# shift_unit

--- config.mk ---
export PLATFORM = sky130hd
export DESIGN_NAME = shift_unit
export DESIGN_NICKNAME = d
export VERILOG_FILES = /design/src/rtl/shift_unit.sv
export SDC_FILE = /design/constraint.sdc
export NUM_CORES = 1
export LEC_CHECK = 0
export CELL_PAD_IN_SITES_DETAIL_PLACEMENT = 2
export CELL_PAD_IN_SITES_GLOBAL_PLACEMENT = 2
export CORE_UTILIZATION = 27
export CTS_CLUSTER_SIZE = 14
export DETAILED_ROUTE_END_ITERATION = 6
export PLACE_DENSITY = 0.75
export SYNTH_ARGS = -nofsm -noshare
export SYNTH_HDL_FRONTEND = slang
export SYNTH_SLANG_ARGS = --single-unit
--- constraint.sdc ---
create_clock -name Clock -period 1.6 [get_ports Clock]
set_input_delay 0.4 -clock Clock [delete_from_list [all_inputs] [get_ports Clock]]
set_output_delay 0.4 -clock Clock [all_outputs]
set_load 0.02 [all_outputs]
--- src/rtl/shift_unit.sv ---
// shift_unit: multi-cycle shift/rotate engine. An accepted request shifts or
// rotates the operand one bit per clock, then publishes the result with a
// one-cycle finished strobe.
module shift_unit #(
    parameter logic [4:0] OP_SHR  = 5'b11100,
    parameter logic [4:0] OP_SHRA = 5'b11101,
    parameter logic [4:0] OP_SHL  = 5'b11110,
    parameter logic [4:0] OP_ROR  = 5'b11111,
    parameter logic [4:0] OP_ROL  = 5'b11011
) (
    input  logic        Clock,
    input  logic        clear,
    input  logic        start,
    input  logic [4:0]  opSelect,
    input  logic [31:0] A,
    input  logic [31:0] B,
    output logic [31:0] result,
    output logic        finished,
    output logic        busy
);

    typedef enum logic [1:0] {
        IDLE  = 2'd0,
        SHIFT = 2'd1,
        DONE  = 2'd2
    } state_t;

    state_t      state_q, state_d;
    logic [31:0] acc_q, acc_d;
    logic [4:0]  cnt_q, cnt_d;
    logic [4:0]  op_q, op_d;
    logic [31:0] result_q, result_d;
    logic        finished_q, finished_d;
    logic        busy_q, busy_d;
    logic [31:0] step_val;

    // The upper shift-amount bits are don't-care: counts wrap modulo 32.
    logic        unused_b_hi;
    assign unused_b_hi = ^B[31:5];

    // One-bit step of the latched operation; unknown opcodes leave acc alone.
    always_comb begin
        step_val = acc_q;
        if (op_q == OP_SHR) begin
            step_val = {1'b0, acc_q[31:1]};
        end else if (op_q == OP_SHRA) begin
            step_val = {acc_q[31], acc_q[31:1]};
        end else if (op_q == OP_SHL) begin
            step_val = {acc_q[30:0], 1'b0};
        end else if (op_q == OP_ROR) begin
            step_val = {acc_q[0], acc_q[31:1]};
        end else if (op_q == OP_ROL) begin
            step_val = {acc_q[30:0], acc_q[31]};
        end
    end

    // Next-state and next-output logic for the IDLE/SHIFT/DONE sequencer.
    always_comb begin
        state_d    = state_q;
        acc_d      = acc_q;
        cnt_d      = cnt_q;
        op_d       = op_q;
        result_d   = result_q;
        finished_d = 1'b0;
        busy_d     = busy_q;
        case (state_q)
            IDLE: begin
                if (start) begin
                    acc_d   = A;
                    cnt_d   = B[4:0];
                    op_d    = opSelect;
                    busy_d  = 1'b1;
                    state_d = SHIFT;
                end
            end
            SHIFT: begin
                if (cnt_q != 5'd0) begin
                    acc_d = step_val;
                    cnt_d = cnt_q - 5'd1;
                end else begin
                    result_d   = acc_q;
                    finished_d = 1'b1;
                    state_d    = DONE;
                end
            end
            DONE: begin
                busy_d  = 1'b0;
                state_d = IDLE;
            end
            default: begin
                busy_d  = 1'b0;
                state_d = IDLE;
            end
        endcase
    end

    // All state and registered outputs; clear aborts any operation at once.
    always_ff @(posedge Clock or negedge clear) begin
        if (!clear) begin
            state_q    <= IDLE;
            acc_q      <= 32'd0;
            cnt_q      <= 5'd0;
            op_q       <= 5'd0;
            result_q   <= 32'd0;
            finished_q <= 1'b0;
            busy_q     <= 1'b0;
        end else begin
            state_q    <= state_d;
            acc_q      <= acc_d;
            cnt_q      <= cnt_d;
            op_q       <= op_d;
            result_q   <= result_d;
            finished_q <= finished_d;
            busy_q     <= busy_d;
        end
    end

    assign result   = result_q;
    assign finished = finished_q;
    assign busy     = busy_q;

endmodule

# alu_rr_sched

**src/rtl/alu_rr_sched.sv**
```systemverilog
// alu_rr_sched: round-robin scheduler sharing one W-bit ALU between two
// requesters. The winning requester's opcode and operands are latched in
// IDLE, the operation is evaluated in EXEC, and the registered result is
// presented with a done pulse in DONE. Every operation takes three cycles.
//
// Optional feature: define ALU_RR_SCHED_STATS_EN to build saturating 8-bit
// grant counters on cnt_0/cnt_1. Without it, both counters are tied to 0.
//
// Ports:
//   clk, rst_n          clock, asynchronous active-low reset
//   ena                 allows new grants (an operation already granted completes)
//   req_x/op_x/a_x/b_x  requester x: level request, opcode, operands (x = 0, 1)
//   gnt_x, done_x       one-cycle grant (EXEC) and completion (DONE) pulses
//   result/carry/zero   registered ALU result and flags, held until the next update
//   err                 illegal opcode flag for the last operation
//   busy                high whenever the FSM is outside IDLE
//   cnt_0, cnt_1        grant counters (feature build only, 0 otherwise)

module alu_rr_sched #(
   parameter int W = 8
) (
   input  logic         clk,
   input  logic         rst_n,
   input  logic         ena,
   input  logic         req_0,
   input  logic [2:0]   op_0,
   input  logic [W-1:0] a_0,
   input  logic [W-1:0] b_0,
   input  logic         req_1,
   input  logic [2:0]   op_1,
   input  logic [W-1:0] a_1,
   input  logic [W-1:0] b_1,
   output logic         gnt_0,
   output logic         gnt_1,
   output logic         done_0,
   output logic         done_1,
   output logic [W-1:0] result,
   output logic         carry,
   output logic         zero,
   output logic         err,
   output logic         busy,
   output logic [7:0]   cnt_0,
   output logic [7:0]   cnt_1
);

   typedef enum logic [1:0] {
      IDLE = 2'd0,
      EXEC = 2'd1,
      DONE = 2'd2
   } state_t;

   state_t       state;
   logic         last;
   logic         owner;
   logic [2:0]   op_q;
   logic [W-1:0] a_q;
   logic [W-1:0] b_q;

   logic         win_valid;
   logic         win;
   logic         grant_now;
   logic [W+1:0] alu_out;   // {err, carry, result}

   // ALU evaluation; returns {err, carry, result}.
   function automatic logic [W+1:0] alu_calc(input logic [2:0]   op,
                                             input logic [W-1:0] a,
                                             input logic [W-1:0] b);
      logic [W:0]   wide;
      logic [W-1:0] res;
      logic         c;
      logic         e;
      wide = '0;
      res  = '0;
      c    = 1'b0;
      e    = 1'b0;
      case (op)
         3'd0: begin
            wide = {1'b0, a} + {1'b0, b};
            res  = wide[W-1:0];
            c    = wide[W];
         end
         3'd1: begin
            // The extra MSB of the widened difference is the borrow (a < b).
            wide = {1'b0, a} - {1'b0, b};
            res  = wide[W-1:0];
            c    = wide[W];
         end
         3'd2: res = a & b;
         3'd3: res = a | b;
         3'd4: begin
            res = {a[W-2:0], 1'b0};
            c   = a[W-1];
         end
         3'd5: begin
            res = {1'b0, a[W-1:1]};
            c   = a[0];
         end
         default: e = 1'b1;
      endcase
      return {e, c, res};
   endfunction

   // Arbitration: a lone request wins; with both high, the port not served last wins.
   always_comb begin
      win_valid = ena & (req_0 | req_1);
      win       = 1'b0;
      if (req_0 && req_1) begin
         win = ~last;
      end else if (req_1) begin
         win = 1'b1;
      end
   end

   assign grant_now = (state == IDLE) && win_valid;
   assign alu_out   = alu_calc(op_q, a_q, b_q);

   // Operand capture: pure data, no reset needed.
   always_ff @(posedge clk) begin
      if (grant_now) begin
         op_q <= win ? op_1 : op_0;
         a_q  <= win ? a_1  : a_0;
         b_q  <= win ? b_1  : b_0;
      end
   end

   // Control FSM with registered outputs.
   always_ff @(posedge clk or negedge rst_n) begin
      if (!rst_n) begin
         state  <= IDLE;
         last   <= 1'b1;
         owner  <= 1'b0;
         gnt_0  <= 1'b0;
         gnt_1  <= 1'b0;
         done_0 <= 1'b0;
         done_1 <= 1'b0;
         result <= '0;
         carry  <= 1'b0;
         zero   <= 1'b0;
         err    <= 1'b0;
         busy   <= 1'b0;
      end else begin
         gnt_0  <= 1'b0;
         gnt_1  <= 1'b0;
         done_0 <= 1'b0;
         done_1 <= 1'b0;
         case (state)
            IDLE: begin
               if (win_valid) begin
                  owner <= win;
                  last  <= win;
                  gnt_0 <= ~win;
                  gnt_1 <= win;
                  busy  <= 1'b1;
                  state <= EXEC;
               end
            end
            EXEC: begin
               result <= alu_out[W-1:0];
               carry  <= alu_out[W];
               err    <= alu_out[W+1];
               zero   <= (alu_out[W-1:0] == '0);
               done_0 <= ~owner;
               done_1 <= owner;
               state  <= DONE;
            end
            DONE: begin
               busy  <= 1'b0;
               state <= IDLE;
            end
            default: begin
               busy  <= 1'b0;
               state <= IDLE;
            end
         endcase
      end
   end

`ifdef ALU_RR_SCHED_STATS_EN
   // Saturating grant counters, bumped on the IDLE->EXEC edge.
   always_ff @(posedge clk or negedge rst_n) begin
      if (!rst_n) begin
         cnt_0 <= 8'd0;
         cnt_1 <= 8'd0;
      end else if (grant_now) begin
         if (win) begin
            if (cnt_1 != 8'hFF) cnt_1 <= cnt_1 + 8'd1;
         end else begin
            if (cnt_0 != 8'hFF) cnt_0 <= cnt_0 + 8'd1;
         end
      end
   end
`else
   assign cnt_0 = 8'd0;
   assign cnt_1 = 8'd0;
`endif

endmodule

```
**config.mk**
```make
export PLATFORM = sky130hd
export DESIGN_NAME = alu_rr_sched
export DESIGN_NICKNAME = d
export VERILOG_FILES = /design/src/rtl/alu_rr_sched.sv
export SDC_FILE = /design/constraint.sdc
export NUM_CORES = 1
export LEC_CHECK = 0
export ABC_AREA = 1
export ABC_CLOCK_PERIOD_IN_PS = 5080
export CORE_UTILIZATION = 35
export DETAILED_ROUTE_END_ITERATION = 8
export GPL_TIMING_DRIVEN = 0
export HOLD_SLACK_MARGIN = 0.08
export PLACE_DENSITY_LB_ADDON = 0.05
export SYNTH_ARGS = -nofsm -noshare
export SYNTH_HDL_FRONTEND = slang
export SYNTH_SLANG_ARGS = --single-unit
export TNS_END_PERCENT = 5
```
**constraint.sdc**
```tcl
create_clock -name clk -period 5.08 [get_ports clk]
set_clock_uncertainty 0.1 [all_clocks]
set_input_delay 0.762 -clock clk [delete_from_list [all_inputs] [get_ports clk]]
set_output_delay 0.762 -clock clk [all_outputs]
set_load 0.02 [all_outputs]
```
# cbus_arbiter_flat

### config.mk
export PLATFORM = sky130hd
export DESIGN_NAME = cbus_arbiter_flat
export DESIGN_NICKNAME = d
export VERILOG_FILES = /design/src/rtl/cbus_arbiter_if.sv /design/src/rtl/cbus_arbiter.sv /design/src/flat_wrapper.sv
export SDC_FILE = /design/constraint.sdc
export NUM_CORES = 1
export LEC_CHECK = 0
export CAP_MARGIN = 20
export CORE_AREA = 5 5 247 249
export DETAILED_ROUTE_END_ITERATION = 6
export DIE_AREA = 0 0 252 254
export GPL_TIMING_DRIVEN = 0
export PLACE_DENSITY_LB_ADDON = 0.2
export SLEW_MARGIN = 15
export SYNTH_ARGS = -nofsm -noshare
export SYNTH_HDL_FRONTEND = slang
export SYNTH_SLANG_ARGS = --single-unit
export TNS_END_PERCENT = 1
### constraint.sdc
create_clock -name clk -period 1.3 [get_ports clk]
set_clock_uncertainty 0.1 [all_clocks]
set_input_delay 0.39 -clock clk [delete_from_list [all_inputs] [get_ports clk]]
set_output_delay 0.39 -clock clk [all_outputs]
set_load 0.01 [all_outputs]
### src/rtl/cbus_arbiter_if.sv
// ============================================================================
// Module  : cbus_pkg / cbus_arbiter_if
// Brief   : cbus request/response types and the arbiter bus bundle.
// Revision: 1.0
// ============================================================================
`default_nettype none

package cbus_pkg;
  localparam logic [3:0] MLEN1  = 4'h0;
  localparam logic [3:0] MLEN4  = 4'h3;
  localparam logic [3:0] MLEN16 = 4'hF;

  typedef struct packed {
    logic        valid;
    logic        is_write;
    logic [2:0]  size;
    logic [63:0] addr;
    logic [7:0]  strobe;
    logic [63:0] data;
    logic [3:0]  len;
  } cbus_req_t;

  typedef struct packed {
    logic        ready;
    logic        last;
    logic [63:0] data;
  } cbus_resp_t;
endpackage

interface cbus_arbiter_if #(
  parameter int NUM_INPUTS = 2
);
  cbus_pkg::cbus_req_t  [NUM_INPUTS-1:0] ireqs;
  cbus_pkg::cbus_resp_t [NUM_INPUTS-1:0] iresps;
  cbus_pkg::cbus_req_t                   oreq;
  cbus_pkg::cbus_resp_t                  oresp;

  // slave: the arbiter; master: cache masters plus memory seen from outside
  modport slave  (input ireqs, input oresp, output iresps, output oreq);
  modport master (output ireqs, output oresp, input iresps, input oreq);
endinterface

`default_nettype wire

### src/rtl/cbus_arbiter.sv
// ============================================================================
// Module  : cbus_arbiter
// Brief   : Burst-locked cbus arbiter; define CBUS_ARB_RR_EN for round-robin,
//           otherwise fixed priority (lowest index wins).
// Revision: 1.0
// ============================================================================
`default_nettype none

module cbus_arbiter #(
  parameter int NUM_INPUTS = 2
) (
  input  logic           clk,
  input  logic           reset,
  cbus_arbiter_if.slave  bus
);

  localparam int IDX_W = (NUM_INPUTS > 1) ? $clog2(NUM_INPUTS) : 1;

  typedef enum logic [0:0] {
    IDLE = 1'b0,
    BUSY = 1'b1
  } state_t;

  state_t           state;
  state_t           state_next;
  logic [IDX_W-1:0] index;
  logic [IDX_W-1:0] index_next;
  logic [IDX_W-1:0] winner;
  logic             any_valid;

`ifdef CBUS_ARB_RR_EN
  logic [IDX_W-1:0] last_grant;
  logic [IDX_W-1:0] cand;

  // Walk from farthest to nearest so the slot right after last_grant wins.
  always_comb begin
    winner    = '0;
    any_valid = 1'b0;
    cand      = '0;
    for (int k = NUM_INPUTS; k >= 1; k--) begin
      cand = IDX_W'((int'(last_grant) + k) % NUM_INPUTS);
      if (bus.ireqs[cand].valid) begin
        winner    = cand;
        any_valid = 1'b1;
      end
    end
  end

  always_ff @(posedge clk) begin
    if (reset) begin
      last_grant <= IDX_W'(NUM_INPUTS - 1);
    end else if (state == IDLE && any_valid) begin
      last_grant <= winner;
    end
  end
`else
  always_comb begin
    winner    = '0;
    any_valid = 1'b0;
    for (int i = NUM_INPUTS - 1; i >= 0; i--) begin
      if (bus.ireqs[IDX_W'(i)].valid) begin
        winner    = IDX_W'(i);
        any_valid = 1'b1;
      end
    end
  end
`endif

  always_ff @(posedge clk) begin
    if (reset) begin
      state <= IDLE;
      index <= '0;
    end else begin
      state <= state_next;
      index <= index_next;
    end
  end

  // The granted request is passed through, never latched; a dropped valid ends the lock.
  always_comb begin
    state_next = state;
    index_next = index;
    bus.oreq   = '0;
    bus.iresps = '0;
    case (state)
      IDLE: begin
        if (any_valid) begin
          state_next = BUSY;
          index_next = winner;
        end
      end
      BUSY: begin
        bus.oreq          = bus.ireqs[index];
        bus.iresps[index] = bus.oresp;
        if ((bus.oresp.ready && bus.oresp.last) || !bus.ireqs[index].valid) begin
          state_next = IDLE;
        end
      end
      default: state_next = IDLE;
    endcase
  end

endmodule

`default_nettype wire

### src/flat_wrapper.sv
// flat-port wrapper written by rule: the top's interface ports become plain ports
module cbus_arbiter_flat 
#(
  parameter int NUM_INPUTS = 2
)
  (clk, reset, bus_ireqs, bus_oresp, bus_iresps, bus_oreq);
  cbus_arbiter_if #(.NUM_INPUTS(NUM_INPUTS)) bus_i ();
  input  logic clk;
  input  logic reset;
  input wire logic [$bits(bus_i.ireqs)-1:0] bus_ireqs;
  input wire logic [$bits(bus_i.oresp)-1:0] bus_oresp;
  output wire logic [$bits(bus_i.iresps)-1:0] bus_iresps;
  output wire logic [$bits(bus_i.oreq)-1:0] bus_oreq;
  assign bus_i.ireqs = bus_ireqs;
  assign bus_i.oresp = bus_oresp;
  assign bus_iresps = bus_i.iresps;
  assign bus_oreq = bus_i.oreq;
  cbus_arbiter #(.NUM_INPUTS(NUM_INPUTS)) u_core (.clk(clk), .reset(reset), .bus(bus_i));
endmodule
# booth_mult_arbiter

`config.mk`:
```
export PLATFORM = sky130hd
export DESIGN_NAME = booth_mult_arbiter
export DESIGN_NICKNAME = d
export VERILOG_FILES = /design/src/rtl/booth_mult_arbiter.sv
export SDC_FILE = /design/constraint.sdc
export NUM_CORES = 1
export LEC_CHECK = 0
export ABC_CLOCK_PERIOD_IN_PS = 2300
export CAP_MARGIN = 20
export CORE_MARGIN = 4
export CORE_UTILIZATION = 37
export CTS_CLUSTER_DIAMETER = 100
export DETAILED_ROUTE_END_ITERATION = 10
export GPL_TIMING_DRIVEN = 0
export MAX_ROUTING_LAYER = met4
export PLACE_DENSITY = 0.78
export SLEW_MARGIN = 10
export SYNTH_ARGS = -nofsm -noshare
export SYNTH_HDL_FRONTEND = slang
export SYNTH_SLANG_ARGS = --single-unit
```
`constraint.sdc`:
```
create_clock -name clk -period 2.3 [get_ports clk]
set_input_delay 0.23 -clock clk [delete_from_list [all_inputs] [get_ports clk]]
set_output_delay 0.23 -clock clk [all_outputs]
set_load 0.05 [all_outputs]
```
`src/rtl/booth_mult_arbiter.sv`:
```
// Round-robin arbiter that shares one sequential Booth multiplier core between NREQ requesters.
// Optional WAIT-state watchdog enabled by defining MUL_TIMEOUT_EN.
module booth_mult_arbiter #(
    parameter int WIDTH   = 16,
    parameter int NREQ    = 4,
    parameter int IDW     = 2,
    parameter int TIMEOUT = 64
) (
    input  logic                    clk,
    input  logic                    rst_n,
    input  logic [NREQ-1:0]         req_valid,
    output logic [NREQ-1:0]         req_ready,
    input  logic [NREQ*WIDTH-1:0]   req_a,
    input  logic [NREQ*WIDTH-1:0]   req_b,
    output logic                    mul_clr,
    output logic                    mul_start,
    output logic [WIDTH-1:0]        mul_m,
    output logic [WIDTH-1:0]        mul_q,
    input  logic                    mul_done,
    input  logic [2*WIDTH-1:0]      mul_result,
    output logic                    rsp_valid,
    input  logic                    rsp_ready,
    output logic [IDW-1:0]          rsp_id,
    output logic [2*WIDTH-1:0]      rsp_data,
    output logic                    rsp_err
);

    if (NREQ < 2 || NREQ > 8 || IDW != $clog2(NREQ) || TIMEOUT < 1) begin : g_bad_cfg
        $error("booth_mult_arbiter: unsupported parameter combination");
    end

    typedef enum logic [2:0] {IDLE, CLR, LAUNCH, WAIT, RESP} state_t;

    localparam int SW = IDW + 2;

    state_t             state;
    logic [IDW-1:0]     rr_ptr;
    logic               phase;
    logic               grant_any;
    logic [IDW-1:0]     grant_idx;
    logic [IDW-1:0]     grant_off;
    logic [IDW:0]       shamt;
    logic [2*NREQ-1:0]  dbl;
    logic [NREQ-1:0]    rotated;
    logic [SW-1:0]      idx_sum;
    logic [WIDTH-1:0]   sel_a;
    logic [WIDTH-1:0]   sel_b;

    // Rotate the valids so bit 0 is the slot just after the last grant, then pick the lowest set bit.
    always_comb begin
        shamt     = {1'b0, rr_ptr} + (IDW+1)'(1);
        dbl       = {req_valid, req_valid} >> shamt;
        rotated   = dbl[NREQ-1:0];
        grant_any = 1'b0;
        grant_off = '0;
        for (int i = NREQ - 1; i >= 0; i--) begin
            if (rotated[i]) begin
                grant_any = 1'b1;
                grant_off = IDW'(i);
            end
        end
        idx_sum = {2'b00, rr_ptr} + SW'(1) + {2'b00, grant_off};
        if (idx_sum >= SW'(NREQ)) begin
            idx_sum = idx_sum - SW'(NREQ);
        end
        grant_idx = idx_sum[IDW-1:0];
    end

    always_comb begin
        sel_a = '0;
        sel_b = '0;
        for (int i = 0; i < NREQ; i++) begin
            if (grant_idx == IDW'(i)) begin
                sel_a = req_a[i*WIDTH +: WIDTH];
                sel_b = req_b[i*WIDTH +: WIDTH];
            end
        end
    end

    // The grant must be combinational so a withdrawn request is never accepted.
    assign req_ready = (state == IDLE && grant_any) ? (NREQ'(1) << grant_idx) : '0;

`ifdef MUL_TIMEOUT_EN
    localparam int TW = $clog2(TIMEOUT + 1);
    logic [TW-1:0] wait_cnt;
`endif

    always_ff @(posedge clk or negedge rst_n) begin
        if (!rst_n) begin
            state     <= IDLE;
            rr_ptr    <= IDW'(NREQ - 1);
            phase     <= 1'b0;
            mul_clr   <= 1'b0;
            mul_start <= 1'b0;
            mul_m     <= '0;
            mul_q     <= '0;
            rsp_valid <= 1'b0;
            rsp_id    <= '0;
            rsp_data  <= '0;
            rsp_err   <= 1'b0;
`ifdef MUL_TIMEOUT_EN
            wait_cnt  <= '0;
`endif
        end else begin
            case (state)
                IDLE: begin
                    if (grant_any) begin
                        mul_m   <= sel_a;
                        mul_q   <= sel_b;
                        rsp_id  <= grant_idx;
                        rr_ptr  <= grant_idx;
                        mul_clr <= 1'b1;
                        phase   <= 1'b0;
                        state   <= CLR;
                    end
                end
                CLR: begin
                    if (!phase) begin
                        phase <= 1'b1;
                    end else begin
                        phase     <= 1'b0;
                        mul_clr   <= 1'b0;
                        mul_start <= 1'b1;
                        state     <= LAUNCH;
                    end
                end
                // First LAUNCH cycle lets the idle core sample start; leave once it reports busy.
                LAUNCH: begin
                    if (!phase) begin
                        phase <= 1'b1;
                    end else if (!mul_done) begin
                        phase     <= 1'b0;
                        mul_start <= 1'b0;
`ifdef MUL_TIMEOUT_EN
                        wait_cnt  <= '0;
`endif
                        state     <= WAIT;
                    end
                end
                WAIT: begin
                    if (mul_done) begin
                        rsp_data  <= mul_result;
                        rsp_err   <= 1'b0;
                        rsp_valid <= 1'b1;
                        state     <= RESP;
`ifdef MUL_TIMEOUT_EN
                    end else if (wait_cnt == TW'(TIMEOUT - 1)) begin
                        rsp_data  <= '0;
                        rsp_err   <= 1'b1;
                        rsp_valid <= 1'b1;
                        state     <= RESP;
                    end else begin
                        wait_cnt  <= wait_cnt + TW'(1);
`endif
                    end
                end
                RESP: begin
                    if (rsp_ready) begin
                        rsp_valid <= 1'b0;
                        state     <= IDLE;
                    end
                end
                default: state <= IDLE;
            endcase
        end
    end

endmodule

```
# router_in_rx

$ cat src/rtl/router_in_rx.sv
// router_in_rx: serial router input-port receiver, deserialises frames into a show-ahead byte FIFO
// Ports:
//   clk, reset                  clock (rising edge) and asynchronous active-high reset
//   frame_n, valid_n, data      serial frame from the input agent (active-low frame/qualifier)
//   busy_n                      active-low backpressure to the sender
//   out_valid, out_ready        FIFO head handshake to the switch core
//   out_addr, out_data, out_last head byte: destination, payload, last-of-frame flag
//   err, err_code               one-cycle error pulse and its cause
module router_in_rx #(
    parameter int ADDR_W     = 4,
    parameter int PAD_CYCLES = 5,
    parameter int DATA_W     = 8,
    parameter int DEPTH      = 4
) (
    input  logic              clk,
    input  logic              reset,
    input  logic              frame_n,
    input  logic              valid_n,
    input  logic              data,
    output logic              busy_n,
    output logic              out_valid,
    input  logic              out_ready,
    output logic [ADDR_W-1:0] out_addr,
    output logic [DATA_W-1:0] out_data,
    output logic              out_last,
    output logic              err,
    output logic [1:0]        err_code
);
    localparam int AC_W  = $clog2(ADDR_W + 1);
    localparam int PC_W  = $clog2(PAD_CYCLES + 1);
    localparam int BC_W  = $clog2(DATA_W + 1);
    localparam int PW    = $clog2(DEPTH);
    localparam int CNT_W = $clog2(DEPTH + 1);
    localparam int EW    = ADDR_W + DATA_W + 1;
    localparam logic [AC_W-1:0] A_LAST = AC_W'(ADDR_W - 1);
    localparam logic [PC_W-1:0] P_LAST = PC_W'(PAD_CYCLES - 1);
    localparam logic [BC_W-1:0] B_LAST = BC_W'(DATA_W - 1);

    typedef enum logic [2:0] {IDLE, ADDR, PAD, DATA, DROP} state_t;

    state_t             r_state;
    logic [ADDR_W-1:0]  r_addr;
    logic [AC_W-1:0]    r_acnt;
    logic [PC_W-1:0]    r_pcnt;
    logic [DATA_W-1:0]  r_shift;
    logic [BC_W-1:0]    r_bcnt;
    logic [EW-1:0]      r_mem [DEPTH];
    logic [PW-1:0]      r_wp;
    logic [PW-1:0]      r_rp;
    logic [CNT_W-1:0]   r_count;
    logic               r_busy_n;
    logic               r_err;
    logic [1:0]         r_code;

    state_t             w_next;
    logic               w_err;
    logic [1:0]         w_code;
    logic               w_done;
    logic               w_push;
    logic               w_pop;
    logic               w_full;
    logic [DATA_W-1:0]  w_bit;
    logic [CNT_W-1:0]   w_count_next;

    always_comb begin
        w_next = r_state;
        w_err  = 1'b0;
        w_code = 2'd0;
        w_done = 1'b0;
        w_bit  = r_shift | (DATA_W'(data) << r_bcnt);
        w_pop  = out_valid & out_ready;
        w_full = r_count == CNT_W'(DEPTH);
        case (r_state)
            IDLE: w_next = frame_n ? IDLE : (ADDR_W == 1 ? PAD : ADDR);
            ADDR, PAD: begin
                // abort outranks protocol when both strike together
                if (frame_n) begin
                    w_err  = 1'b1;
                    w_code = 2'd1;
                    w_next = IDLE;
                end else if (!valid_n) begin
                    w_err  = 1'b1;
                    w_next = DROP;
                end else if (r_state == ADDR)
                    w_next = r_acnt == A_LAST ? PAD : ADDR;
                else
                    w_next = r_pcnt == P_LAST ? DATA : PAD;
            end
            DATA: begin
                if (valid_n) begin
                    if (frame_n) begin
                        w_err  = 1'b1;
                        w_code = 2'd1;
                        w_next = IDLE;
                    end
                end else if (r_bcnt == B_LAST) begin
                    w_done = 1'b1;
                    // a same-edge pop frees the slot, so full alone is not overflow
                    if (w_full && !w_pop) begin
                        w_err  = 1'b1;
                        w_code = 2'd3;
                        w_next = frame_n ? IDLE : DROP;
                    end else if (frame_n)
                        w_next = IDLE;
                end else if (frame_n) begin
                    w_err  = 1'b1;
                    w_code = 2'd2;
                    w_next = IDLE;
                end
            end
            DROP: w_next = frame_n ? IDLE : DROP;
            default: w_next = IDLE;
        endcase
        w_push       = w_done & (!w_full | w_pop);
        w_count_next = r_count + CNT_W'(w_push) - CNT_W'(w_pop);
    end

    always_ff @(posedge clk or posedge reset) begin
        if (reset) begin
            r_state  <= IDLE;
            r_addr   <= '0;
            r_acnt   <= AC_W'(1);
            r_pcnt   <= '0;
            r_shift  <= '0;
            r_bcnt   <= '0;
            r_wp     <= '0;
            r_rp     <= '0;
            r_count  <= '0;
            r_busy_n <= 1'b1;
            r_err    <= 1'b0;
            r_code   <= 2'd0;
        end else begin
            r_state  <= w_next;
            r_addr   <= r_state == IDLE ? ADDR_W'(data) :
                        r_state == ADDR ? r_addr | (ADDR_W'(data) << r_acnt) : r_addr;
            r_acnt   <= r_state == ADDR ? r_acnt + AC_W'(1) : AC_W'(1);
            r_pcnt   <= r_state == PAD ? r_pcnt + PC_W'(1) : '0;
            r_shift  <= (r_state != DATA || w_done) ? '0 : (!valid_n ? w_bit : r_shift);
            r_bcnt   <= (r_state != DATA || w_done) ? '0 : (!valid_n ? r_bcnt + BC_W'(1) : r_bcnt);
            r_wp     <= r_wp + PW'(w_push);
            r_rp     <= r_rp + PW'(w_pop);
            r_count  <= w_count_next;
            r_busy_n <= w_count_next < CNT_W'(DEPTH - 1);
            r_err    <= w_err;
            r_code   <= w_code;
        end
    end

    always_ff @(posedge clk) begin
        if (w_push)
            r_mem[r_wp] <= {r_addr, w_bit, frame_n};
    end

    assign out_valid = r_count != '0;
    // head gated so stale storage never shows after reset or drain
    assign {out_addr, out_data, out_last} = out_valid ? r_mem[r_rp] : '0;
    assign busy_n    = r_busy_n;
    assign err       = r_err;
    assign err_code  = r_code;
endmodule

$ cat config.mk
export PLATFORM = sky130hd
export DESIGN_NAME = router_in_rx
export DESIGN_NICKNAME = d
export VERILOG_FILES = /design/src/rtl/router_in_rx.sv
export SDC_FILE = /design/constraint.sdc
export NUM_CORES = 1
export LEC_CHECK = 0
export CAP_MARGIN = 20
export CORE_ASPECT_RATIO = 0.8
export CORE_MARGIN = 3
export CORE_UTILIZATION = 63
export DETAILED_ROUTE_END_ITERATION = 10
export PLACE_DENSITY = 0.92
export SETUP_SLACK_MARGIN = 0.15
export SYNTH_ARGS = -nofsm -noshare
export SYNTH_HDL_FRONTEND = slang
export SYNTH_SLANG_ARGS = --single-unit
$ cat constraint.sdc
create_clock -name clk -period 4.75 [get_ports clk]
set_input_delay 0.95 -clock clk [delete_from_list [all_inputs] [get_ports clk]]
set_output_delay 0.95 -clock clk [all_outputs]
set_load 0.1 [all_outputs]
cbus_arbiter_flat, cells coloured by class:
Drawn at 1 px/µm. Fill, decap, tap and diode cells in grey.
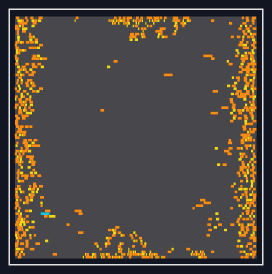
combinational and other logic -> yellow  # cells 279, share of their area 27%
flops -> cyan  # cells 1, share of their area 0.36%
other buffers and delay cells -> orange  # cells 526, share of their area 73%
FP Rows: 89
Core ar.: 58500 µm²
Final Util: 12.9%
Design Area, Final: 7560 µm²

==> ci_impl_report.md, cbus_arbiter_flat <==
## PnR job results

| Metric | Value |
|---|---|
| Cell Chain, Critical Path | `buf_12 -> buf_16 -> clkbuf_16 -> and2_4 -> buf_6` |
| P per Cell Area | `350 nW/µm²` |
| Worst vdd rail ir drop | `0.117 mV` |
| Min-delay src | `bus_oresp[64]` |
| Sequential cell area | `23.8 µm²` |
| Inverters | `1` |
| FF-to-FF Start | `u_core.state` |
| Main flop type | `dfxtp_1` |
| Setup ws final | `-327 ps` |
| Leak pwr | `0.00382 µW` |
| Crit path capture | `bus_iresps[39]` |
| Reg2Reg Setup Slack | `80 ps` |
| Met3 routed WL | `2990 µm` |
| Number of logic gates | `278` |
| WP buf/inv | `4` |
| Grt ovf | `0` |
| Status | `finished with violations` |
| Post-DRT Antenna Nets | `0` |
| Wl on met1 | `6250 µm` |
| Failing checks | `negative setup slack` |
| Cell Int Power | `1630 µW` |
| Met1 usage | `4.62%` |
| Data required time of the critical path | `810 ps` |
| Seq area share | `0.314%` |
| Non-Filler Instances | `1579` |
| Sequential share of power | `1.7%` |
| Synth top cell by count | `and2_1` |
| Drt first pass iters | `3` |
| Worst hold stages | `3` |
| Setup Fix Bufs, Post-CTS | `7` |
| Gates resized, CTS repair | `937` |
| Crit-path slowest cell | `dfxtp_4` |
| Worst path top cell family by delay | `buffers and inverters` |
| Top reg by flops | `u_core.state` |
| Initial antenna violation count | `1` |
| Die Span Y | `254 µm` |
| Tap Count | `773` |
| Final setup viols | `211` |
| Port Buffers | `423` |
| Max incr delay on CP | `410 ps` |
| FF-to-FF End | `u_core.state` |
| RSZ-0062 raised after global routing | `yes` |
| GRT busiest layer | `met2` |
| Log Warnings | `176` |
| Pin count of the biggest net entering global routing | `11` |
| Max power group | `combinational logic` |
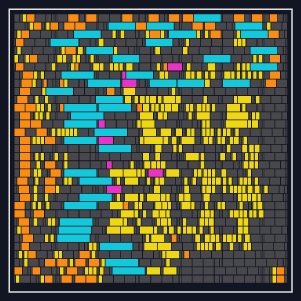
alu_rr_sched: cells coloured by class
Drawn at 3 px/µm. Fill, decap, tap and diode cells in grey.
clock drivers and dummy loads -> magenta  # cells 8, share of their area 2.3%
flops -> cyan  # cells 39, share of their area 29%
combinational and other logic -> yellow  # cells 357, share of their area 48%
other buffers and delay cells -> orange  # cells 84, share of their area 20%
Final Util: 46.5%
Design Area, Final: 3800 µm²
Core ar.: 8180 µm²
Seq area share: 28.2%
FP Rows: 33

==> ci_impl_report.md, alu_rr_sched <==
## PnR job results

| Metric | Value |
|---|---|
| Worst-Margin Slew | `928 ps` |
| Basic Gates by Area | `32.3%` |
| Clock Power Share | `19.5%` |
| Non-clk bufs | `84` |
| Adder Area Share | `12.4%` |
| Clock buf count | `6` |
| Crit path capture | `owner` |
| Top-area cell type share of the netlist area | `19.4%` |
| Seq cells | `39` |
| Hold EP | `done_0` |
| CP max FO | `20` |
| Met3 routed WL | `350 µm` |
| Post-DRT Antenna Nets | `0` |
| Die W | `93.8 µm` |
| # H-tree levels | `2` |
| Wire per inst | `11.4 µm` |
| Total number of vias | `2645` |
| Fillcell total | `863` |
| Via-to-Cell Ratio | `4.46` |
| Reg2Reg Setup Slack | `2820 ps` |
| Commonest cells post-synth | `nand2_1 (145), inv_1 (48), nand3_1 (34)` |
| Startpoint types | `input pin` |
| Cell Area, Placed | `3720 µm²` |
| Setup Fix Bufs, Post-CTS | `0` |
| Global Route Usage Sum | `16.5%` |
| Slew Viols, Final | `0` |
| Sequential share of power | `40.8%` |
| Synth Cell Area | `2950 µm²` |
| P_comb | `413 µW` |
| Nets | `558` |
| RSZ-0062 raised after global routing | `no` |
| Reg2Reg Depth | `14` |
| Leak pwr | `0.00195 µW` |
| Register area share after synthesis | `36.4%` |
| Setup ws final | `2500 ps` |
| Cell Chain, Critical Path | `clkdlybuf4s50_1 -> o21ai_0 -> nor2_2 -> inv_1 -> nor2_1 -> a21oi_1` |
| Area leader, netlist | `edfxtp_1` |
| FF-to-FF Start | `a_q[0]` |
| WS Path Type | `input pin to flop` |
| Log Warnings | `44` |
| Clk latency late pin | `290 ps` |
| Inst Count DP | `585` |
| Worst hold stages | `1` |
| Synth logic family | `simple AND/OR/NAND/NOR gates` |
| Min-delay src | `owner` |
| Critical path arrival | `2650 ps` |
| 1st-iter DRT viols | `141` |
| Final setup TNS | `0 ps` |
| Instance count on the critical path | `6` |
| Met1 usage | `22.3%` |
| CTS buffer count | `5` |
| Worst slew margin | `37.9%` |
| Pin count of the biggest net entering global routing | `21` |
| Top class by area | `combinational gates` |
| Clock slew at reported path FFs | `80 ps` |
| Wl on met1 | `3260 µm` |
| Status | `completed` |
| Main flop type | `edfxtp_1` |
| Met3 Usage GRT | `3.07%` |
| Switching power | `379 µW` |
| Sequential power | `424 µW` |
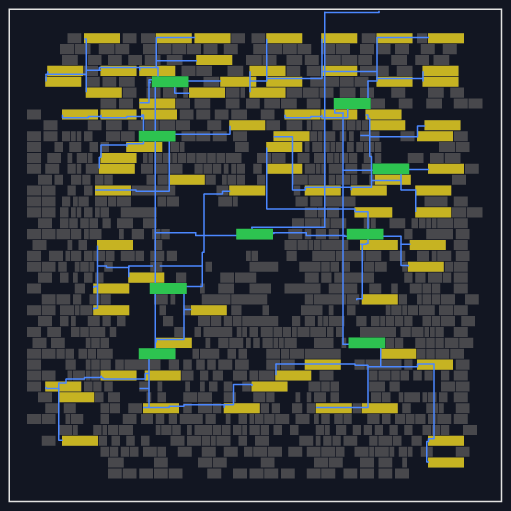
booth_mult_arbiter: clock wires, drivers and flops
Drawn at 4 px/µm.
clock drivers -> green  # count 9
clock wires -> blue  # length 1120 µm
flip-flops -> yellow  # count 75
flops lie = all over the die
routed clock nets = 10
Clock group: 1460 µW
clk latency late pin: 340 ps
Post-Route Skew: 7.16 ps

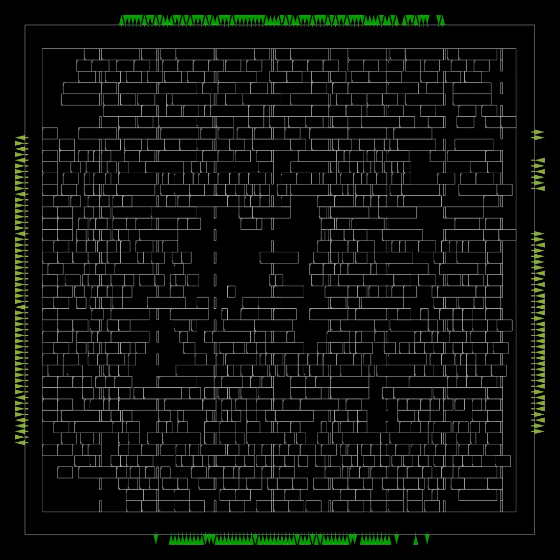
booth_mult_arbiter: cell outlines without signal wires
Seq area share: 22.2%
fillcell total: 1080
Non-Filler Instances: 1001
Core ar.: 12700 µm²

==> ci_impl_report.md, booth_mult_arbiter <==
## PnR job results

| Metric | Value |
|---|---|
| Status | `finished with violations` |
| Failing checks | `negative setup slack` |
| Setup ws final | `-200 ps` |
| Sequential power | `2390 µW` |
| # H-tree levels | `3` |
| HPWL Detailed | `13800 µm` |
| Final setup TNS | `-6420 ps` |
| Post-DRT Antenna Nets | `0` |
| RSZ-0062 raised after global routing | `yes` |
| Leak pwr | `0.00326 µW` |
| F_max | `400 MHz` |
| Gp weighted congestion | `0.857` |
| Main flop type | `dfrtp_1` |
| Die Span Y | `123 µm` |
| YS chip area | `4860 µm²` |
| Cell Area, Placed | `7560 µm²` |
| Crit. End Element | `flop` |
| Synth-to-Final Area Change | `73.7%` |
| Port Buffers | `239` |
| FF-to-FF Start | `rr_ptr[1]` |
| Total number of vias | `5428` |
| Adder Area Share | `0.257%` |
| Number of logic gates | `423` |
| Non-clock buffering overhead | `36.4%` |
| Met1 usage | `30.3%` |
| Final setup viols | `36` |
| Pin count of the biggest net entering global routing | `43` |
| Worst hold slack | `393 ps` |
| Cell Int Power | `7910 µW` |
| Sequential cell area | `1880 µm²` |
| Log Warnings | `29` |
| P per Cell Area | `1840 nW/µm²` |
| DRC | `0` |
| Number of global-route vias before repair | `5570` |
| P_comb | `11700 µW` |
| Global Route Usage Sum | `24.7%` |
| Startpoint types | `flop` |
| Gates resized, CTS repair | `88` |
| Worst slew margin | `49.6%` |
| Distinct lib cells used | `48` |
| Grt met2 use | `40.9%` |
| Final wirelength | `19100 µm` |
| Mux share | `8.44%` |
| Sequential share of power | `15.4%` |
| Combinational share of power | `75.2%` |
| FF-to-FF End | `mul_q[7]` |
| Worst vdd rail ir drop | `0.807 mV` |
| Final Util | `66.4%` |
| Tap Count | `172` |
| Synth logic family | `AND-OR/OR-AND gates` |
| Crit path from | `rr_ptr[1]` |
| Clock buf count | `11` |
| Met3 routed WL | `1160 µm` |
| Nets | `991` |
| Wire per inst | `19.1 µm` |
| Avg Cell Area, Syn | `8.78 µm²` |
| Crit path capture | `mul_q[7]` |
| CTS sink count | `75` |
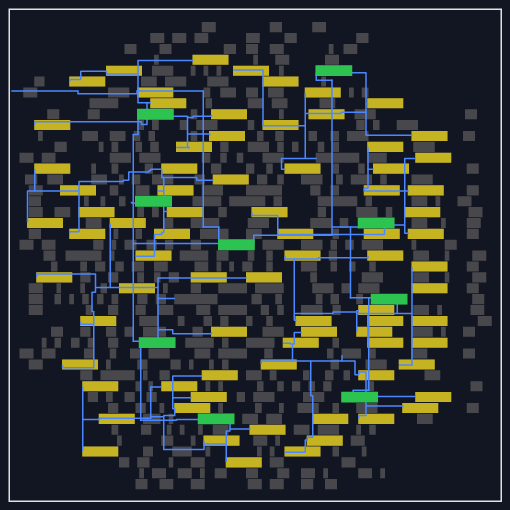
shift_unit: clock wires, drivers and flops
Drawn at 4 px/µm.
flip-flops -> yellow  # count 78
clock wires -> blue  # length 1250 µm
clock drivers -> green  # count 9
flops lie = all over the die
routed clock nets = 10
Clock Power Share: 18.5%
Clock group: 2340 µW

==> ci_impl_report.md, shift_unit <==
## PnR job results

| Metric | Value |
|---|---|
| Status | `finished with violations` |
| Failing checks | `negative setup slack` |
| Commonest cells post-synth | `dfrtp_1 (78), a21oi_1 (36), o21ai_0 (36)` |
| Share of layout cells above drive strength 1 | `29.5%` |
| Sequential cell area | `1950 µm²` |
| Met3 Usage GRT | `3.07%` |
| Leak pwr | `0.00269 µW` |
| Synth Cell Area | `3930 µm²` |
| Synth Register Bits | `78` |
| Final setup viols | `64` |
| Met3 routed WL | `368 µm` |
| Critical path arrival | `2030 ps` |
| Main flop type | `dfrtp_1` |
| Fillcell total | `1467` |
| First-pass GRT wire length | `20400 µm` |
| Final wirelength | `13200 µm` |
| Non-clock buffering overhead | `22.8%` |
| Port Buffers | `78` |
| Final setup TNS | `-11010 ps` |
| Design Area, Final | `5730 µm²` |
| WS Path Type | `flop to flop` |
| Initial antenna violation count | `0` |
| P per Cell Area | `2210 nW/µm²` |
| Post-Synthesis Cells | `364` |
| YS chip area | `3930 µm²` |
| Worst slew margin | `77.6%` |
| Via-to-Cell Ratio | `5.06` |
| Most numerous logic cells after layout | `dfrtp_1 (78), clkdlybuf4s50_1 (42), mux2_4 (36)` |
| Post-synth EDFFs | `0` |
| Clock buf count | `13` |
| Worst vdd rail ir drop | `0.691 mV` |
| Post-DRT Antenna Nets | `0` |
| Switching Fraction | `38.3%` |
| Switching power | `4840 µW` |
| Seq area share | `34.1%` |
| Setup ws final | `-200 ps` |
| Logic share of the area | `32.9%` |
| RSZ-0062 raised after global routing | `yes` |
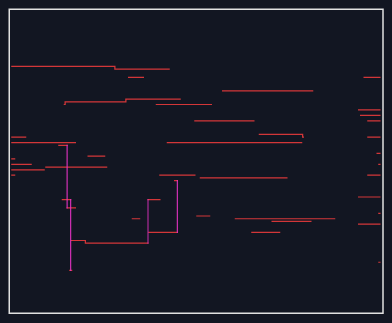
router_in_rx: signal wires by layer
Drawn at 4 px/µm. Two of the layers only.
metal 3 -> red  # wire length 372 µm
metal 4 -> magenta  # wire length 57.1 µm
Global Route Usage Sum: 21.6%
total number of vias: 2099
wire per inst: 18.4 µm
final wirelength: 6740 µm

==> ci_impl_report.md, router_in_rx <==
## PnR job results

| Metric | Value |
|---|---|
| P_comb | `950 µW` |
| Commonest cells post-synth | `edfxtp_1 (52), dfrtp_1 (34), nor2b_1 (24)` |
| Met2 Wirelength | `3430 µm` |
| Xor+xnor area frac | `1.60%` |
| Nets | `300` |
| Combinational share of power | `39.0%` |
| Seq cells | `88` |
| Final setup viols | `0` |
| Via-to-Cell Ratio | `5.72` |
| Clock slew at reported path FFs | `90 ps` |
| Share of layout cells above drive strength 1 | `15.6%` |
| DR top layer | `met4` |
| Mux share | `8.22%` |
| Max incr delay on CP | `970 ps` |
| Min cycle time layout | `3940 ps` |
| Distinct lib cells used | `47` |
| Met1 usage | `28.5%` |
| Worst hold stages | `1` |
| Synth logic family | `simple AND/OR/NAND/NOR gates` |
| Die Span Y | `75.6 µm` |
| Gates resized, CTS repair | `0` |
| Post-Synthesis Cells | `253` |
| F_max | `254 MHz` |
| Hold EP | `r_pcnt[0]` |
| CTS buffer count | `9` |
| Clock Power Share | `21.1%` |
| Leak pwr | `0.00168 µW` |
| Cycle use final | `83.0%` |
| Die W | `93.1 µm` |
| Sequential cell area | `2460 µm²` |
| Commonest Layout Cell | `edfxtp_1` |
| Clk buf depth | `2` |
| Number of logic gates | `142` |
| DRC | `0` |
| Top Ports | `24` |
| Switching Fraction | `42.5%` |
| Clk latency late pin | `350 ps` |
| Top cells by area | `edfxtp_1 (41%), dfrtp_1 (22%), mux4_2 (7.7%)` |
| Post-Route Skew | `6.42 ps` |
| Post-synth EDFFs | `52` |
| Cell Area, Placed | `4140 µm²` |
| Gate Area | `1250 µm²` |
| Grt met2 use | `36.2%` |
| Synth-to-Final Area Change | `13.6%` |
| Startpoint types | `flop` |
| CTS sink count | `88` |
| Worst-Margin Slew | `989 ps` |
| Initial antenna violation count | `0` |
| Reg2Reg Depth | `10` |
| 1st-iter DRT viols | `109` |
| Register area share after synthesis | `64.5%` |
| Status | `completed` |
| FP Util | `67.7%` |

# ctrl_decoder

[config.mk]
export PLATFORM = sky130hd
export DESIGN_NAME = ctrl_decoder
export DESIGN_NICKNAME = d
export VERILOG_FILES = /design/src/rtl/ctrl_decoder.sv
export SDC_FILE = /design/constraint.sdc
export NUM_CORES = 1
export LEC_CHECK = 0
export CAP_MARGIN = 20
export CORE_AREA = 3 3 40 42
export DETAILED_ROUTE_END_ITERATION = 6
export DIE_AREA = 0 0 43 45
export SLEW_MARGIN = 20
export SYNTH_ARGS = -nofsm -noshare
export SYNTH_HDL_FRONTEND = slang
export SYNTH_SLANG_ARGS = --single-unit
[constraint.sdc]
create_clock -name clk -period 0.8 [get_ports clk]
set_input_delay 0.08 -clock clk [delete_from_list [all_inputs] [get_ports clk]]
set_output_delay 0.08 -clock clk [all_outputs]
set_load 0.03 [all_outputs]
[src/rtl/ctrl_decoder.sv]
// Main control decoder for the 9-bit CPU: opcode -> datapath strobes,
// combinational for same-cycle use plus a registered copy for the next stage.
module ctrl_decoder #(
  parameter int OPW = 3
) (
  input  logic           clk,
  input  logic           reset,
  input  logic [OPW-1:0] op,
  output logic           str,
  output logic           ldr,
  output logic           rf_we,
  output logic           branch,
  output logic           imm_sel,
  output logic [1:0]     alu_op,
  output logic [OPW-1:0] op_q,
  output logic           str_q,
  output logic           ldr_q,
  output logic           rf_we_q,
  output logic           branch_q
);

  localparam logic [OPW-1:0] OP_ADD = OPW'(0);
  localparam logic [OPW-1:0] OP_AND = OPW'(1);
  localparam logic [OPW-1:0] OP_XOR = OPW'(2);
  localparam logic [OPW-1:0] OP_LSH = OPW'(3);
  localparam logic [OPW-1:0] OP_LDI = OPW'(4);
  localparam logic [OPW-1:0] OP_STR = OPW'(5);
  localparam logic [OPW-1:0] OP_LDM = OPW'(6);
  localparam logic [OPW-1:0] OP_BNE = OPW'(7);

  logic [OPW-1:0] op_d;
  logic           str_d;
  logic           ldr_d;
  logic           rf_we_d;
  logic           branch_d;

  // An opcode with X/Z bits matches no item and falls to the all-zero safe state.
  always_comb begin
    str     = 1'b0;
    ldr     = 1'b0;
    rf_we   = 1'b0;
    branch  = 1'b0;
    imm_sel = 1'b0;
    alu_op  = 2'd0;
    case (op)
      OP_ADD, OP_AND, OP_XOR, OP_LSH: begin
        rf_we  = 1'b1;
        alu_op = op[1:0];
      end
      OP_LDI: begin
        rf_we   = 1'b1;
        imm_sel = 1'b1;
      end
      OP_STR: str = 1'b1;
      OP_LDM: begin
        ldr   = 1'b1;
        rf_we = 1'b1;
      end
      OP_BNE: branch = 1'b1;
      default: ;
    endcase
  end

  always_comb begin
    op_d     = op;
    str_d    = str;
    ldr_d    = ldr;
    rf_we_d  = rf_we;
    branch_d = branch;
  end

  always_ff @(posedge clk or posedge reset) begin
    if (reset) begin
      op_q     <= '0;
      str_q    <= 1'b0;
      ldr_q    <= 1'b0;
      rf_we_q  <= 1'b0;
      branch_q <= 1'b0;
    end else begin
      op_q     <= op_d;
      str_q    <= str_d;
      ldr_q    <= ldr_d;
      rf_we_q  <= rf_we_d;
      branch_q <= branch_d;
    end
  end

endmodule

# tt_sweep_capture

### config.mk
export PLATFORM = sky130hd
export DESIGN_NAME = tt_sweep_capture
export DESIGN_NICKNAME = d
export VERILOG_FILES = /design/src/rtl/tt_sweep_capture.sv
export SDC_FILE = /design/constraint.sdc
export NUM_CORES = 1
export LEC_CHECK = 0
export ABC_AREA = 1
export CAP_MARGIN = 25
export CORE_MARGIN = 2
export CORE_UTILIZATION = 40
export CTS_CLUSTER_DIAMETER = 50
export CTS_CLUSTER_SIZE = 10
export DETAILED_ROUTE_END_ITERATION = 16
export PLACE_DENSITY = 0.53
export SLEW_MARGIN = 20
export SYNTH_ARGS = -nofsm -noshare
export SYNTH_HDL_FRONTEND = slang
export SYNTH_SLANG_ARGS = --single-unit
### constraint.sdc
create_clock -name clk -period 31.8 [get_ports clk]
set_clock_uncertainty 0.05 [all_clocks]
set_input_delay 4.77 -clock clk [delete_from_list [all_inputs] [get_ports clk]]
set_output_delay 4.77 -clock clk [all_outputs]
set_load 0.02 [all_outputs]
### src/rtl/tt_sweep_capture.sv
// rtl/tt_sweep_capture.sv - exhaustive input sweep driver with truth-table, MISR and ones-count capture
module tt_sweep_capture #(
    parameter int               N_IN    = 8,
    parameter int               DUT_LAT = 0,
    parameter int               SIG_W   = 16,
    parameter logic [SIG_W-1:0] POLY    = 16'h1021,
    parameter logic [SIG_W-1:0] SEED    = 16'hFFFF
) (
    input  logic              clk,
    input  logic              rst,
    input  logic              start,
    output logic [N_IN-1:0]   x,
    input  logic              y,
    input  logic [SIG_W-1:0]  exp_sig,
    output logic              busy,
    output logic              done,
    output logic [SIG_W-1:0]  signature,
    output logic [N_IN:0]     ones_count,
    output logic              match,
    input  logic [N_IN-1:0]   tt_idx,
    output logic              tt_bit
);
    localparam int DEPTH = 2 ** N_IN;
    localparam int DW    = (DUT_LAT > 1) ? $clog2(DUT_LAT) : 1;
    localparam logic [DW-1:0]   DRAIN_LAST = DW'((DUT_LAT > 0) ? DUT_LAT - 1 : 0);
    localparam logic [N_IN-1:0] X_MAX      = '1;
    localparam logic [N_IN-1:0] X_ONE      = {{(N_IN-1){1'b0}}, 1'b1};

    typedef enum logic [1:0] {S_IDLE, S_SWEEP, S_DRAIN, S_DONE} state_t;

    state_t              r_state;
    logic [N_IN-1:0]     r_x;
    logic [DW-1:0]       r_drain;
    logic [SIG_W-1:0]    r_sig;
    logic [SIG_W-1:0]    r_exp;
    logic [N_IN:0]       r_ones;
    logic [DEPTH-1:0]    r_tt;
    logic                r_done;
    logic                r_match;
    // Stage 0 runs alongside r_x; stage DUT_LAT names the index whose response is on y now.
    logic                r_pv [0:DUT_LAT];
    logic [N_IN-1:0]     r_pi [0:DUT_LAT];

    logic                w_cap_v;
    logic [N_IN-1:0]     w_cap_i;
    logic [SIG_W-1:0]    w_sig_next;
    logic [SIG_W-1:0]    w_sig_fin;

    always_comb begin
        w_cap_v    = r_pv[DUT_LAT];
        w_cap_i    = r_pi[DUT_LAT];
        w_sig_next = {r_sig[SIG_W-2:0], 1'b0}
                   ^ (r_sig[SIG_W-1] ? POLY : {SIG_W{1'b0}})
                   ^ {{(SIG_W-1){1'b0}}, y};
        w_sig_fin  = w_cap_v ? w_sig_next : r_sig;
    end

    always_ff @(posedge clk or posedge rst) begin
        if (rst) begin
            r_state <= S_IDLE;
            r_x     <= '0;
            r_drain <= '0;
            r_sig   <= SEED;
            r_exp   <= '0;
            r_ones  <= '0;
            r_tt    <= '0;
            r_done  <= 1'b0;
            r_match <= 1'b0;
            for (int i = 0; i <= DUT_LAT; i++) begin
                r_pv[i] <= 1'b0;
                r_pi[i] <= '0;
            end
        end else begin
            r_done <= 1'b0;

            if (w_cap_v) begin
                r_tt[w_cap_i] <= y;
                r_ones        <= r_ones + {{N_IN{1'b0}}, y};
                r_sig         <= w_sig_next;
            end

            for (int i = DUT_LAT; i >= 1; i--) begin
                r_pv[i] <= r_pv[i-1];
                r_pi[i] <= r_pi[i-1];
            end
            r_pv[0] <= 1'b0;
            r_pi[0] <= '0;

            case (r_state)
                S_IDLE, S_DONE: begin
                    if (start) begin
                        r_state <= S_SWEEP;
                        r_x     <= '0;
                        r_sig   <= SEED;
                        r_ones  <= '0;
                        r_tt    <= '0;
                        r_exp   <= exp_sig;
                        r_match <= 1'b0;
                        r_pv[0] <= 1'b1;
                        r_pi[0] <= '0;
                    end
                end
                S_SWEEP: begin
                    if (r_x == X_MAX) begin
                        r_x <= '0;
                        if (DUT_LAT > 0) begin
                            r_state <= S_DRAIN;
                            r_drain <= '0;
                        end else begin
                            r_state <= S_DONE;
                            r_done  <= 1'b1;
                            r_match <= (w_sig_fin == r_exp);
                        end
                    end else begin
                        r_x     <= r_x + X_ONE;
                        r_pv[0] <= 1'b1;
                        r_pi[0] <= r_x + X_ONE;
                    end
                end
                S_DRAIN: begin
                    // The final in-flight sample lands on the same edge that enters DONE.
                    if (r_drain == DRAIN_LAST) begin
                        r_state <= S_DONE;
                        r_done  <= 1'b1;
                        r_match <= (w_sig_fin == r_exp);
                    end else begin
                        r_drain <= r_drain + DW'(1);
                    end
                end
                default: r_state <= S_IDLE;
            endcase
        end
    end

    assign x          = r_x;
    assign busy       = (r_state == S_SWEEP) || (r_state == S_DRAIN);
    assign done       = r_done;
    assign signature  = r_sig;
    assign ones_count = r_ones;
    assign match      = r_match;
    assign tt_bit     = r_tt[tt_idx];
endmodule
# grid_cursor_ctrl

--- src/rtl/grid_cursor_ctrl.sv ---
// Cursor controller for the board display: debounced Next/Prev/Select buttons
// move a cursor over a column-major ROWS x COLS grid, skipping occupied cells.
module grid_cursor_ctrl #(
    parameter int ROWS            = 3,
    parameter int COLS            = 3,
    parameter int H_RES           = 640,
    parameter int V_RES           = 480,
    parameter int DEBOUNCE_CYCLES = 250000,
    localparam int N              = ROWS * COLS,
    localparam int IDX_W          = (N > 1) ? $clog2(N) : 1
) (
    input  logic             Clk,
    input  logic             rst,
    input  logic             BtnNext,
    input  logic             BtnPrev,
    input  logic             BtnSel,
    input  logic [N-1:0]     occupied_mask,
    output logic [IDX_W-1:0] cursor_index,
    output logic [15:0]      selected_square_startX,
    output logic [15:0]      selected_square_endX,
    output logic [9:0]       selected_square_startY,
    output logic [9:0]       selected_square_endY,
    output logic             sel_valid,
    output logic [IDX_W-1:0] sel_index,
    output logic             sel_reject,
    output logic             busy
);

    localparam int CNT_W  = $clog2(DEBOUNCE_CYCLES);
    localparam int B_NEXT = 0;
    localparam int B_PREV = 1;
    localparam int B_SEL  = 2;

    typedef enum logic {IDLE, SEARCH} state_t;

    function automatic logic [15:0] x_edge(input int c);
        return 16'(c * H_RES / COLS);
    endfunction

    function automatic logic [9:0] y_edge(input int r);
        return 10'(r * V_RES / ROWS);
    endfunction

    logic [2:0]       raw;
    logic [2:0]       sync_p0;
    logic [2:0]       sync_p1;
    logic [2:0]       deb;
    logic [2:0]       deb_q;
    logic [2:0]       press;
    logic [CNT_W-1:0] cnt [3];

    assign raw = {BtnSel, BtnPrev, BtnNext};

    // Synchroniser, debounce counter and rising-edge press detector
    always_ff @(posedge Clk) begin
        if (!rst) begin
            sync_p0 <= '0;
            sync_p1 <= '0;
            deb     <= '0;
            deb_q   <= '0;
            press   <= '0;
            for (int b = 0; b < 3; b++) cnt[b] <= '0;
        end else begin
            sync_p0 <= raw;
            sync_p1 <= sync_p0;
            deb_q   <= deb;
            press   <= deb & ~deb_q;
            for (int b = 0; b < 3; b++) begin
                if (sync_p1[b] == deb[b]) begin
                    cnt[b] <= '0;
                end else if (cnt[b] == CNT_W'(DEBOUNCE_CYCLES - 1)) begin
                    cnt[b] <= '0;
                    deb[b] <= ~deb[b];
                end else begin
                    cnt[b] <= cnt[b] + 1'b1;
                end
            end
        end
    end

    state_t           state, state_n;
    logic [IDX_W-1:0] cand, cand_n, cand_step;
    logic             dir_neg, dir_neg_n;
    logic [IDX_W-1:0] cursor_n, sel_index_n;
    logic             sel_valid_n, sel_reject_n;

    always_comb begin
        if (dir_neg) cand_step = (cand == '0) ? IDX_W'(N - 1) : cand - 1'b1;
        else         cand_step = (cand == IDX_W'(N - 1)) ? '0 : cand + 1'b1;
    end

    always_comb begin
        state_n      = state;
        cand_n       = cand;
        dir_neg_n    = dir_neg;
        cursor_n     = cursor_index;
        sel_index_n  = sel_index;
        sel_valid_n  = 1'b0;
        sel_reject_n = 1'b0;
        case (state)
            IDLE: begin
                // Select wins over any simultaneous Next/Prev
                if (press[B_SEL]) begin
                    if (!occupied_mask[cursor_index]) begin
                        sel_valid_n = 1'b1;
                        sel_index_n = cursor_index;
                    end else begin
                        sel_reject_n = 1'b1;
                    end
                end else if (press[B_NEXT] ^ press[B_PREV]) begin
                    state_n   = SEARCH;
                    cand_n    = cursor_index;
                    dir_neg_n = press[B_PREV];
                end
            end
            SEARCH: begin
                if (cand_step == cursor_index) begin
                    state_n = IDLE;
                end else if (!occupied_mask[cand_step]) begin
                    cursor_n = cand_step;
                    state_n  = IDLE;
                end else begin
                    cand_n = cand_step;
                end
            end
            default: state_n = IDLE;
        endcase
    end

    always_ff @(posedge Clk) begin
        if (!rst) begin
            state        <= IDLE;
            cursor_index <= '0;
            sel_index    <= '0;
            sel_valid    <= 1'b0;
            sel_reject   <= 1'b0;
        end else begin
            state        <= state_n;
            cursor_index <= cursor_n;
            sel_index    <= sel_index_n;
            sel_valid    <= sel_valid_n;
            sel_reject   <= sel_reject_n;
        end
    end

    always_ff @(posedge Clk) begin
        cand    <= cand_n;
        dir_neg <= dir_neg_n;
    end

    assign busy = (state == SEARCH);

    logic [15:0] sx_n, ex_n;
    logic [9:0]  sy_n, ey_n;

    // Constant per-cell table, indexed by the registered cursor
    always_comb begin
        sx_n = x_edge(0);
        ex_n = x_edge(1);
        sy_n = y_edge(0);
        ey_n = y_edge(1);
        for (int i = 0; i < N; i++) begin
            if (cursor_index == IDX_W'(i)) begin
                sx_n = x_edge(i / ROWS);
                ex_n = x_edge(i / ROWS + 1);
                sy_n = y_edge(i % ROWS);
                ey_n = y_edge(i % ROWS + 1);
            end
        end
    end

    always_ff @(posedge Clk) begin
        if (!rst) begin
            selected_square_startX <= x_edge(0);
            selected_square_endX   <= x_edge(1);
            selected_square_startY <= y_edge(0);
            selected_square_endY   <= y_edge(1);
        end else begin
            selected_square_startX <= sx_n;
            selected_square_endX   <= ex_n;
            selected_square_startY <= sy_n;
            selected_square_endY   <= ey_n;
        end
    end

endmodule
--- config.mk ---
export PLATFORM = sky130hd
export DESIGN_NAME = grid_cursor_ctrl
export DESIGN_NICKNAME = d
export VERILOG_FILES = /design/src/rtl/grid_cursor_ctrl.sv
export SDC_FILE = /design/constraint.sdc
export NUM_CORES = 1
export LEC_CHECK = 0
export ABC_AREA = 1
export CAP_MARGIN = 20
export CORE_ASPECT_RATIO = 2
export CORE_MARGIN = 1.5
export CORE_UTILIZATION = 40
export CTS_CLUSTER_DIAMETER = 60
export DETAILED_ROUTE_END_ITERATION = 8
export PLACE_DENSITY = 0.66
export SYNTH_ARGS = -nofsm -noshare
export SYNTH_HDL_FRONTEND = slang
export SYNTH_SLANG_ARGS = --single-unit
--- constraint.sdc ---
create_clock -name Clk -period 2.4 [get_ports Clk]
set_input_delay 0.36 -clock Clk [delete_from_list [all_inputs] [get_ports Clk]]
set_output_delay 0.36 -clock Clk [all_outputs]
set_load 0.02 [all_outputs]
# sync_fifo_ctrl_flat

--- src/rtl/sync_fifo_ctrl_if.sv ---
// sync_fifo_ctrl_if: write/read handshake, data, status and error-flag bundle for sync_fifo_ctrl.
// The master modport is the FIFO user side and the slave modport is the FIFO.
interface sync_fifo_ctrl_if #(
  parameter int word_size = 8,
  parameter int ptr_size  = 4
);
  logic                 write_en;
  logic [word_size-1:0] write_data_in;
  logic                 read_en;
  logic [word_size-1:0] read_data_out;
  logic                 full;
  logic                 empty;
  logic                 almost_full;
  logic                 almost_empty;
  logic [ptr_size:0]    level;
  logic                 overflow;
  logic                 underflow;
  logic                 clr_err;

  modport master (
    output write_en, write_data_in, read_en, clr_err,
    input  read_data_out, full, empty, almost_full, almost_empty, level, overflow, underflow
  );

  modport slave (
    input  write_en, write_data_in, read_en, clr_err,
    output read_data_out, full, empty, almost_full, almost_empty, level, overflow, underflow
  );
endinterface

--- src/rtl/sync_fifo_ctrl.sv ---
// sync_fifo_ctrl: single-clock FIFO with register-array storage, level/threshold flags and sticky errors.
// Define SYNC_FIFO_FWFT_EN for first-word-fall-through read data; otherwise read data is registered.
module sync_fifo_ctrl #(
  parameter int word_size = 8,
  parameter int ptr_size  = 4,
  parameter int af_level  = 14,
  parameter int ae_level  = 2
) (
  input logic             clk,
  input logic             reset,
  sync_fifo_ctrl_if.slave bus
);
  localparam int depth = 1 << ptr_size;
  localparam logic [ptr_size:0] af_thresh = af_level[ptr_size:0];
  localparam logic [ptr_size:0] ae_thresh = ae_level[ptr_size:0];
  localparam logic [ptr_size:0] ptr_one   = 1;

  logic [ptr_size:0]    b_write_ptr;
  logic [ptr_size:0]    b_read_ptr;
  logic [ptr_size-1:0]  wr_addr;
  logic [ptr_size-1:0]  rd_addr;
  logic [word_size-1:0] mem [depth];
  logic [ptr_size:0]    level_int;
  logic                 full_int;
  logic                 empty_int;
  logic                 wr_accept;
  logic                 rd_accept;
  logic                 wr_reject;
  logic                 rd_reject;
  logic                 overflow_q;
  logic                 underflow_q;
  logic [word_size-1:0] read_data;

  assign wr_addr   = b_write_ptr[ptr_size-1:0];
  assign rd_addr   = b_read_ptr[ptr_size-1:0];

  // Wrap bits differ with equal addresses means the writer is a full lap ahead.
  assign full_int  = (b_write_ptr[ptr_size] != b_read_ptr[ptr_size]) && (wr_addr == rd_addr);
  assign empty_int = (b_write_ptr == b_read_ptr);
  assign level_int = b_write_ptr - b_read_ptr;

  assign wr_accept = bus.write_en && !full_int;
  assign rd_accept = bus.read_en && !empty_int;
  assign wr_reject = bus.write_en && full_int;
  assign rd_reject = bus.read_en && empty_int;

  always_ff @(posedge clk or posedge reset) begin
    if (reset) begin
      b_write_ptr <= '0;
      b_read_ptr  <= '0;
    end else begin
      if (wr_accept) b_write_ptr <= b_write_ptr + ptr_one;
      if (rd_accept) b_read_ptr  <= b_read_ptr + ptr_one;
    end
  end

  // Storage is deliberately left out of reset; contents are only observable behind a valid pointer.
  always_ff @(posedge clk) begin
    if (wr_accept) mem[wr_addr] <= bus.write_data_in;
  end

  always_ff @(posedge clk or posedge reset) begin
    if (reset) begin
      overflow_q  <= 1'b0;
      underflow_q <= 1'b0;
    end else begin
      if (wr_reject)        overflow_q <= 1'b1;
      else if (bus.clr_err) overflow_q <= 1'b0;
      if (rd_reject)        underflow_q <= 1'b1;
      else if (bus.clr_err) underflow_q <= 1'b0;
    end
  end

`ifdef SYNC_FIFO_FWFT_EN
  assign read_data = empty_int ? '0 : mem[rd_addr];
`else
  always_ff @(posedge clk or posedge reset) begin
    if (reset)          read_data <= '0;
    else if (rd_accept) read_data <= mem[rd_addr];
  end
`endif

  assign bus.read_data_out = read_data;
  assign bus.full          = full_int;
  assign bus.empty         = empty_int;
  assign bus.level         = level_int;
  assign bus.almost_full   = (level_int >= af_thresh);
  assign bus.almost_empty  = (level_int <= ae_thresh);
  assign bus.overflow      = overflow_q;
  assign bus.underflow     = underflow_q;
endmodule

--- src/flat_wrapper.sv ---
// flat-port wrapper written by rule: the top's interface ports become plain ports
module sync_fifo_ctrl_flat 
#(
  parameter int word_size = 8,
  parameter int ptr_size  = 4,
  parameter int af_level  = 14,
  parameter int ae_level  = 2
)
  (clk, reset, bus_write_en, bus_write_data_in, bus_read_en, bus_clr_err, bus_read_data_out, bus_full, bus_empty, bus_almost_full, bus_almost_empty, bus_level, bus_overflow, bus_underflow);
  sync_fifo_ctrl_if #(.word_size(word_size), .ptr_size(ptr_size)) bus_i ();
  input logic clk;
  input logic reset;
  input wire logic [$bits(bus_i.write_en)-1:0] bus_write_en;
  input wire logic [$bits(bus_i.write_data_in)-1:0] bus_write_data_in;
  input wire logic [$bits(bus_i.read_en)-1:0] bus_read_en;
  input wire logic [$bits(bus_i.clr_err)-1:0] bus_clr_err;
  output wire logic [$bits(bus_i.read_data_out)-1:0] bus_read_data_out;
  output wire logic [$bits(bus_i.full)-1:0] bus_full;
  output wire logic [$bits(bus_i.empty)-1:0] bus_empty;
  output wire logic [$bits(bus_i.almost_full)-1:0] bus_almost_full;
  output wire logic [$bits(bus_i.almost_empty)-1:0] bus_almost_empty;
  output wire logic [$bits(bus_i.level)-1:0] bus_level;
  output wire logic [$bits(bus_i.overflow)-1:0] bus_overflow;
  output wire logic [$bits(bus_i.underflow)-1:0] bus_underflow;
  assign bus_i.write_en = bus_write_en;
  assign bus_i.write_data_in = bus_write_data_in;
  assign bus_i.read_en = bus_read_en;
  assign bus_i.clr_err = bus_clr_err;
  assign bus_read_data_out = bus_i.read_data_out;
  assign bus_full = bus_i.full;
  assign bus_empty = bus_i.empty;
  assign bus_almost_full = bus_i.almost_full;
  assign bus_almost_empty = bus_i.almost_empty;
  assign bus_level = bus_i.level;
  assign bus_overflow = bus_i.overflow;
  assign bus_underflow = bus_i.underflow;
  sync_fifo_ctrl #(.word_size(word_size), .ptr_size(ptr_size), .af_level(af_level), .ae_level(ae_level)) u_core (.clk(clk), .reset(reset), .bus(bus_i));
endmodule
--- config.mk ---
export PLATFORM = sky130hd
export DESIGN_NAME = sync_fifo_ctrl_flat
export DESIGN_NICKNAME = d
export VERILOG_FILES = /design/src/rtl/sync_fifo_ctrl_if.sv /design/src/rtl/sync_fifo_ctrl.sv /design/src/flat_wrapper.sv
export SDC_FILE = /design/constraint.sdc
export NUM_CORES = 1
export LEC_CHECK = 0
export CORE_MARGIN = 2
export CORE_UTILIZATION = 59
export CTS_CLUSTER_SIZE = 40
export DETAILED_ROUTE_END_ITERATION = 16
export PLACE_DENSITY_LB_ADDON = 0.1
export SYNTH_ARGS = -nofsm -noshare
export SYNTH_HDL_FRONTEND = slang
export SYNTH_SLANG_ARGS = --single-unit
--- constraint.sdc ---
create_clock -name clk -period 4 [get_ports clk]
set_input_delay 0.8 -clock clk [delete_from_list [all_inputs] [get_ports clk]]
set_output_delay 0.8 -clock clk [all_outputs]
set_load 0.005 [all_outputs]
# display_mux_scheduler_flat

$ cat config.mk
export PLATFORM = sky130hd
export DESIGN_NAME = display_mux_scheduler_flat
export DESIGN_NICKNAME = d
export VERILOG_FILES = /design/src/rtl/display_mux_scheduler_if.sv /design/src/rtl/display_mux_scheduler.sv /design/src/flat_wrapper.sv
export SDC_FILE = /design/constraint.sdc
export NUM_CORES = 1
export LEC_CHECK = 0
export ABC_AREA = 1
export CAP_MARGIN = 5
export CORE_UTILIZATION = 30
export CTS_CLUSTER_SIZE = 12
export DETAILED_ROUTE_END_ITERATION = 8
export HOLD_SLACK_MARGIN = 0.06
export PLACE_DENSITY = 0.53
export SYNTH_ARGS = -nofsm -noshare
export SYNTH_HDL_FRONTEND = slang
export SYNTH_SLANG_ARGS = --single-unit
$ cat constraint.sdc
create_clock -name clk -period 1.48 [get_ports clk]
set_input_delay 0.296 -clock clk [delete_from_list [all_inputs] [get_ports clk]]
set_output_delay 0.296 -clock clk [all_outputs]
set_load 0.01 [all_outputs]
$ cat src/rtl/display_mux_scheduler_if.sv
// Digit bus between the switch inputs, the display scheduler and the shared
// seven-segment decoder / anode drivers.
// master: the scheduler; slave: the surrounding lab top level.
interface display_mux_scheduler_if;
   logic [3:0] switch1;
   logic [3:0] switch2;
   logic [3:0] seg_digit;
   logic [1:0] anode;
   logic       digit_sel;
   logic       frame_tick;

   modport master (
      input  switch1,
      input  switch2,
      output seg_digit,
      output anode,
      output digit_sel,
      output frame_tick
   );

   modport slave (
      output switch1,
      output switch2,
      input  seg_digit,
      input  anode,
      input  digit_sel,
      input  frame_tick
   );
endinterface

$ cat src/rtl/display_mux_scheduler.sv
// Time-multiplexes switch1/switch2 onto one shared seven-segment decoder and
// drives the matching active-low anode enables.
// Optional dead time between digits: define DISPLAY_BLANK_EN to build the
// BLANK0/BLANK1 states; otherwise SHOW0 and SHOW1 alternate directly.
module display_mux_scheduler #(
   parameter int unsigned REFRESH_DIV  = 4,
   parameter int unsigned BLANK_CYCLES = 2
) (
   input  logic                    clk,
   input  logic                    reset,
   display_mux_scheduler_if.master bus
);

   localparam int unsigned MAX_N = (REFRESH_DIV > BLANK_CYCLES) ? REFRESH_DIV : BLANK_CYCLES;
   localparam int unsigned CNT_W = $clog2(MAX_N);
   localparam logic [CNT_W-1:0] SHOW_LAST  = CNT_W'(REFRESH_DIV - 1);
`ifdef DISPLAY_BLANK_EN
   localparam logic [CNT_W-1:0] BLANK_LAST = CNT_W'(BLANK_CYCLES - 1);
`endif

   typedef enum logic [2:0] {
      ST_INIT   = 3'd0,
      ST_SHOW0  = 3'd1,
      ST_SHOW1  = 3'd2
`ifdef DISPLAY_BLANK_EN
      ,
      ST_BLANK0 = 3'd3,
      ST_BLANK1 = 3'd4
`endif
   } state_e;

   state_e           r_state;
   state_e           w_state_n;
   logic [CNT_W-1:0] r_cnt;
   logic [CNT_W-1:0] w_cnt_n;
   logic [3:0]       r_digit;
   logic [3:0]       w_digit_n;
   logic [1:0]       r_anode;
   logic [1:0]       w_anode_n;
   logic             r_sel;
   logic             w_sel_n;
   logic             r_tick;
   logic             w_tick_n;

   // State, phase counter, digit latch and registered Moore outputs
   always_ff @(posedge clk) begin
      if (!reset) begin
         r_state <= ST_INIT;
         r_cnt   <= '0;
         r_digit <= 4'h0;
         r_anode <= 2'b11;
         r_sel   <= 1'b0;
         r_tick  <= 1'b0;
      end else begin
         r_state <= w_state_n;
         r_cnt   <= w_cnt_n;
         r_digit <= w_digit_n;
         r_anode <= w_anode_n;
         r_sel   <= w_sel_n;
         r_tick  <= w_tick_n;
      end
   end

   // Next state, digit load on show entry, and output decode of the next state
   always_comb begin
      w_state_n = r_state;
      w_cnt_n   = r_cnt + CNT_W'(1);
      w_digit_n = r_digit;
      w_anode_n = 2'b11;
      w_sel_n   = r_sel;
      w_tick_n  = 1'b0;

      case (r_state)
         ST_INIT: begin
            w_state_n = ST_SHOW0;
            w_cnt_n   = '0;
         end
         ST_SHOW0: begin
            if (r_cnt == SHOW_LAST) begin
`ifdef DISPLAY_BLANK_EN
               w_state_n = ST_BLANK0;
`else
               w_state_n = ST_SHOW1;
`endif
               w_cnt_n   = '0;
            end
         end
         ST_SHOW1: begin
            if (r_cnt == SHOW_LAST) begin
`ifdef DISPLAY_BLANK_EN
               w_state_n = ST_BLANK1;
`else
               w_state_n = ST_SHOW0;
`endif
               w_cnt_n   = '0;
            end
         end
`ifdef DISPLAY_BLANK_EN
         ST_BLANK0: begin
            if (r_cnt == BLANK_LAST) begin
               w_state_n = ST_SHOW1;
               w_cnt_n   = '0;
            end
         end
         ST_BLANK1: begin
            if (r_cnt == BLANK_LAST) begin
               w_state_n = ST_SHOW0;
               w_cnt_n   = '0;
            end
         end
`endif
         default: begin
            w_state_n = ST_INIT;
            w_cnt_n   = '0;
         end
      endcase

      // Latch the digit on the edge that enters its show phase
      if (w_state_n == ST_SHOW0 && r_state != ST_SHOW0) begin
         w_digit_n = bus.switch1;
         w_tick_n  = (r_state != ST_INIT);
      end else if (w_state_n == ST_SHOW1 && r_state != ST_SHOW1) begin
         w_digit_n = bus.switch2;
      end

      case (w_state_n)
         ST_SHOW0: begin
            w_anode_n = 2'b10;
            w_sel_n   = 1'b0;
         end
         ST_SHOW1: begin
            w_anode_n = 2'b01;
            w_sel_n   = 1'b1;
         end
         default: w_anode_n = 2'b11;
      endcase
   end

   assign bus.seg_digit  = r_digit;
   assign bus.anode      = r_anode;
   assign bus.digit_sel  = r_sel;
   assign bus.frame_tick = r_tick;

endmodule
$ cat src/flat_wrapper.sv
// flat-port wrapper written by rule: the top's interface ports become plain ports
module display_mux_scheduler_flat 
#(
   parameter int unsigned REFRESH_DIV  = 4,
   parameter int unsigned BLANK_CYCLES = 2
)
  (clk, reset, bus_switch1, bus_switch2, bus_seg_digit, bus_anode, bus_digit_sel, bus_frame_tick);
  display_mux_scheduler_if bus_i ();
  input  logic clk;
  input  logic reset;
  input wire logic [$bits(bus_i.switch1)-1:0] bus_switch1;
  input wire logic [$bits(bus_i.switch2)-1:0] bus_switch2;
  output wire logic [$bits(bus_i.seg_digit)-1:0] bus_seg_digit;
  output wire logic [$bits(bus_i.anode)-1:0] bus_anode;
  output wire logic [$bits(bus_i.digit_sel)-1:0] bus_digit_sel;
  output wire logic [$bits(bus_i.frame_tick)-1:0] bus_frame_tick;
  assign bus_i.switch1 = bus_switch1;
  assign bus_i.switch2 = bus_switch2;
  assign bus_seg_digit = bus_i.seg_digit;
  assign bus_anode = bus_i.anode;
  assign bus_digit_sel = bus_i.digit_sel;
  assign bus_frame_tick = bus_i.frame_tick;
  display_mux_scheduler #(.REFRESH_DIV(REFRESH_DIV), .BLANK_CYCLES(BLANK_CYCLES)) u_core (.clk(clk), .reset(reset), .bus(bus_i));
endmodule
sync_fifo_ctrl_flat, cells coloured by class:
Drawn at 2 px/µm. Fill, decap, tap and diode cells in grey.
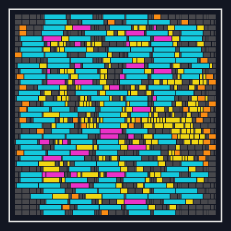
flops -> cyan  # cells 148, share of their area 63%
clock drivers and dummy loads -> magenta  # cells 32, share of their area 8.3%
combinational and other logic -> yellow  # cells 202, share of their area 23%
other buffers and delay cells -> orange  # cells 39, share of their area 5.4%
Final Util: 69.3%
Core ar.: 10100 µm²
Seq area share: 61.9%
Design Area, Final: 7020 µm²

==> ci_impl_report.md, sync_fifo_ctrl_flat <==
## PnR job results

| Metric | Value |
|---|---|
| Status | `completed` |
| Gates resized, CTS repair | `0` |
| Number of hold-repair buffers added at the cts stage | `0` |
| Post-synth EDFFs | `128` |
| Worst slew margin | `44.1%` |
| CTS buffer count | `17` |
| Setup Fix Bufs, Post-CTS | `0` |
| RSZ-0062 raised after global routing | `no` |
| Met1 usage | `32.3%` |
| Reg2Reg Setup Slack | `960 ps` |
| FF-to-FF End | `u_core.mem[5][5]` |
| Met3 Usage GRT | `6.56%` |
| Final setup viols | `0` |
| Root Driver | `clkbuf_8` |
| Logic share of the area | `21.8%` |
| Min-delay src | `u_core.bus.underflow` |
| Leak pwr | `0.00249 µW` |
| First-pass GRT wire length | `17900 µm` |
| Area leader, netlist | `edfxtp_1` |
| Min cycle time layout | `3740 ps` |
| Wire per inst | `21.1 µm` |
| Sequential power | `2080 µW` |
| Clock group | `1480 µW` |
| Crit path from | `u_core.b_write_ptr[0]` |
| Commonest Layout Cell | `edfxtp_1` |
| Synth Register Bits | `148` |
| Max reg flops | `128` |
| Top cells by area | `edfxtp_1 (63%), dfrtp_1 (8.2%), mux2i_1 (7.9%)` |
| DRC | `0` |
| Cell Int Power | `3700 µW` |
| Async set or reset register ratio after synthesis | `13.5%` |
| Die W | `105 µm` |
| CTS sink count | `148` |
| Grt ovf | `0` |
| Sequential share of power | `38.3%` |
| GRT busiest layer | `met2` |
| Sequential cell area | `4340 µm²` |
| Met3 routed WL | `1030 µm` |
| Final Hold Fails | `0` |
| Clock slew at reported path FFs | `60 ps` |
| Non-clk bufs | `39` |
| Non-Filler Instances | `557` |
| Number of global-route vias before repair | `3204` |
| Yosys aoi share | `5.81%` |
| Cell Chain, Critical Path | `inv_1 -> ha_1 -> inv_1 -> fa_1 -> a21o_1 -> a21oi_1 -> xnor2_1 -> a211oi_1 -> clkdlybuf4s50_1` |
| Top Ports | `32` |
| WS Path Type | `flop to primary output` |
| CTS tree | `built` |
| Instance count on the critical path | `9` |
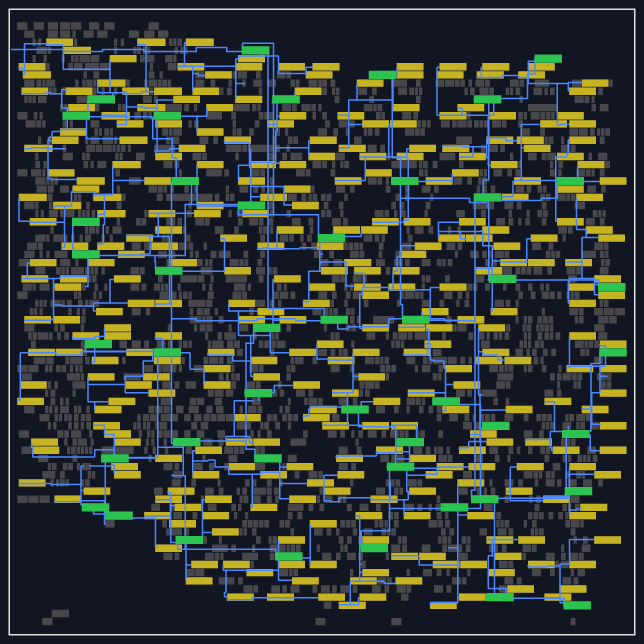
tt_sweep_capture: clock wires, drivers and flops
Drawn at 3 px/µm.
clock drivers -> green  # count 45
clock wires -> blue  # length 4920 µm
flip-flops -> yellow  # count 318
routed clock nets = 46
clk latency late pin: 570 ps
Clock group: 488 µW
Clock Power Share: 38.6%

==> ci_impl_report.md, tt_sweep_capture <==
## PnR job results

| Metric | Value |
|---|---|
| Core ar. | `40900 µm²` |
| Cell total in the yosys stat output | `1918` |
| Share of layout cells above drive strength 1 | `11.0%` |
| Met2 Wirelength | `23800 µm` |
| FF-to-FF Start | `r_state[0]` |
| CTS buffer count | `45` |
| Non-Filler Instances | `2420` |
| Final Hold Fails | `0` |
| Root Driver | `clkbuf_16` |
| Most frequent cell on the critical path | `nand3_1` |
| Initial antenna violation count | `0` |
| Crit-path slowest cell | `buf_4` |
| Fillcell total | `4081` |
| Yosys warning tally | `0` |
| Top-area cell type share of the netlist area | `45.4%` |
| Combinational share of power | `24.5%` |
| Number of logic gates | `1329` |
| Max power group | `the clock network` |
| Log Warnings | `34` |
| Port Buffers | `64` |
| Top reg by flops | `r_tt` |
| Crit path capture | `tt_bit` |
| Status | `completed` |
| Worst min-delay path class | `flop to flop` |
| Total number of vias | `14.6k` |
| Commonest Layout Cell | `nand2_1` |
| Worst-Margin Slew | `1090 ps` |
| # H-tree levels | `2` |
| Cell Area, Placed | `17300 µm²` |
| Cell Int Power | `823 µW` |
| Number of hold-repair buffers added at the cts stage | `0` |
| Area fraction of clock buffers and clock inverters | `7.65%` |
| Data required time of the critical path | `26980 ps` |
| Cycle use final | `40.1%` |
| 1st-iter DRT viols | `1663` |
| FP Util | `40.7%` |
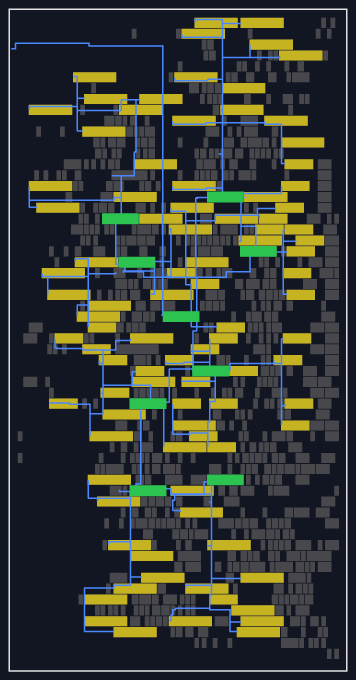
grid_cursor_ctrl: clock wires, drivers and flops
Drawn at 4 px/µm.
clock drivers -> green  # count 9
flip-flops -> yellow  # count 93
clock wires -> blue  # length 1170 µm
routed clock nets = 10
Post-Route Skew: 12.4 ps
Clock Power Share: 42.9%

==> ci_impl_report.md, grid_cursor_ctrl <==
## PnR job results

| Metric | Value |
|---|---|
| Cell Chain, Critical Path | `inv_1 -> ha_1 -> or2_2 -> nand3_2 -> nand2_2 -> inv_2 -> nand3_1 -> nand2_1 -> nand2_1 -> nand2_1 -> nand2_2 -> nor2_1 -> nor2_2 -> inv_2` |
| Switching power | `751 µW` |
| F_max | `449 MHz` |
| Root Driver | `clkbuf_16` |
| Post-DRT Antenna Nets | `0` |
| P_comb | `176 µW` |
| Clk buf depth | `2` |
| 1st-iter DRT viols | `259` |
| Min cycle time layout | `2230 ps` |
| Combinational share of power | `5.1%` |
| Synth logic family | `simple AND/OR/NAND/NOR gates` |
| Clock group | `1470 µW` |
| Share of layout cells above drive strength 1 | `10.4%` |
| Antenna diodes | `0` |
| WS Path Type | `flop to flop` |
| WP buf/inv | `3` |
| Max power group | `sequential cells` |
| Main flop type | `edfxtp_1` |
| RSZ-0062 raised after global routing | `no` |
| Worst min-delay path class | `flop to flop` |
| Status | `completed` |
| Most numerous logic cells after layout | `nand2_1 (108), conb_1 (80), inv_1 (79)` |
| Gp weighted congestion | `0.892` |
| CP max FO | `6` |
| Async set or reset register ratio after synthesis | `0%` |
| Sequential share of power | `52.0%` |
| Nets | `736` |
| Hold EP | `press[1]` |
| Startpoint types | `flop` |
| Tap Count | `152` |
| Die W | `84.0 µm` |
| CTS sink count | `93` |
| Grt met2 use | `31.9%` |
| Met2 Wirelength | `6220 µm` |
| Inverters | `88` |
| Max reg flops | `54` |
| Crit-path slowest cell | `edfxtp_1` |
| CTS tree | `built` |
| Synth-to-Final Area Change | `18.7%` |
| Switching Fraction | `22.0%` |
| Worst slew margin | `65.6%` |
| Worst path top cell family by delay | `simple AND/OR/NAND/NOR gates` |
| GRT busiest layer | `met2` |
| Global Route Usage Sum | `16.1%` |
| HPWL Detailed | `8680 µm` |
| Sequential cell area | `2450 µm²` |
| Crit path from | `cand[1]` |
| Final Util | `48.3%` |
| Pin count of the biggest net entering global routing | `27` |
| Non-clk bufs | `57` |
| Commonest Layout Cell | `nand2_1` |
| Logic share of the area | `38.4%` |
| FF-to-FF End | `cand[2]` |
| Non-clock buffering overhead | `8.87%` |
| P per Cell Area | `549 nW/µm²` |
| Worst hold slack | `383 ps` |
| Synth Register Bits | `93` |
| FP Rows | `59` |
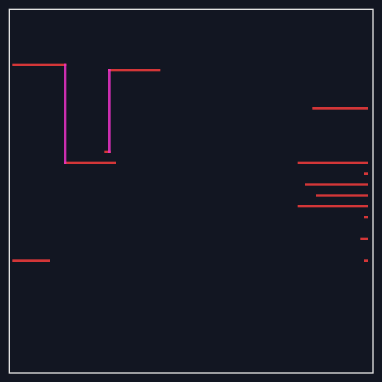
display_mux_scheduler_flat: signal wires by layer
Drawn at 8 px/µm. Two of the layers only.
metal 4 -> magenta  # wire length 22.4 µm
metal 3 -> red  # wire length 62.3 µm
Global Route Usage Sum: 10.7%
total number of vias: 476
final wirelength: 987 µm
wire per inst: 8.36 µm

==> ci_impl_report.md, display_mux_scheduler_flat <==
## PnR job results

| Metric | Value |
|---|---|
| Drt first pass iters | `4` |
| Crit. End Element | `primary output` |
| Top cells by area | `dfxtp_1 (46%), nand2_1 (11%), nor2_1 (10%)` |
| Clk latency late pin | `270 ps` |
| Status | `completed` |
| Die W | `45.3 µm` |
| Port Buffers | `17` |
| Basic Gates by Area | `38.3%` |
| Startpoint types | `flop` |
| Crit path from | `u_core.bus.seg_digit[2]` |
| Max incr delay on CP | `530 ps` |
| Non-Filler Instances | `118` |
| Most numerous logic cells after layout | `nand2_1 (17), clkdlybuf4s50_1 (17), nor2_1 (15)` |
| Grt ovf | `0` |
| Net Count, Synth | `85` |
| Total power | `689 µW` |
| 1st-iter DRT viols | `3` |
| Met2 Wirelength | `427 µm` |
| CP max FO | `2` |
| Hold EP | `u_core.r_cnt[0]` |
| FP Rows | `15` |
| Data required time of the critical path | `1180 ps` |
| Synth Register Bits | `13` |
| Commonest cells post-synth | `nand2_1 (17), nor2_1 (15), dfxtp_1 (13)` |
| Fillcell total | `187` |
| Switching Fraction | `23.3%` |
| Via-to-Cell Ratio | `4.03` |
| Setup Fix Bufs, Post-CTS | `0` |
| Number of global-route vias before repair | `386` |
| Post-Synthesis Cells | `74` |
| Top Ports | `18` |
| Post-synth EDFFs | `0` |
| Top class by area | `registers` |
| Synth top cell by count | `nand2_1` |
| Non-clock buffering overhead | `22.0%` |
| Crit-path slowest cell | `clkdlybuf4s50_1` |
| Critical path arrival | `1130 ps` |
| Tap Count | `25` |
| Chip area | `2050 µm²` |
| Combinational share of power | `15.3%` |
| Clock Power Share | `30.8%` |
| Final Hold Fails | `0` |
| Seq cells | `13` |
| Reg2Reg Setup Slack | `190 ps` |
| Reg2Reg Depth | `8` |
| Worst path top cell family by delay | `buffers and inverters` |
| Met3 routed WL | `62 µm` |
| Yosys aoi share | `2.23%` |
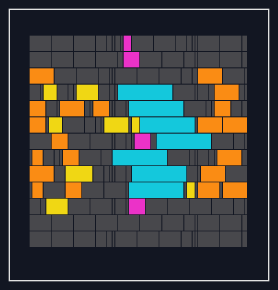
ctrl_decoder: cells coloured by class
Drawn at 6 px/µm. Fill, decap, tap and diode cells in grey.
other buffers and delay cells -> orange  # cells 20, share of their area 41%
flops -> cyan  # cells 7, share of their area 39%
clock drivers and dummy loads -> magenta  # cells 4, share of their area 5.8%
combinational and other logic -> yellow  # cells 8, share of their area 14%
FP Rows: 13
Seq area share: 37.3%

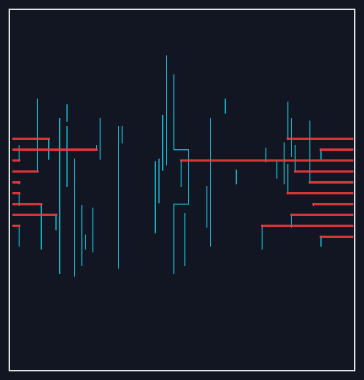
ctrl_decoder: signal wires by layer
Drawn at 8 px/µm. Two of the layers only.
metal 3 -> red  # wire length 111 µm
metal 2 -> cyan  # wire length 246 µm
wire per inst: 11.0 µm
Global Route Usage Sum: 7.32%

==> ci_impl_report.md, ctrl_decoder <==
## PnR job results

| Metric | Value |
|---|---|
| Status | `finished with violations` |
| Failing checks | `negative setup slack` |
| Top class by area | `buffers` |
| Max power group | `sequential cells` |
| Clock slew at reported path FFs | `50 ps` |
| Distinct lib cells used | `7` |
| Final setup viols | `7` |
| Main flop type | `dfrtp_1` |
| Final wirelength | `593 µm` |
| Root Driver | `clkbuf_4` |
| Worst hold stages | `1` |
| Gates resized, CTS repair | `18` |
| Synth-to-Final Area Change | `103%` |
| Port Buffers | `18` |
| Hold EP | `op_q[1]` |
| Final setup TNS | `-201 ps` |
| Top Ports | `19` |
| Yosys aoi share | `0%` |
| Worst min-delay path class | `input pin to flop` |
| Worst-Margin Slew | `239 ps` |
| Crit path from | `op_q[2]` |
| Area leader, netlist | `dfrtp_1` |
| Clk buf depth | `2` |
| Leak pwr | `0.000240 µW` |
| Gate Area | `60.1 µm²` |
| Net Count, Synth | `20` |
| Tap Count | `15` |
| Share of layout cells above drive strength 1 | `66.7%` |
| WP buf/inv | `1` |
| Avg Cell Area, Syn | `15.4 µm²` |
| Inverters | `1` |
| Commonest cells post-synth | `dfrtp_1 (7), and3b_1 (2), nor2b_1 (2)` |
| Non-Filler Instances | `54` |
| Post-Synthesis Cells | `15` |
| Initial antenna violation count | `0` |
| Worst hold slack | `23.1 ps` |
| Fillcell total | `142` |
| CTS buffer count | `3` |
| Async set or reset register ratio after synthesis | `100%` |
| Setup ws final | `-35.0 ps` |
| Register area share after synthesis | `75.7%` |
| Met3 routed WL | `110 µm` |
| Slew Viols, Final | `0` |
| Top-area cell type share of the netlist area | `75.7%` |
| Final Hold Fails | `0` |
| Cycle use final | `104%` |
| Mux share | `0%` |
| Worst path top cell family by delay | `flip-flops` |
| Sequential share of power | `43.4%` |
| Max Cap Viol | `0` |
| Drt first pass iters | `1` |
| Die W | `43 µm` |
| Min cycle time layout | `835 ps` |
| Die Span Y | `45 µm` |
| Post-synth EDFFs | `0` |
| Cell Chain, Critical Path | `buf_6` |
| P per Cell Area | `1860 nW/µm²` |
| Logic share of the area | `12.8%` |

# chip_sequencer

chip_sequencer, clock wires, drivers and flops:
Drawn at 10 px/µm.
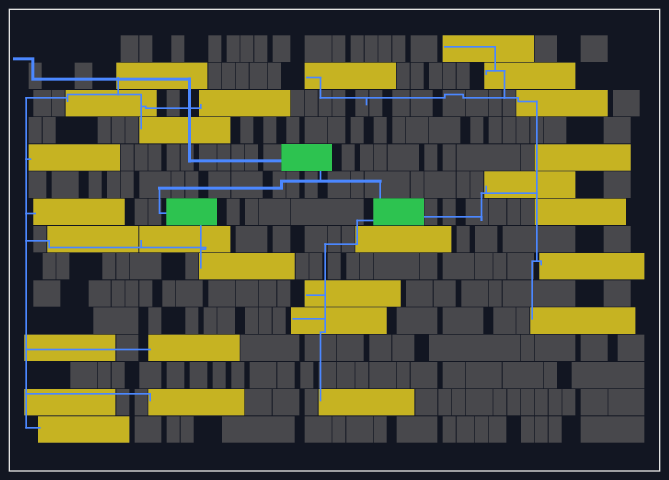

--- src/rtl/chip_sequencer.sv ---
// Chip/bit sequencer for a chaos-spread transmitter: walks reference and data chips of every frame bit.
// Optional frame abort input is compiled in with CHIP_SEQ_ABORT_EN.
module chip_sequencer #(
    parameter int MAX_SF_LOG2 = 4,
    parameter int FRAME_W     = 8
) (
    input  logic                             i_clk,
    input  logic                             i_arst_n,
    input  logic                             i_send,
    input  logic                             i_chaos_valid,
    input  logic [$clog2(MAX_SF_LOG2+1)-1:0] i_sf_log2,
    input  logic [FRAME_W-1:0]               i_frame_len,
`ifdef CHIP_SEQ_ABORT_EN
    input  logic                             i_abort,
`endif
    output logic                             o_sending,
    output logic [MAX_SF_LOG2:0]             o_chip_index,
    output logic                             o_msb,
    output logic                             o_load_bit,
    output logic [FRAME_W-1:0]               o_bit_index,
    output logic                             o_done,
    output logic                             o_cfg_err
);

    localparam int SFW    = $clog2(MAX_SF_LOG2 + 1);
    localparam int CHIP_W = MAX_SF_LOG2 + 1;

    typedef enum logic [1:0] {
        S_IDLE = 2'd0,
        S_RUN  = 2'd1,
        S_DONE = 2'd2
    } state_t;

    state_t              state;
    state_t              state_nxt;
    logic [SFW-1:0]      sf_q;
    logic [FRAME_W-1:0]  len_q;
    logic [CHIP_W-1:0]   chip_q;
    logic [FRAME_W-1:0]  bit_q;
    logic                cfg_err_q;
    logic [CHIP_W-1:0]   chip_last_idx;
    logic                sf_legal;
    logic                accept;
    logic                load_bit;
    logic                last_bit;
    logic                abort_req;

`ifdef CHIP_SEQ_ABORT_EN
    assign abort_req = i_abort;
`else
    assign abort_req = 1'b0;
`endif

    assign sf_legal = (i_sf_log2 != '0) && (i_sf_log2 <= SFW'(MAX_SF_LOG2));
    assign accept   = (state == S_IDLE) && i_send && sf_legal;

    // 2 << sf wraps to zero at the largest SF, so the subtraction still yields all-ones.
    assign chip_last_idx = (CHIP_W'(2) << sf_q) - CHIP_W'(1);
    assign load_bit      = (state == S_RUN) && i_chaos_valid && (chip_q == chip_last_idx);
    assign last_bit      = (bit_q == len_q);

    always_ff @(posedge i_clk or negedge i_arst_n) begin
        if (!i_arst_n) begin
            state <= S_IDLE;
        end else begin
            state <= state_nxt;
        end
    end

    always_comb begin
        state_nxt = state;
        case (state)
            S_IDLE: if (accept) state_nxt = S_RUN;
            S_RUN: begin
                if (abort_req) begin
                    state_nxt = S_DONE;
                end else if (load_bit && last_bit) begin
                    state_nxt = S_DONE;
                end
            end
            S_DONE:  state_nxt = S_IDLE;
            default: state_nxt = S_IDLE;
        endcase
    end

    always_ff @(posedge i_clk or negedge i_arst_n) begin
        if (!i_arst_n) begin
            sf_q      <= SFW'(1);
            len_q     <= '0;
            chip_q    <= '0;
            bit_q     <= '0;
            cfg_err_q <= 1'b0;
        end else begin
            cfg_err_q <= (state == S_IDLE) && i_send && !sf_legal;
            if (accept) begin
                sf_q   <= i_sf_log2;
                len_q  <= i_frame_len;
                chip_q <= '0;
                bit_q  <= '0;
            end else if (state == S_RUN) begin
                if (abort_req) begin
                    chip_q <= '0;
                    bit_q  <= '0;
                end else if (i_chaos_valid) begin
                    if (load_bit) begin
                        chip_q <= '0;
                        bit_q  <= last_bit ? '0 : bit_q + FRAME_W'(1);
                    end else begin
                        chip_q <= chip_q + CHIP_W'(1);
                    end
                end
            end
        end
    end

    assign o_sending    = (state == S_RUN);
    assign o_done       = (state == S_DONE);
    assign o_cfg_err    = cfg_err_q;
    assign o_chip_index = chip_q;
    assign o_bit_index  = bit_q;
    assign o_msb        = chip_q[sf_q];
    assign o_load_bit   = load_bit;

endmodule

--- config.mk ---
export PLATFORM = sky130hd
export DESIGN_NAME = chip_sequencer
export DESIGN_NICKNAME = d
export VERILOG_FILES = /design/src/rtl/chip_sequencer.sv
export SDC_FILE = /design/constraint.sdc
export NUM_CORES = 1
export LEC_CHECK = 0
export ABC_AREA = 1
export CORE_ASPECT_RATIO = 0.7
export CORE_UTILIZATION = 62
export DETAILED_ROUTE_END_ITERATION = 6
export DONT_BUFFER_PORTS = 1
export PLACE_DENSITY = 0.85
export SYNTH_ARGS = -nofsm -noshare
export SYNTH_HDL_FRONTEND = slang
export SYNTH_SLANG_ARGS = --single-unit
--- constraint.sdc ---
create_clock -name i_clk -period 2.02 [get_ports i_clk]
set_input_delay 0.404 -clock i_clk [delete_from_list [all_inputs] [get_ports i_clk]]
set_output_delay 0.404 -clock i_clk [all_outputs]
set_load 0.1 [all_outputs]
# btn_cond

### src/rtl/btn_cond.sv
// btn_cond: three-key push-button conditioner.
//   Each raw active-low key is double-flop synchronized, then debounced by an
//   independent IDLE/PRESS_CHK/HELD/REL_CHK state machine. A debounced press
//   produces a one-cycle pulse on the key's output; held[] reports the
//   debounced pressed level.
//
//   Optional feature macro: BTN_REPEAT_EN
//     When defined, a key that stays in HELD re-pulses REPEAT_DELAY cycles
//     after entering HELD and every REPEAT_PERIOD cycles thereafter.
//
// Parameters:
//   DEBOUNCE_CYCLES  stable cycles needed to accept a level change (>= 2)
//   REPEAT_DELAY     cycles in HELD before the first auto-repeat pulse
//   REPEAT_PERIOD    cycles between subsequent auto-repeat pulses
//
// Ports:
//   clk      in   system clock, rising edge
//   reset    in   synchronous, active-high
//   key_n    in   [2:0] raw buttons, active-low (0 start, 1 pfinish, 2 stop)
//   start    out  press pulse for key_n[0]
//   pfinish  out  press pulse for key_n[1]
//   stop     out  press pulse for key_n[2]
//   held     out  [2:0] debounced pressed level, 1 = pressed
module btn_cond #(
  parameter int unsigned DEBOUNCE_CYCLES = 500000,
  parameter int unsigned REPEAT_DELAY    = 25000000,
  parameter int unsigned REPEAT_PERIOD   = 10000000
) (
  input  logic       clk,
  input  logic       reset,
  input  logic [2:0] key_n,
  output logic       start,
  output logic       pfinish,
  output logic       stop,
  output logic [2:0] held
);

  localparam int unsigned MAX_AB  = (DEBOUNCE_CYCLES > REPEAT_DELAY) ? DEBOUNCE_CYCLES : REPEAT_DELAY;
  localparam int unsigned CNT_MAX = (MAX_AB > REPEAT_PERIOD) ? MAX_AB : REPEAT_PERIOD;
  localparam int unsigned CW      = $clog2(CNT_MAX + 1);

  localparam logic [CW-1:0] DB_CNT = CW'(DEBOUNCE_CYCLES);
`ifdef BTN_REPEAT_EN
  localparam logic [CW-1:0] RD_CNT = CW'(REPEAT_DELAY);
  localparam logic [CW-1:0] RP_CNT = CW'(REPEAT_PERIOD);
`endif

  localparam logic [1:0] ST_IDLE      = 2'd0;
  localparam logic [1:0] ST_PRESS_CHK = 2'd1;
  localparam logic [1:0] ST_HELD      = 2'd2;
  localparam logic [1:0] ST_REL_CHK   = 2'd3;

  logic [2:0]    sync1_q, sync1_d;
  logic [2:0]    sync2_q, sync2_d;
  logic [1:0]    state_q [3];
  logic [1:0]    state_d [3];
  logic [CW-1:0] cnt_q   [3];
  logic [CW-1:0] cnt_d   [3];
  logic [CW-1:0] cnt_inc;
  logic [2:0]    pulse_q, pulse_d;
  logic [2:0]    held_q, held_d;
`ifdef BTN_REPEAT_EN
  // 0: waiting for the initial repeat delay, 1: in the periodic phase
  logic [2:0]    rep_q, rep_d;
`endif

  always_comb begin
    sync1_d = key_n;
    sync2_d = sync1_q;
    pulse_d = '0;
    held_d  = '0;
    cnt_inc = '0;
`ifdef BTN_REPEAT_EN
    rep_d   = rep_q;
`endif
    for (int unsigned i = 0; i < 3; i++) begin
      state_d[i] = state_q[i];
      cnt_d[i]   = cnt_q[i];
      // saturating increment
      cnt_inc    = (cnt_q[i] == '1) ? cnt_q[i] : cnt_q[i] + CW'(1);
      case (state_q[i])
        ST_IDLE: begin
          if (!sync2_q[i]) begin
            state_d[i] = ST_PRESS_CHK;
            cnt_d[i]   = CW'(1);
          end
        end
        ST_PRESS_CHK: begin
          if (sync2_q[i]) begin
            state_d[i] = ST_IDLE;
            cnt_d[i]   = '0;
          end else if (cnt_inc >= DB_CNT) begin
            state_d[i] = ST_HELD;
            cnt_d[i]   = '0;
            pulse_d[i] = 1'b1;
`ifdef BTN_REPEAT_EN
            rep_d[i]   = 1'b0;
`endif
          end else begin
            cnt_d[i]   = cnt_inc;
          end
        end
        ST_HELD: begin
          if (sync2_q[i]) begin
            state_d[i] = ST_REL_CHK;
            cnt_d[i]   = CW'(1);
          end
`ifdef BTN_REPEAT_EN
          else if (cnt_inc >= (rep_q[i] ? RP_CNT : RD_CNT)) begin
            cnt_d[i]   = '0;
            pulse_d[i] = 1'b1;
            rep_d[i]   = 1'b1;
          end else begin
            cnt_d[i]   = cnt_inc;
          end
`endif
        end
        ST_REL_CHK: begin
          if (!sync2_q[i]) begin
            // glitch on release: back to HELD with repeat timing restarted
            state_d[i] = ST_HELD;
            cnt_d[i]   = '0;
`ifdef BTN_REPEAT_EN
            rep_d[i]   = 1'b0;
`endif
          end else if (cnt_inc >= DB_CNT) begin
            state_d[i] = ST_IDLE;
            cnt_d[i]   = '0;
          end else begin
            cnt_d[i]   = cnt_inc;
          end
        end
        default: begin
          state_d[i] = ST_IDLE;
          cnt_d[i]   = '0;
        end
      endcase
      held_d[i] = (state_d[i] == ST_HELD) || (state_d[i] == ST_REL_CHK);
    end
  end

  always_ff @(posedge clk) begin
    if (reset) begin
      sync1_q <= '1;
      sync2_q <= '1;
      pulse_q <= '0;
      held_q  <= '0;
`ifdef BTN_REPEAT_EN
      rep_q   <= '0;
`endif
      for (int unsigned i = 0; i < 3; i++) begin
        state_q[i] <= ST_IDLE;
        cnt_q[i]   <= '0;
      end
    end else begin
      sync1_q <= sync1_d;
      sync2_q <= sync2_d;
      pulse_q <= pulse_d;
      held_q  <= held_d;
`ifdef BTN_REPEAT_EN
      rep_q   <= rep_d;
`endif
      for (int unsigned i = 0; i < 3; i++) begin
        state_q[i] <= state_d[i];
        cnt_q[i]   <= cnt_d[i];
      end
    end
  end

  assign start   = pulse_q[0];
  assign pfinish = pulse_q[1];
  assign stop    = pulse_q[2];
  assign held    = held_q;

endmodule

### config.mk
export PLATFORM = sky130hd
export DESIGN_NAME = btn_cond
export DESIGN_NICKNAME = d
export VERILOG_FILES = /design/src/rtl/btn_cond.sv
export SDC_FILE = /design/constraint.sdc
export NUM_CORES = 1
export LEC_CHECK = 0
export CORE_ASPECT_RATIO = 0.8
export CORE_MARGIN = 4
export CORE_UTILIZATION = 60
export CTS_CLUSTER_SIZE = 8
export DETAILED_ROUTE_END_ITERATION = 6
export GPL_ROUTABILITY_DRIVEN = 0
export MAX_ROUTING_LAYER = met4
export PLACE_DENSITY = 0.75
export SYNTH_ARGS = -nofsm -noshare
export SYNTH_HDL_FRONTEND = slang
export SYNTH_SLANG_ARGS = --single-unit
### constraint.sdc
create_clock -name clk -period 5.1 [get_ports clk]
set_clock_uncertainty 0.15 [all_clocks]
set_input_delay 1.02 -clock clk [delete_from_list [all_inputs] [get_ports clk]]
set_output_delay 1.02 -clock clk [all_outputs]
set_load 0.02 [all_outputs]
# front_panel_loader

<file path="src/rtl/front_panel_loader.sv">
// Front-panel word loader: copies switch values into instruction memory
// through a req/ack write port, auto-incrementing the target address.
module front_panel_loader #(
  parameter int WIDTH   = 16,
  parameter int ADDR_W  = 7,
  parameter int TIMEOUT = 255
) (
  input  logic              Clock,
  input  logic              Reset_n,
  input  logic              LoadStrobe,
  input  logic              AddrStrobe,
  input  logic [WIDTH-1:0]  Switches,
  output logic              WrReq,
  output logic [ADDR_W-1:0] WrAddr,
  output logic [WIDTH-1:0]  WrData,
  input  logic              WrAck,
  output logic              Busy,
  output logic [ADDR_W-1:0] Addr,
  output logic [7:0]        WordCount,
  output logic              Timeout,
  output logic              Overrun
);

  localparam int CNT_W = (TIMEOUT > 1) ? $clog2(TIMEOUT) : 1;
  localparam logic [CNT_W-1:0] CNT_LAST = CNT_W'(TIMEOUT - 1);

  typedef enum logic {
    IDLE,
    REQ
  } state_t;

  state_t              state_q, state_d;
  logic                req_q, req_d;
  logic [ADDR_W-1:0]   wr_addr_q, wr_addr_d;
  logic [WIDTH-1:0]    wr_data_q, wr_data_d;
  logic [ADDR_W-1:0]   addr_q, addr_d;
  logic [7:0]          count_q, count_d;
  logic                to_q, to_d;
  logic                ovr_q, ovr_d;
  logic [CNT_W-1:0]    wait_q, wait_d;

  always_comb begin
    state_d   = state_q;
    wr_addr_d = wr_addr_q;
    wr_data_d = wr_data_q;
    addr_d    = addr_q;
    count_d   = count_q;
    to_d      = to_q;
    ovr_d     = ovr_q;
    wait_d    = wait_q;
    case (state_q)
      IDLE: begin
        if (AddrStrobe) begin
          addr_d  = Switches[ADDR_W-1:0];
          count_d = '0;
          to_d    = 1'b0;
          // a simultaneous load is dropped and flagged
          ovr_d   = LoadStrobe;
        end else if (LoadStrobe) begin
          wr_data_d = Switches;
          wr_addr_d = addr_q;
          wait_d    = '0;
          state_d   = REQ;
        end
      end
      REQ: begin
        if (LoadStrobe || AddrStrobe)
          ovr_d = 1'b1;
        if (WrAck) begin
          state_d = IDLE;
          addr_d  = addr_q + ADDR_W'(1);
          if (count_q != 8'hFF)
            count_d = count_q + 8'd1;
        end else if (wait_q == CNT_LAST) begin
          state_d = IDLE;
          to_d    = 1'b1;
        end else begin
          wait_d = wait_q + CNT_W'(1);
        end
      end
      default: state_d = IDLE;
    endcase
    req_d = (state_d == REQ);
  end

  always_ff @(posedge Clock or negedge Reset_n) begin
    if (!Reset_n) begin
      state_q   <= IDLE;
      req_q     <= 1'b0;
      wr_addr_q <= '0;
      wr_data_q <= '0;
      addr_q    <= '0;
      count_q   <= '0;
      to_q      <= 1'b0;
      ovr_q     <= 1'b0;
      wait_q    <= '0;
    end else begin
      state_q   <= state_d;
      req_q     <= req_d;
      wr_addr_q <= wr_addr_d;
      wr_data_q <= wr_data_d;
      addr_q    <= addr_d;
      count_q   <= count_d;
      to_q      <= to_d;
      ovr_q     <= ovr_d;
      wait_q    <= wait_d;
    end
  end

  assign Busy      = (state_q == REQ);
  assign WrReq     = req_q;
  assign WrAddr    = wr_addr_q;
  assign WrData    = wr_data_q;
  assign Addr      = addr_q;
  assign WordCount = count_q;
  assign Timeout   = to_q;
  assign Overrun   = ovr_q;

endmodule
</file>
<file path="config.mk">
export PLATFORM = sky130hd
export DESIGN_NAME = front_panel_loader
export DESIGN_NICKNAME = d
export VERILOG_FILES = /design/src/rtl/front_panel_loader.sv
export SDC_FILE = /design/constraint.sdc
export NUM_CORES = 1
export LEC_CHECK = 0
export CORE_MARGIN = 1.5
export CORE_UTILIZATION = 48
export DETAILED_ROUTE_END_ITERATION = 10
export GPL_TIMING_DRIVEN = 0
export HOLD_SLACK_MARGIN = 0.15
export PLACE_DENSITY_LB_ADDON = 0.05
export SKIP_LAST_GASP = 1
export SYNTH_ARGS = -nofsm -noshare
export SYNTH_HDL_FRONTEND = slang
export SYNTH_SLANG_ARGS = --single-unit
</file>
<file path="constraint.sdc">
create_clock -name Clock -period 1.92 [get_ports Clock]
set_clock_uncertainty 0.05 [all_clocks]
set_input_delay 0.384 -clock Clock [delete_from_list [all_inputs] [get_ports Clock]]
set_output_delay 0.384 -clock Clock [all_outputs]
set_load 0.005 [all_outputs]
</file>
chip_sequencer, cell outlines without signal wires:
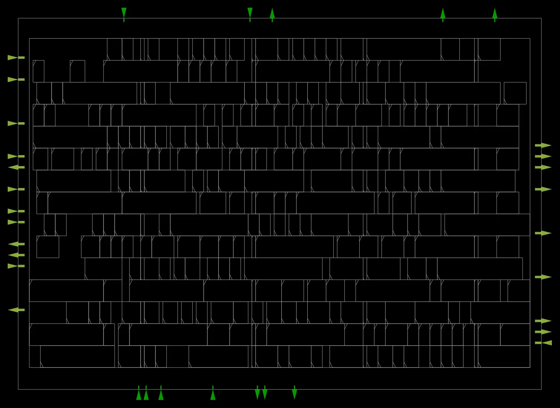
Seq area share: 32.3%
Core ar.: 2530 µm²
fillcell total: 151
Final Util: 84.5%
Tap Count: 34

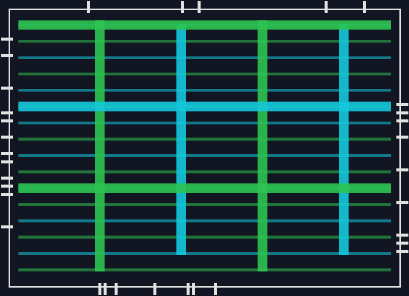
chip_sequencer: power grid
Drawn at 6 px/µm. Pins as bars on the die edge.
VDD -> cyan
VSS -> green
met5 straps = 3
met4 straps = 4
Die Span Y: 46.0 µm
Die W: 64.9 µm
worst vdd rail ir drop: 1.13 mV

Notes on 'clock wires, drivers and flops' of chip_sequencer above:
clock wires -> blue  # length 291 µm
flip-flops -> yellow  # count 27
clock drivers -> green  # count 3
flops lie = all over the die
routed clock nets = 4
clk latency late pin: 270 ps
Clock Power Share: 9.6%
Post-Route Skew: 4.03 ps

==> ci_impl_report.md, chip_sequencer <==
## PnR job results

| Metric | Value |
|---|---|
| Leak pwr | `0.00115 µW` |
| Status | `finished with violations` |
| Met3 Usage GRT | `5.50%` |
| Initial antenna violation count | `0` |
| YS chip area | `1720 µm²` |
| Non-Filler Instances | `305` |
| Most numerous logic cells after layout | `nand2_1 (90), inv_1 (31), buf_4 (27)` |
| Instance count on the critical path | `9` |
| Logic share of the area | `44.2%` |
| Total number of vias | `1731` |
| Top cells by area | `dfrtp_1 (38%), nand2_1 (20%), inv_1 (7.0%)` |
| Final setup viols | `9` |
| Failing checks | `negative setup slack` |
| Cell total in the yosys stat output | `240` |
| P_comb | `1980 µW` |
| Inst Count DP | `292` |
| Setup ws final | `-314 ps` |
| Xor+xnor area frac | `4.08%` |
| Avg Cell Area, Syn | `7.15 µm²` |
| Top class by area | `combinational gates` |
| Post-synth EDFFs | `0` |
| WS Path Type | `flop to primary output` |
| Non-clk bufs | `32` |
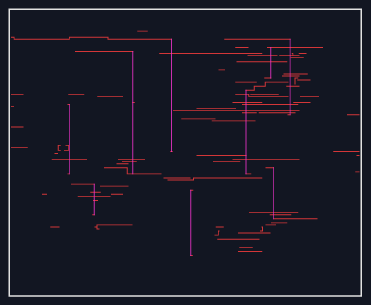
btn_cond: signal wires by layer
Drawn at 3 px/µm. Two of the layers only.
metal 4 -> magenta  # wire length 214 µm
metal 3 -> red  # wire length 749 µm
total number of vias: 5458
final wirelength: 13200 µm
Global Route Usage Sum: 24.9%
wire per inst: 15.5 µm

==> ci_impl_report.md, btn_cond <==
## PnR job results

| Metric | Value |
|---|---|
| Status | `completed` |
| DRC | `0` |
| Synth-to-Final Area Change | `6.60%` |
| Reg2Reg Depth | `10` |
| First-pass GRT wire length | `22100 µm` |
| Avg Cell Area, Syn | `7.59 µm²` |
| Distinct lib cells used | `71` |
| Met1 usage | `33.2%` |
| Cell Chain, Critical Path | `ha_1 -> nand4_1 -> or2_0 -> a21oi_1 -> nand3_1 -> xnor2_1 -> or4_1 -> a211oi_2 -> o21ai_0 -> a21oi_1` |
| Slew Viols, Final | `0` |
| DR top layer | `met4` |
| Sequential cell area | `1860 µm²` |
| Yosys warning tally | `0` |
| Worst hold slack | `257 ps` |
| Biggest registers after layout | `cnt_q x75, state_q x6` |
| Number of logic gates | `595` |
| Setup Fix Bufs, Post-CTS | `0` |
| Top Ports | `11` |
| Most frequent cell on the critical path | `a21oi_1` |
| Post-synth EDFFs | `0` |
| Grt met2 use | `38.4%` |
| Area fraction of clock buffers and clock inverters | `5.30%` |
| Met2 Wirelength | `6090 µm` |
| Via-to-Cell Ratio | `6.41` |
| Core ar. | `9150 µm²` |
| Non-clk bufs | `15` |
| CP max FO | `13` |
| Drt first pass iters | `5` |
| Commonest cells post-synth | `nand2_1 (108), dfxtp_1 (93), nand3_1 (57)` |
| Crit-path slowest cell | `a211oi_2` |
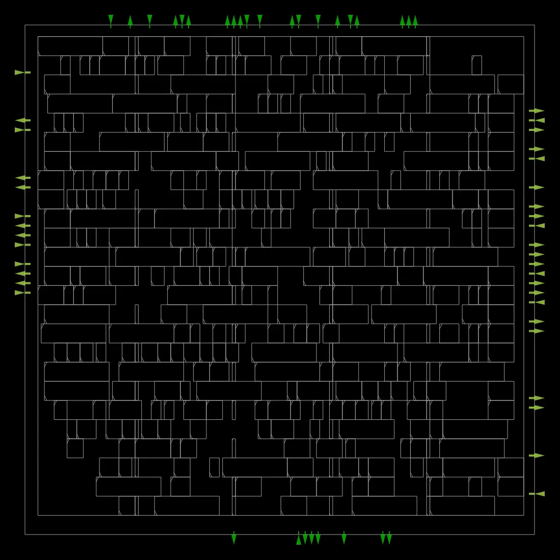
front_panel_loader: cell outlines without signal wires
FP Rows: 25
Final Util: 66.5%
Seq cells: 49
fillcell total: 418
Tap Count: 54

==> ci_impl_report.md, front_panel_loader <==
## PnR job results

| Metric | Value |
|---|---|
| Met3 Usage GRT | `5.56%` |
| Worst hold stages | `2` |
| Cell Int Power | `1910 µW` |
| Avg Cell Area, Syn | `9.09 µm²` |
| Net Count, Synth | `279` |
| Adder Area Share | `2.17%` |
| Data required time of the critical path | `1490 ps` |
| Reg2Reg Depth | `5` |
| Crit path capture | `WrReq` |
| WP buf/inv | `2` |
| Synth logic family | `simple AND/OR/NAND/NOR gates` |
| Async set or reset register ratio after synthesis | `100%` |
| Clock slew at reported path FFs | `90 ps` |
| Post-Synthesis Cells | `254` |
| Core ar. | `4690 µm²` |
| Instance count on the critical path | `2` |
| HPWL Detailed | `3760 µm` |
| Total number of vias | `2002` |
| Cell Chain, Critical Path | `buf_4 -> clkdlybuf4s50_1` |
| Synth Register Bits | `49` |
| RSZ-0062 raised after global routing | `no` |
| Sequential power | `1360 µW` |
| Max reg flops | `16` |
| Logic share of the area | `32.8%` |
| Number of logic gates | `188` |
| Main flop type | `dfrtp_1` |
| Via-to-Cell Ratio | `5.27` |
| Leak pwr | `0.00141 µW` |
| Top-area cell type share of the netlist area | `53.1%` |
| Commonest cells post-synth | `nand2_1 (80), dfrtp_1 (49), nand3_1 (14)` |
| Post-DRT Antenna Nets | `0` |
| Number of global-route vias before repair | `1776` |
| Grt met2 use | `32.6%` |
| Total power | `2700 µW` |
| Cell total in the yosys stat output | `254` |
| FP Util | `49.2%` |
| Status | `completed` |
| Cycle use final | `96.3%` |
| Final Hold Fails | `0` |
| # H-tree levels | `2` |
| Crit path from | `WrReq` |
| Area leader, netlist | `dfrtp_1` |
| Distinct lib cells used | `44` |
| Top Ports | `63` |
| Wl on met1 | `2510 µm` |
| Clock Power Share | `21.9%` |
| Drt first pass iters | `4` |
| Clock group | `591 µW` |
| Startpoint types | `flop` |
| Clk buf depth | `2` |
| Final setup TNS | `0 ps` |
| Synth top cell by count | `nand2_1` |
| Slew Viols, Final | `0` |
| Port Buffers | `62` |
| Inst Count DP | `371` |
| Root Driver | `clkbuf_8` |
| Global Route Usage Sum | `21.4%` |


==> layout pictures side by side <==
Power grid.
(a)
Drawn at 4 px/µm. Pins as bars on the die edge.
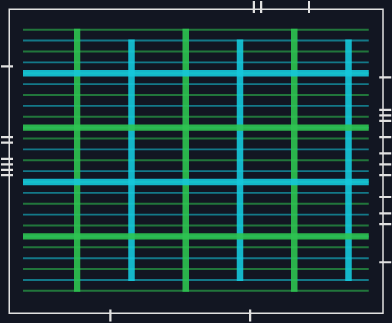
(b)
Drawn at 3 px/µm. Pins as bars on the die edge.
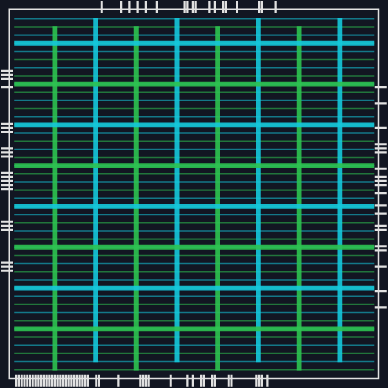
(c)
Drawn at 4 px/µm. Pins as bars on the die edge.
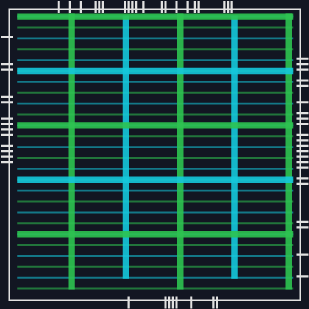
(d)
Drawn at 8 px/µm. Pins as bars on the die edge.
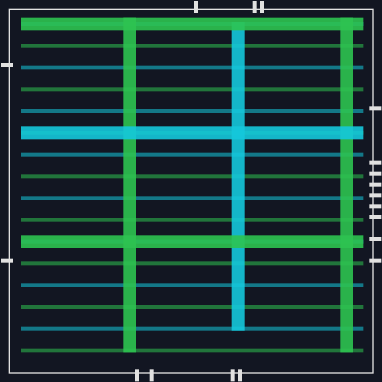
(e)
Drawn at 2 px/µm. Pins as bars on the die edge.
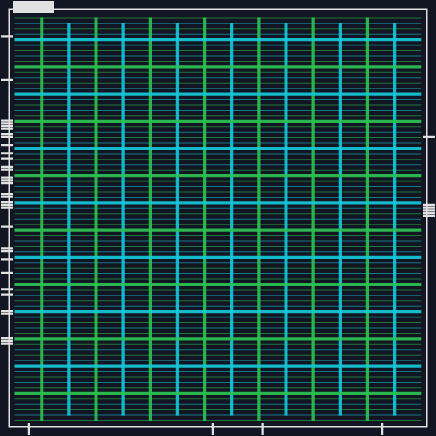
(f)
Drawn at 1.5 px/µm. Pins as bars on the die edge.
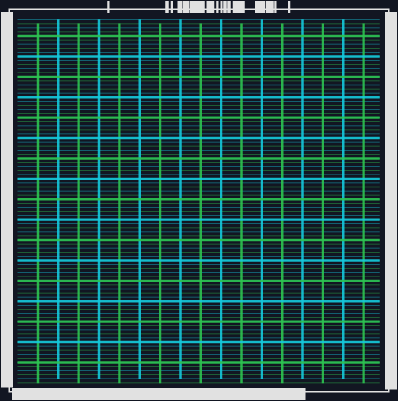
- (f) = cbus_arbiter_flat
- (a) = router_in_rx
- (d) = display_mux_scheduler_flat
- (e) = tt_sweep_capture
- (c) = front_panel_loader
- (b) = shift_unit


## Gallery

Cell outlines without signal wires.
Plate I
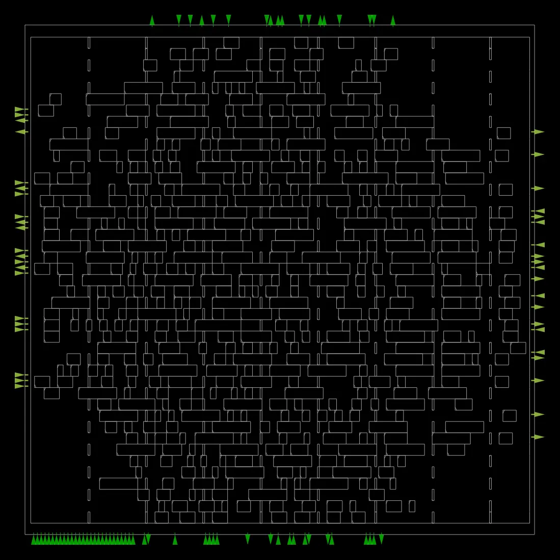
Plate II
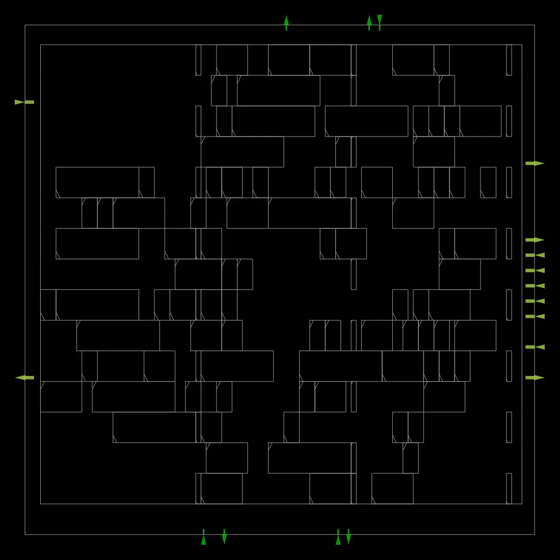
Plate III
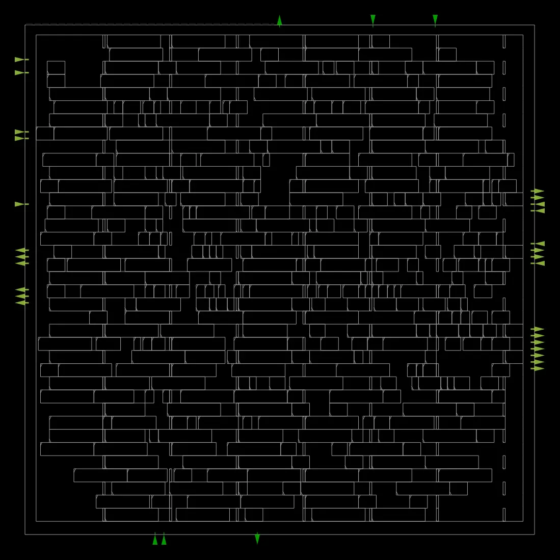
Plate IV
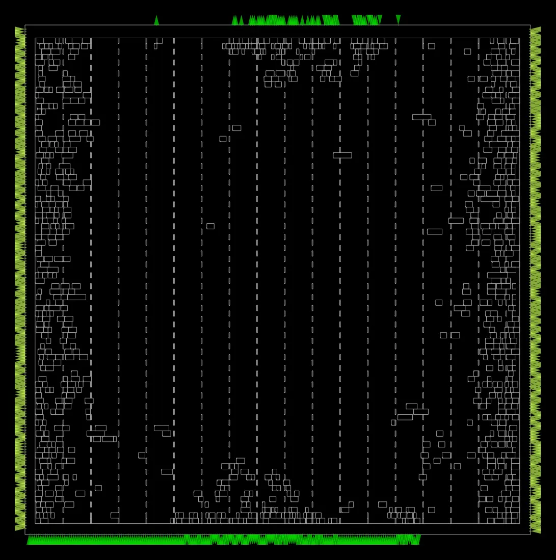
Plate V
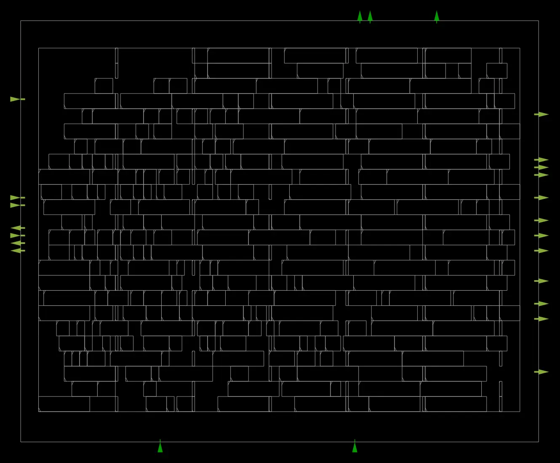
Plate VI
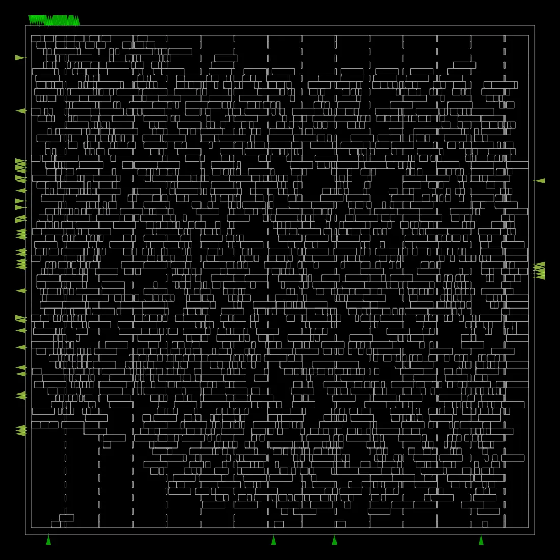
Of these, fewest sequential cells: Plate IV
Of these, most sequential cells: Plate VI
display_mux_scheduler_flat -> Plate II
cbus_arbiter_flat -> Plate IV
tt_sweep_capture -> Plate VI
shift_unit -> Plate I
sync_fifo_ctrl_flat -> Plate III
router_in_rx -> Plate V

Power is estimated from default activity; no workload was simulated.
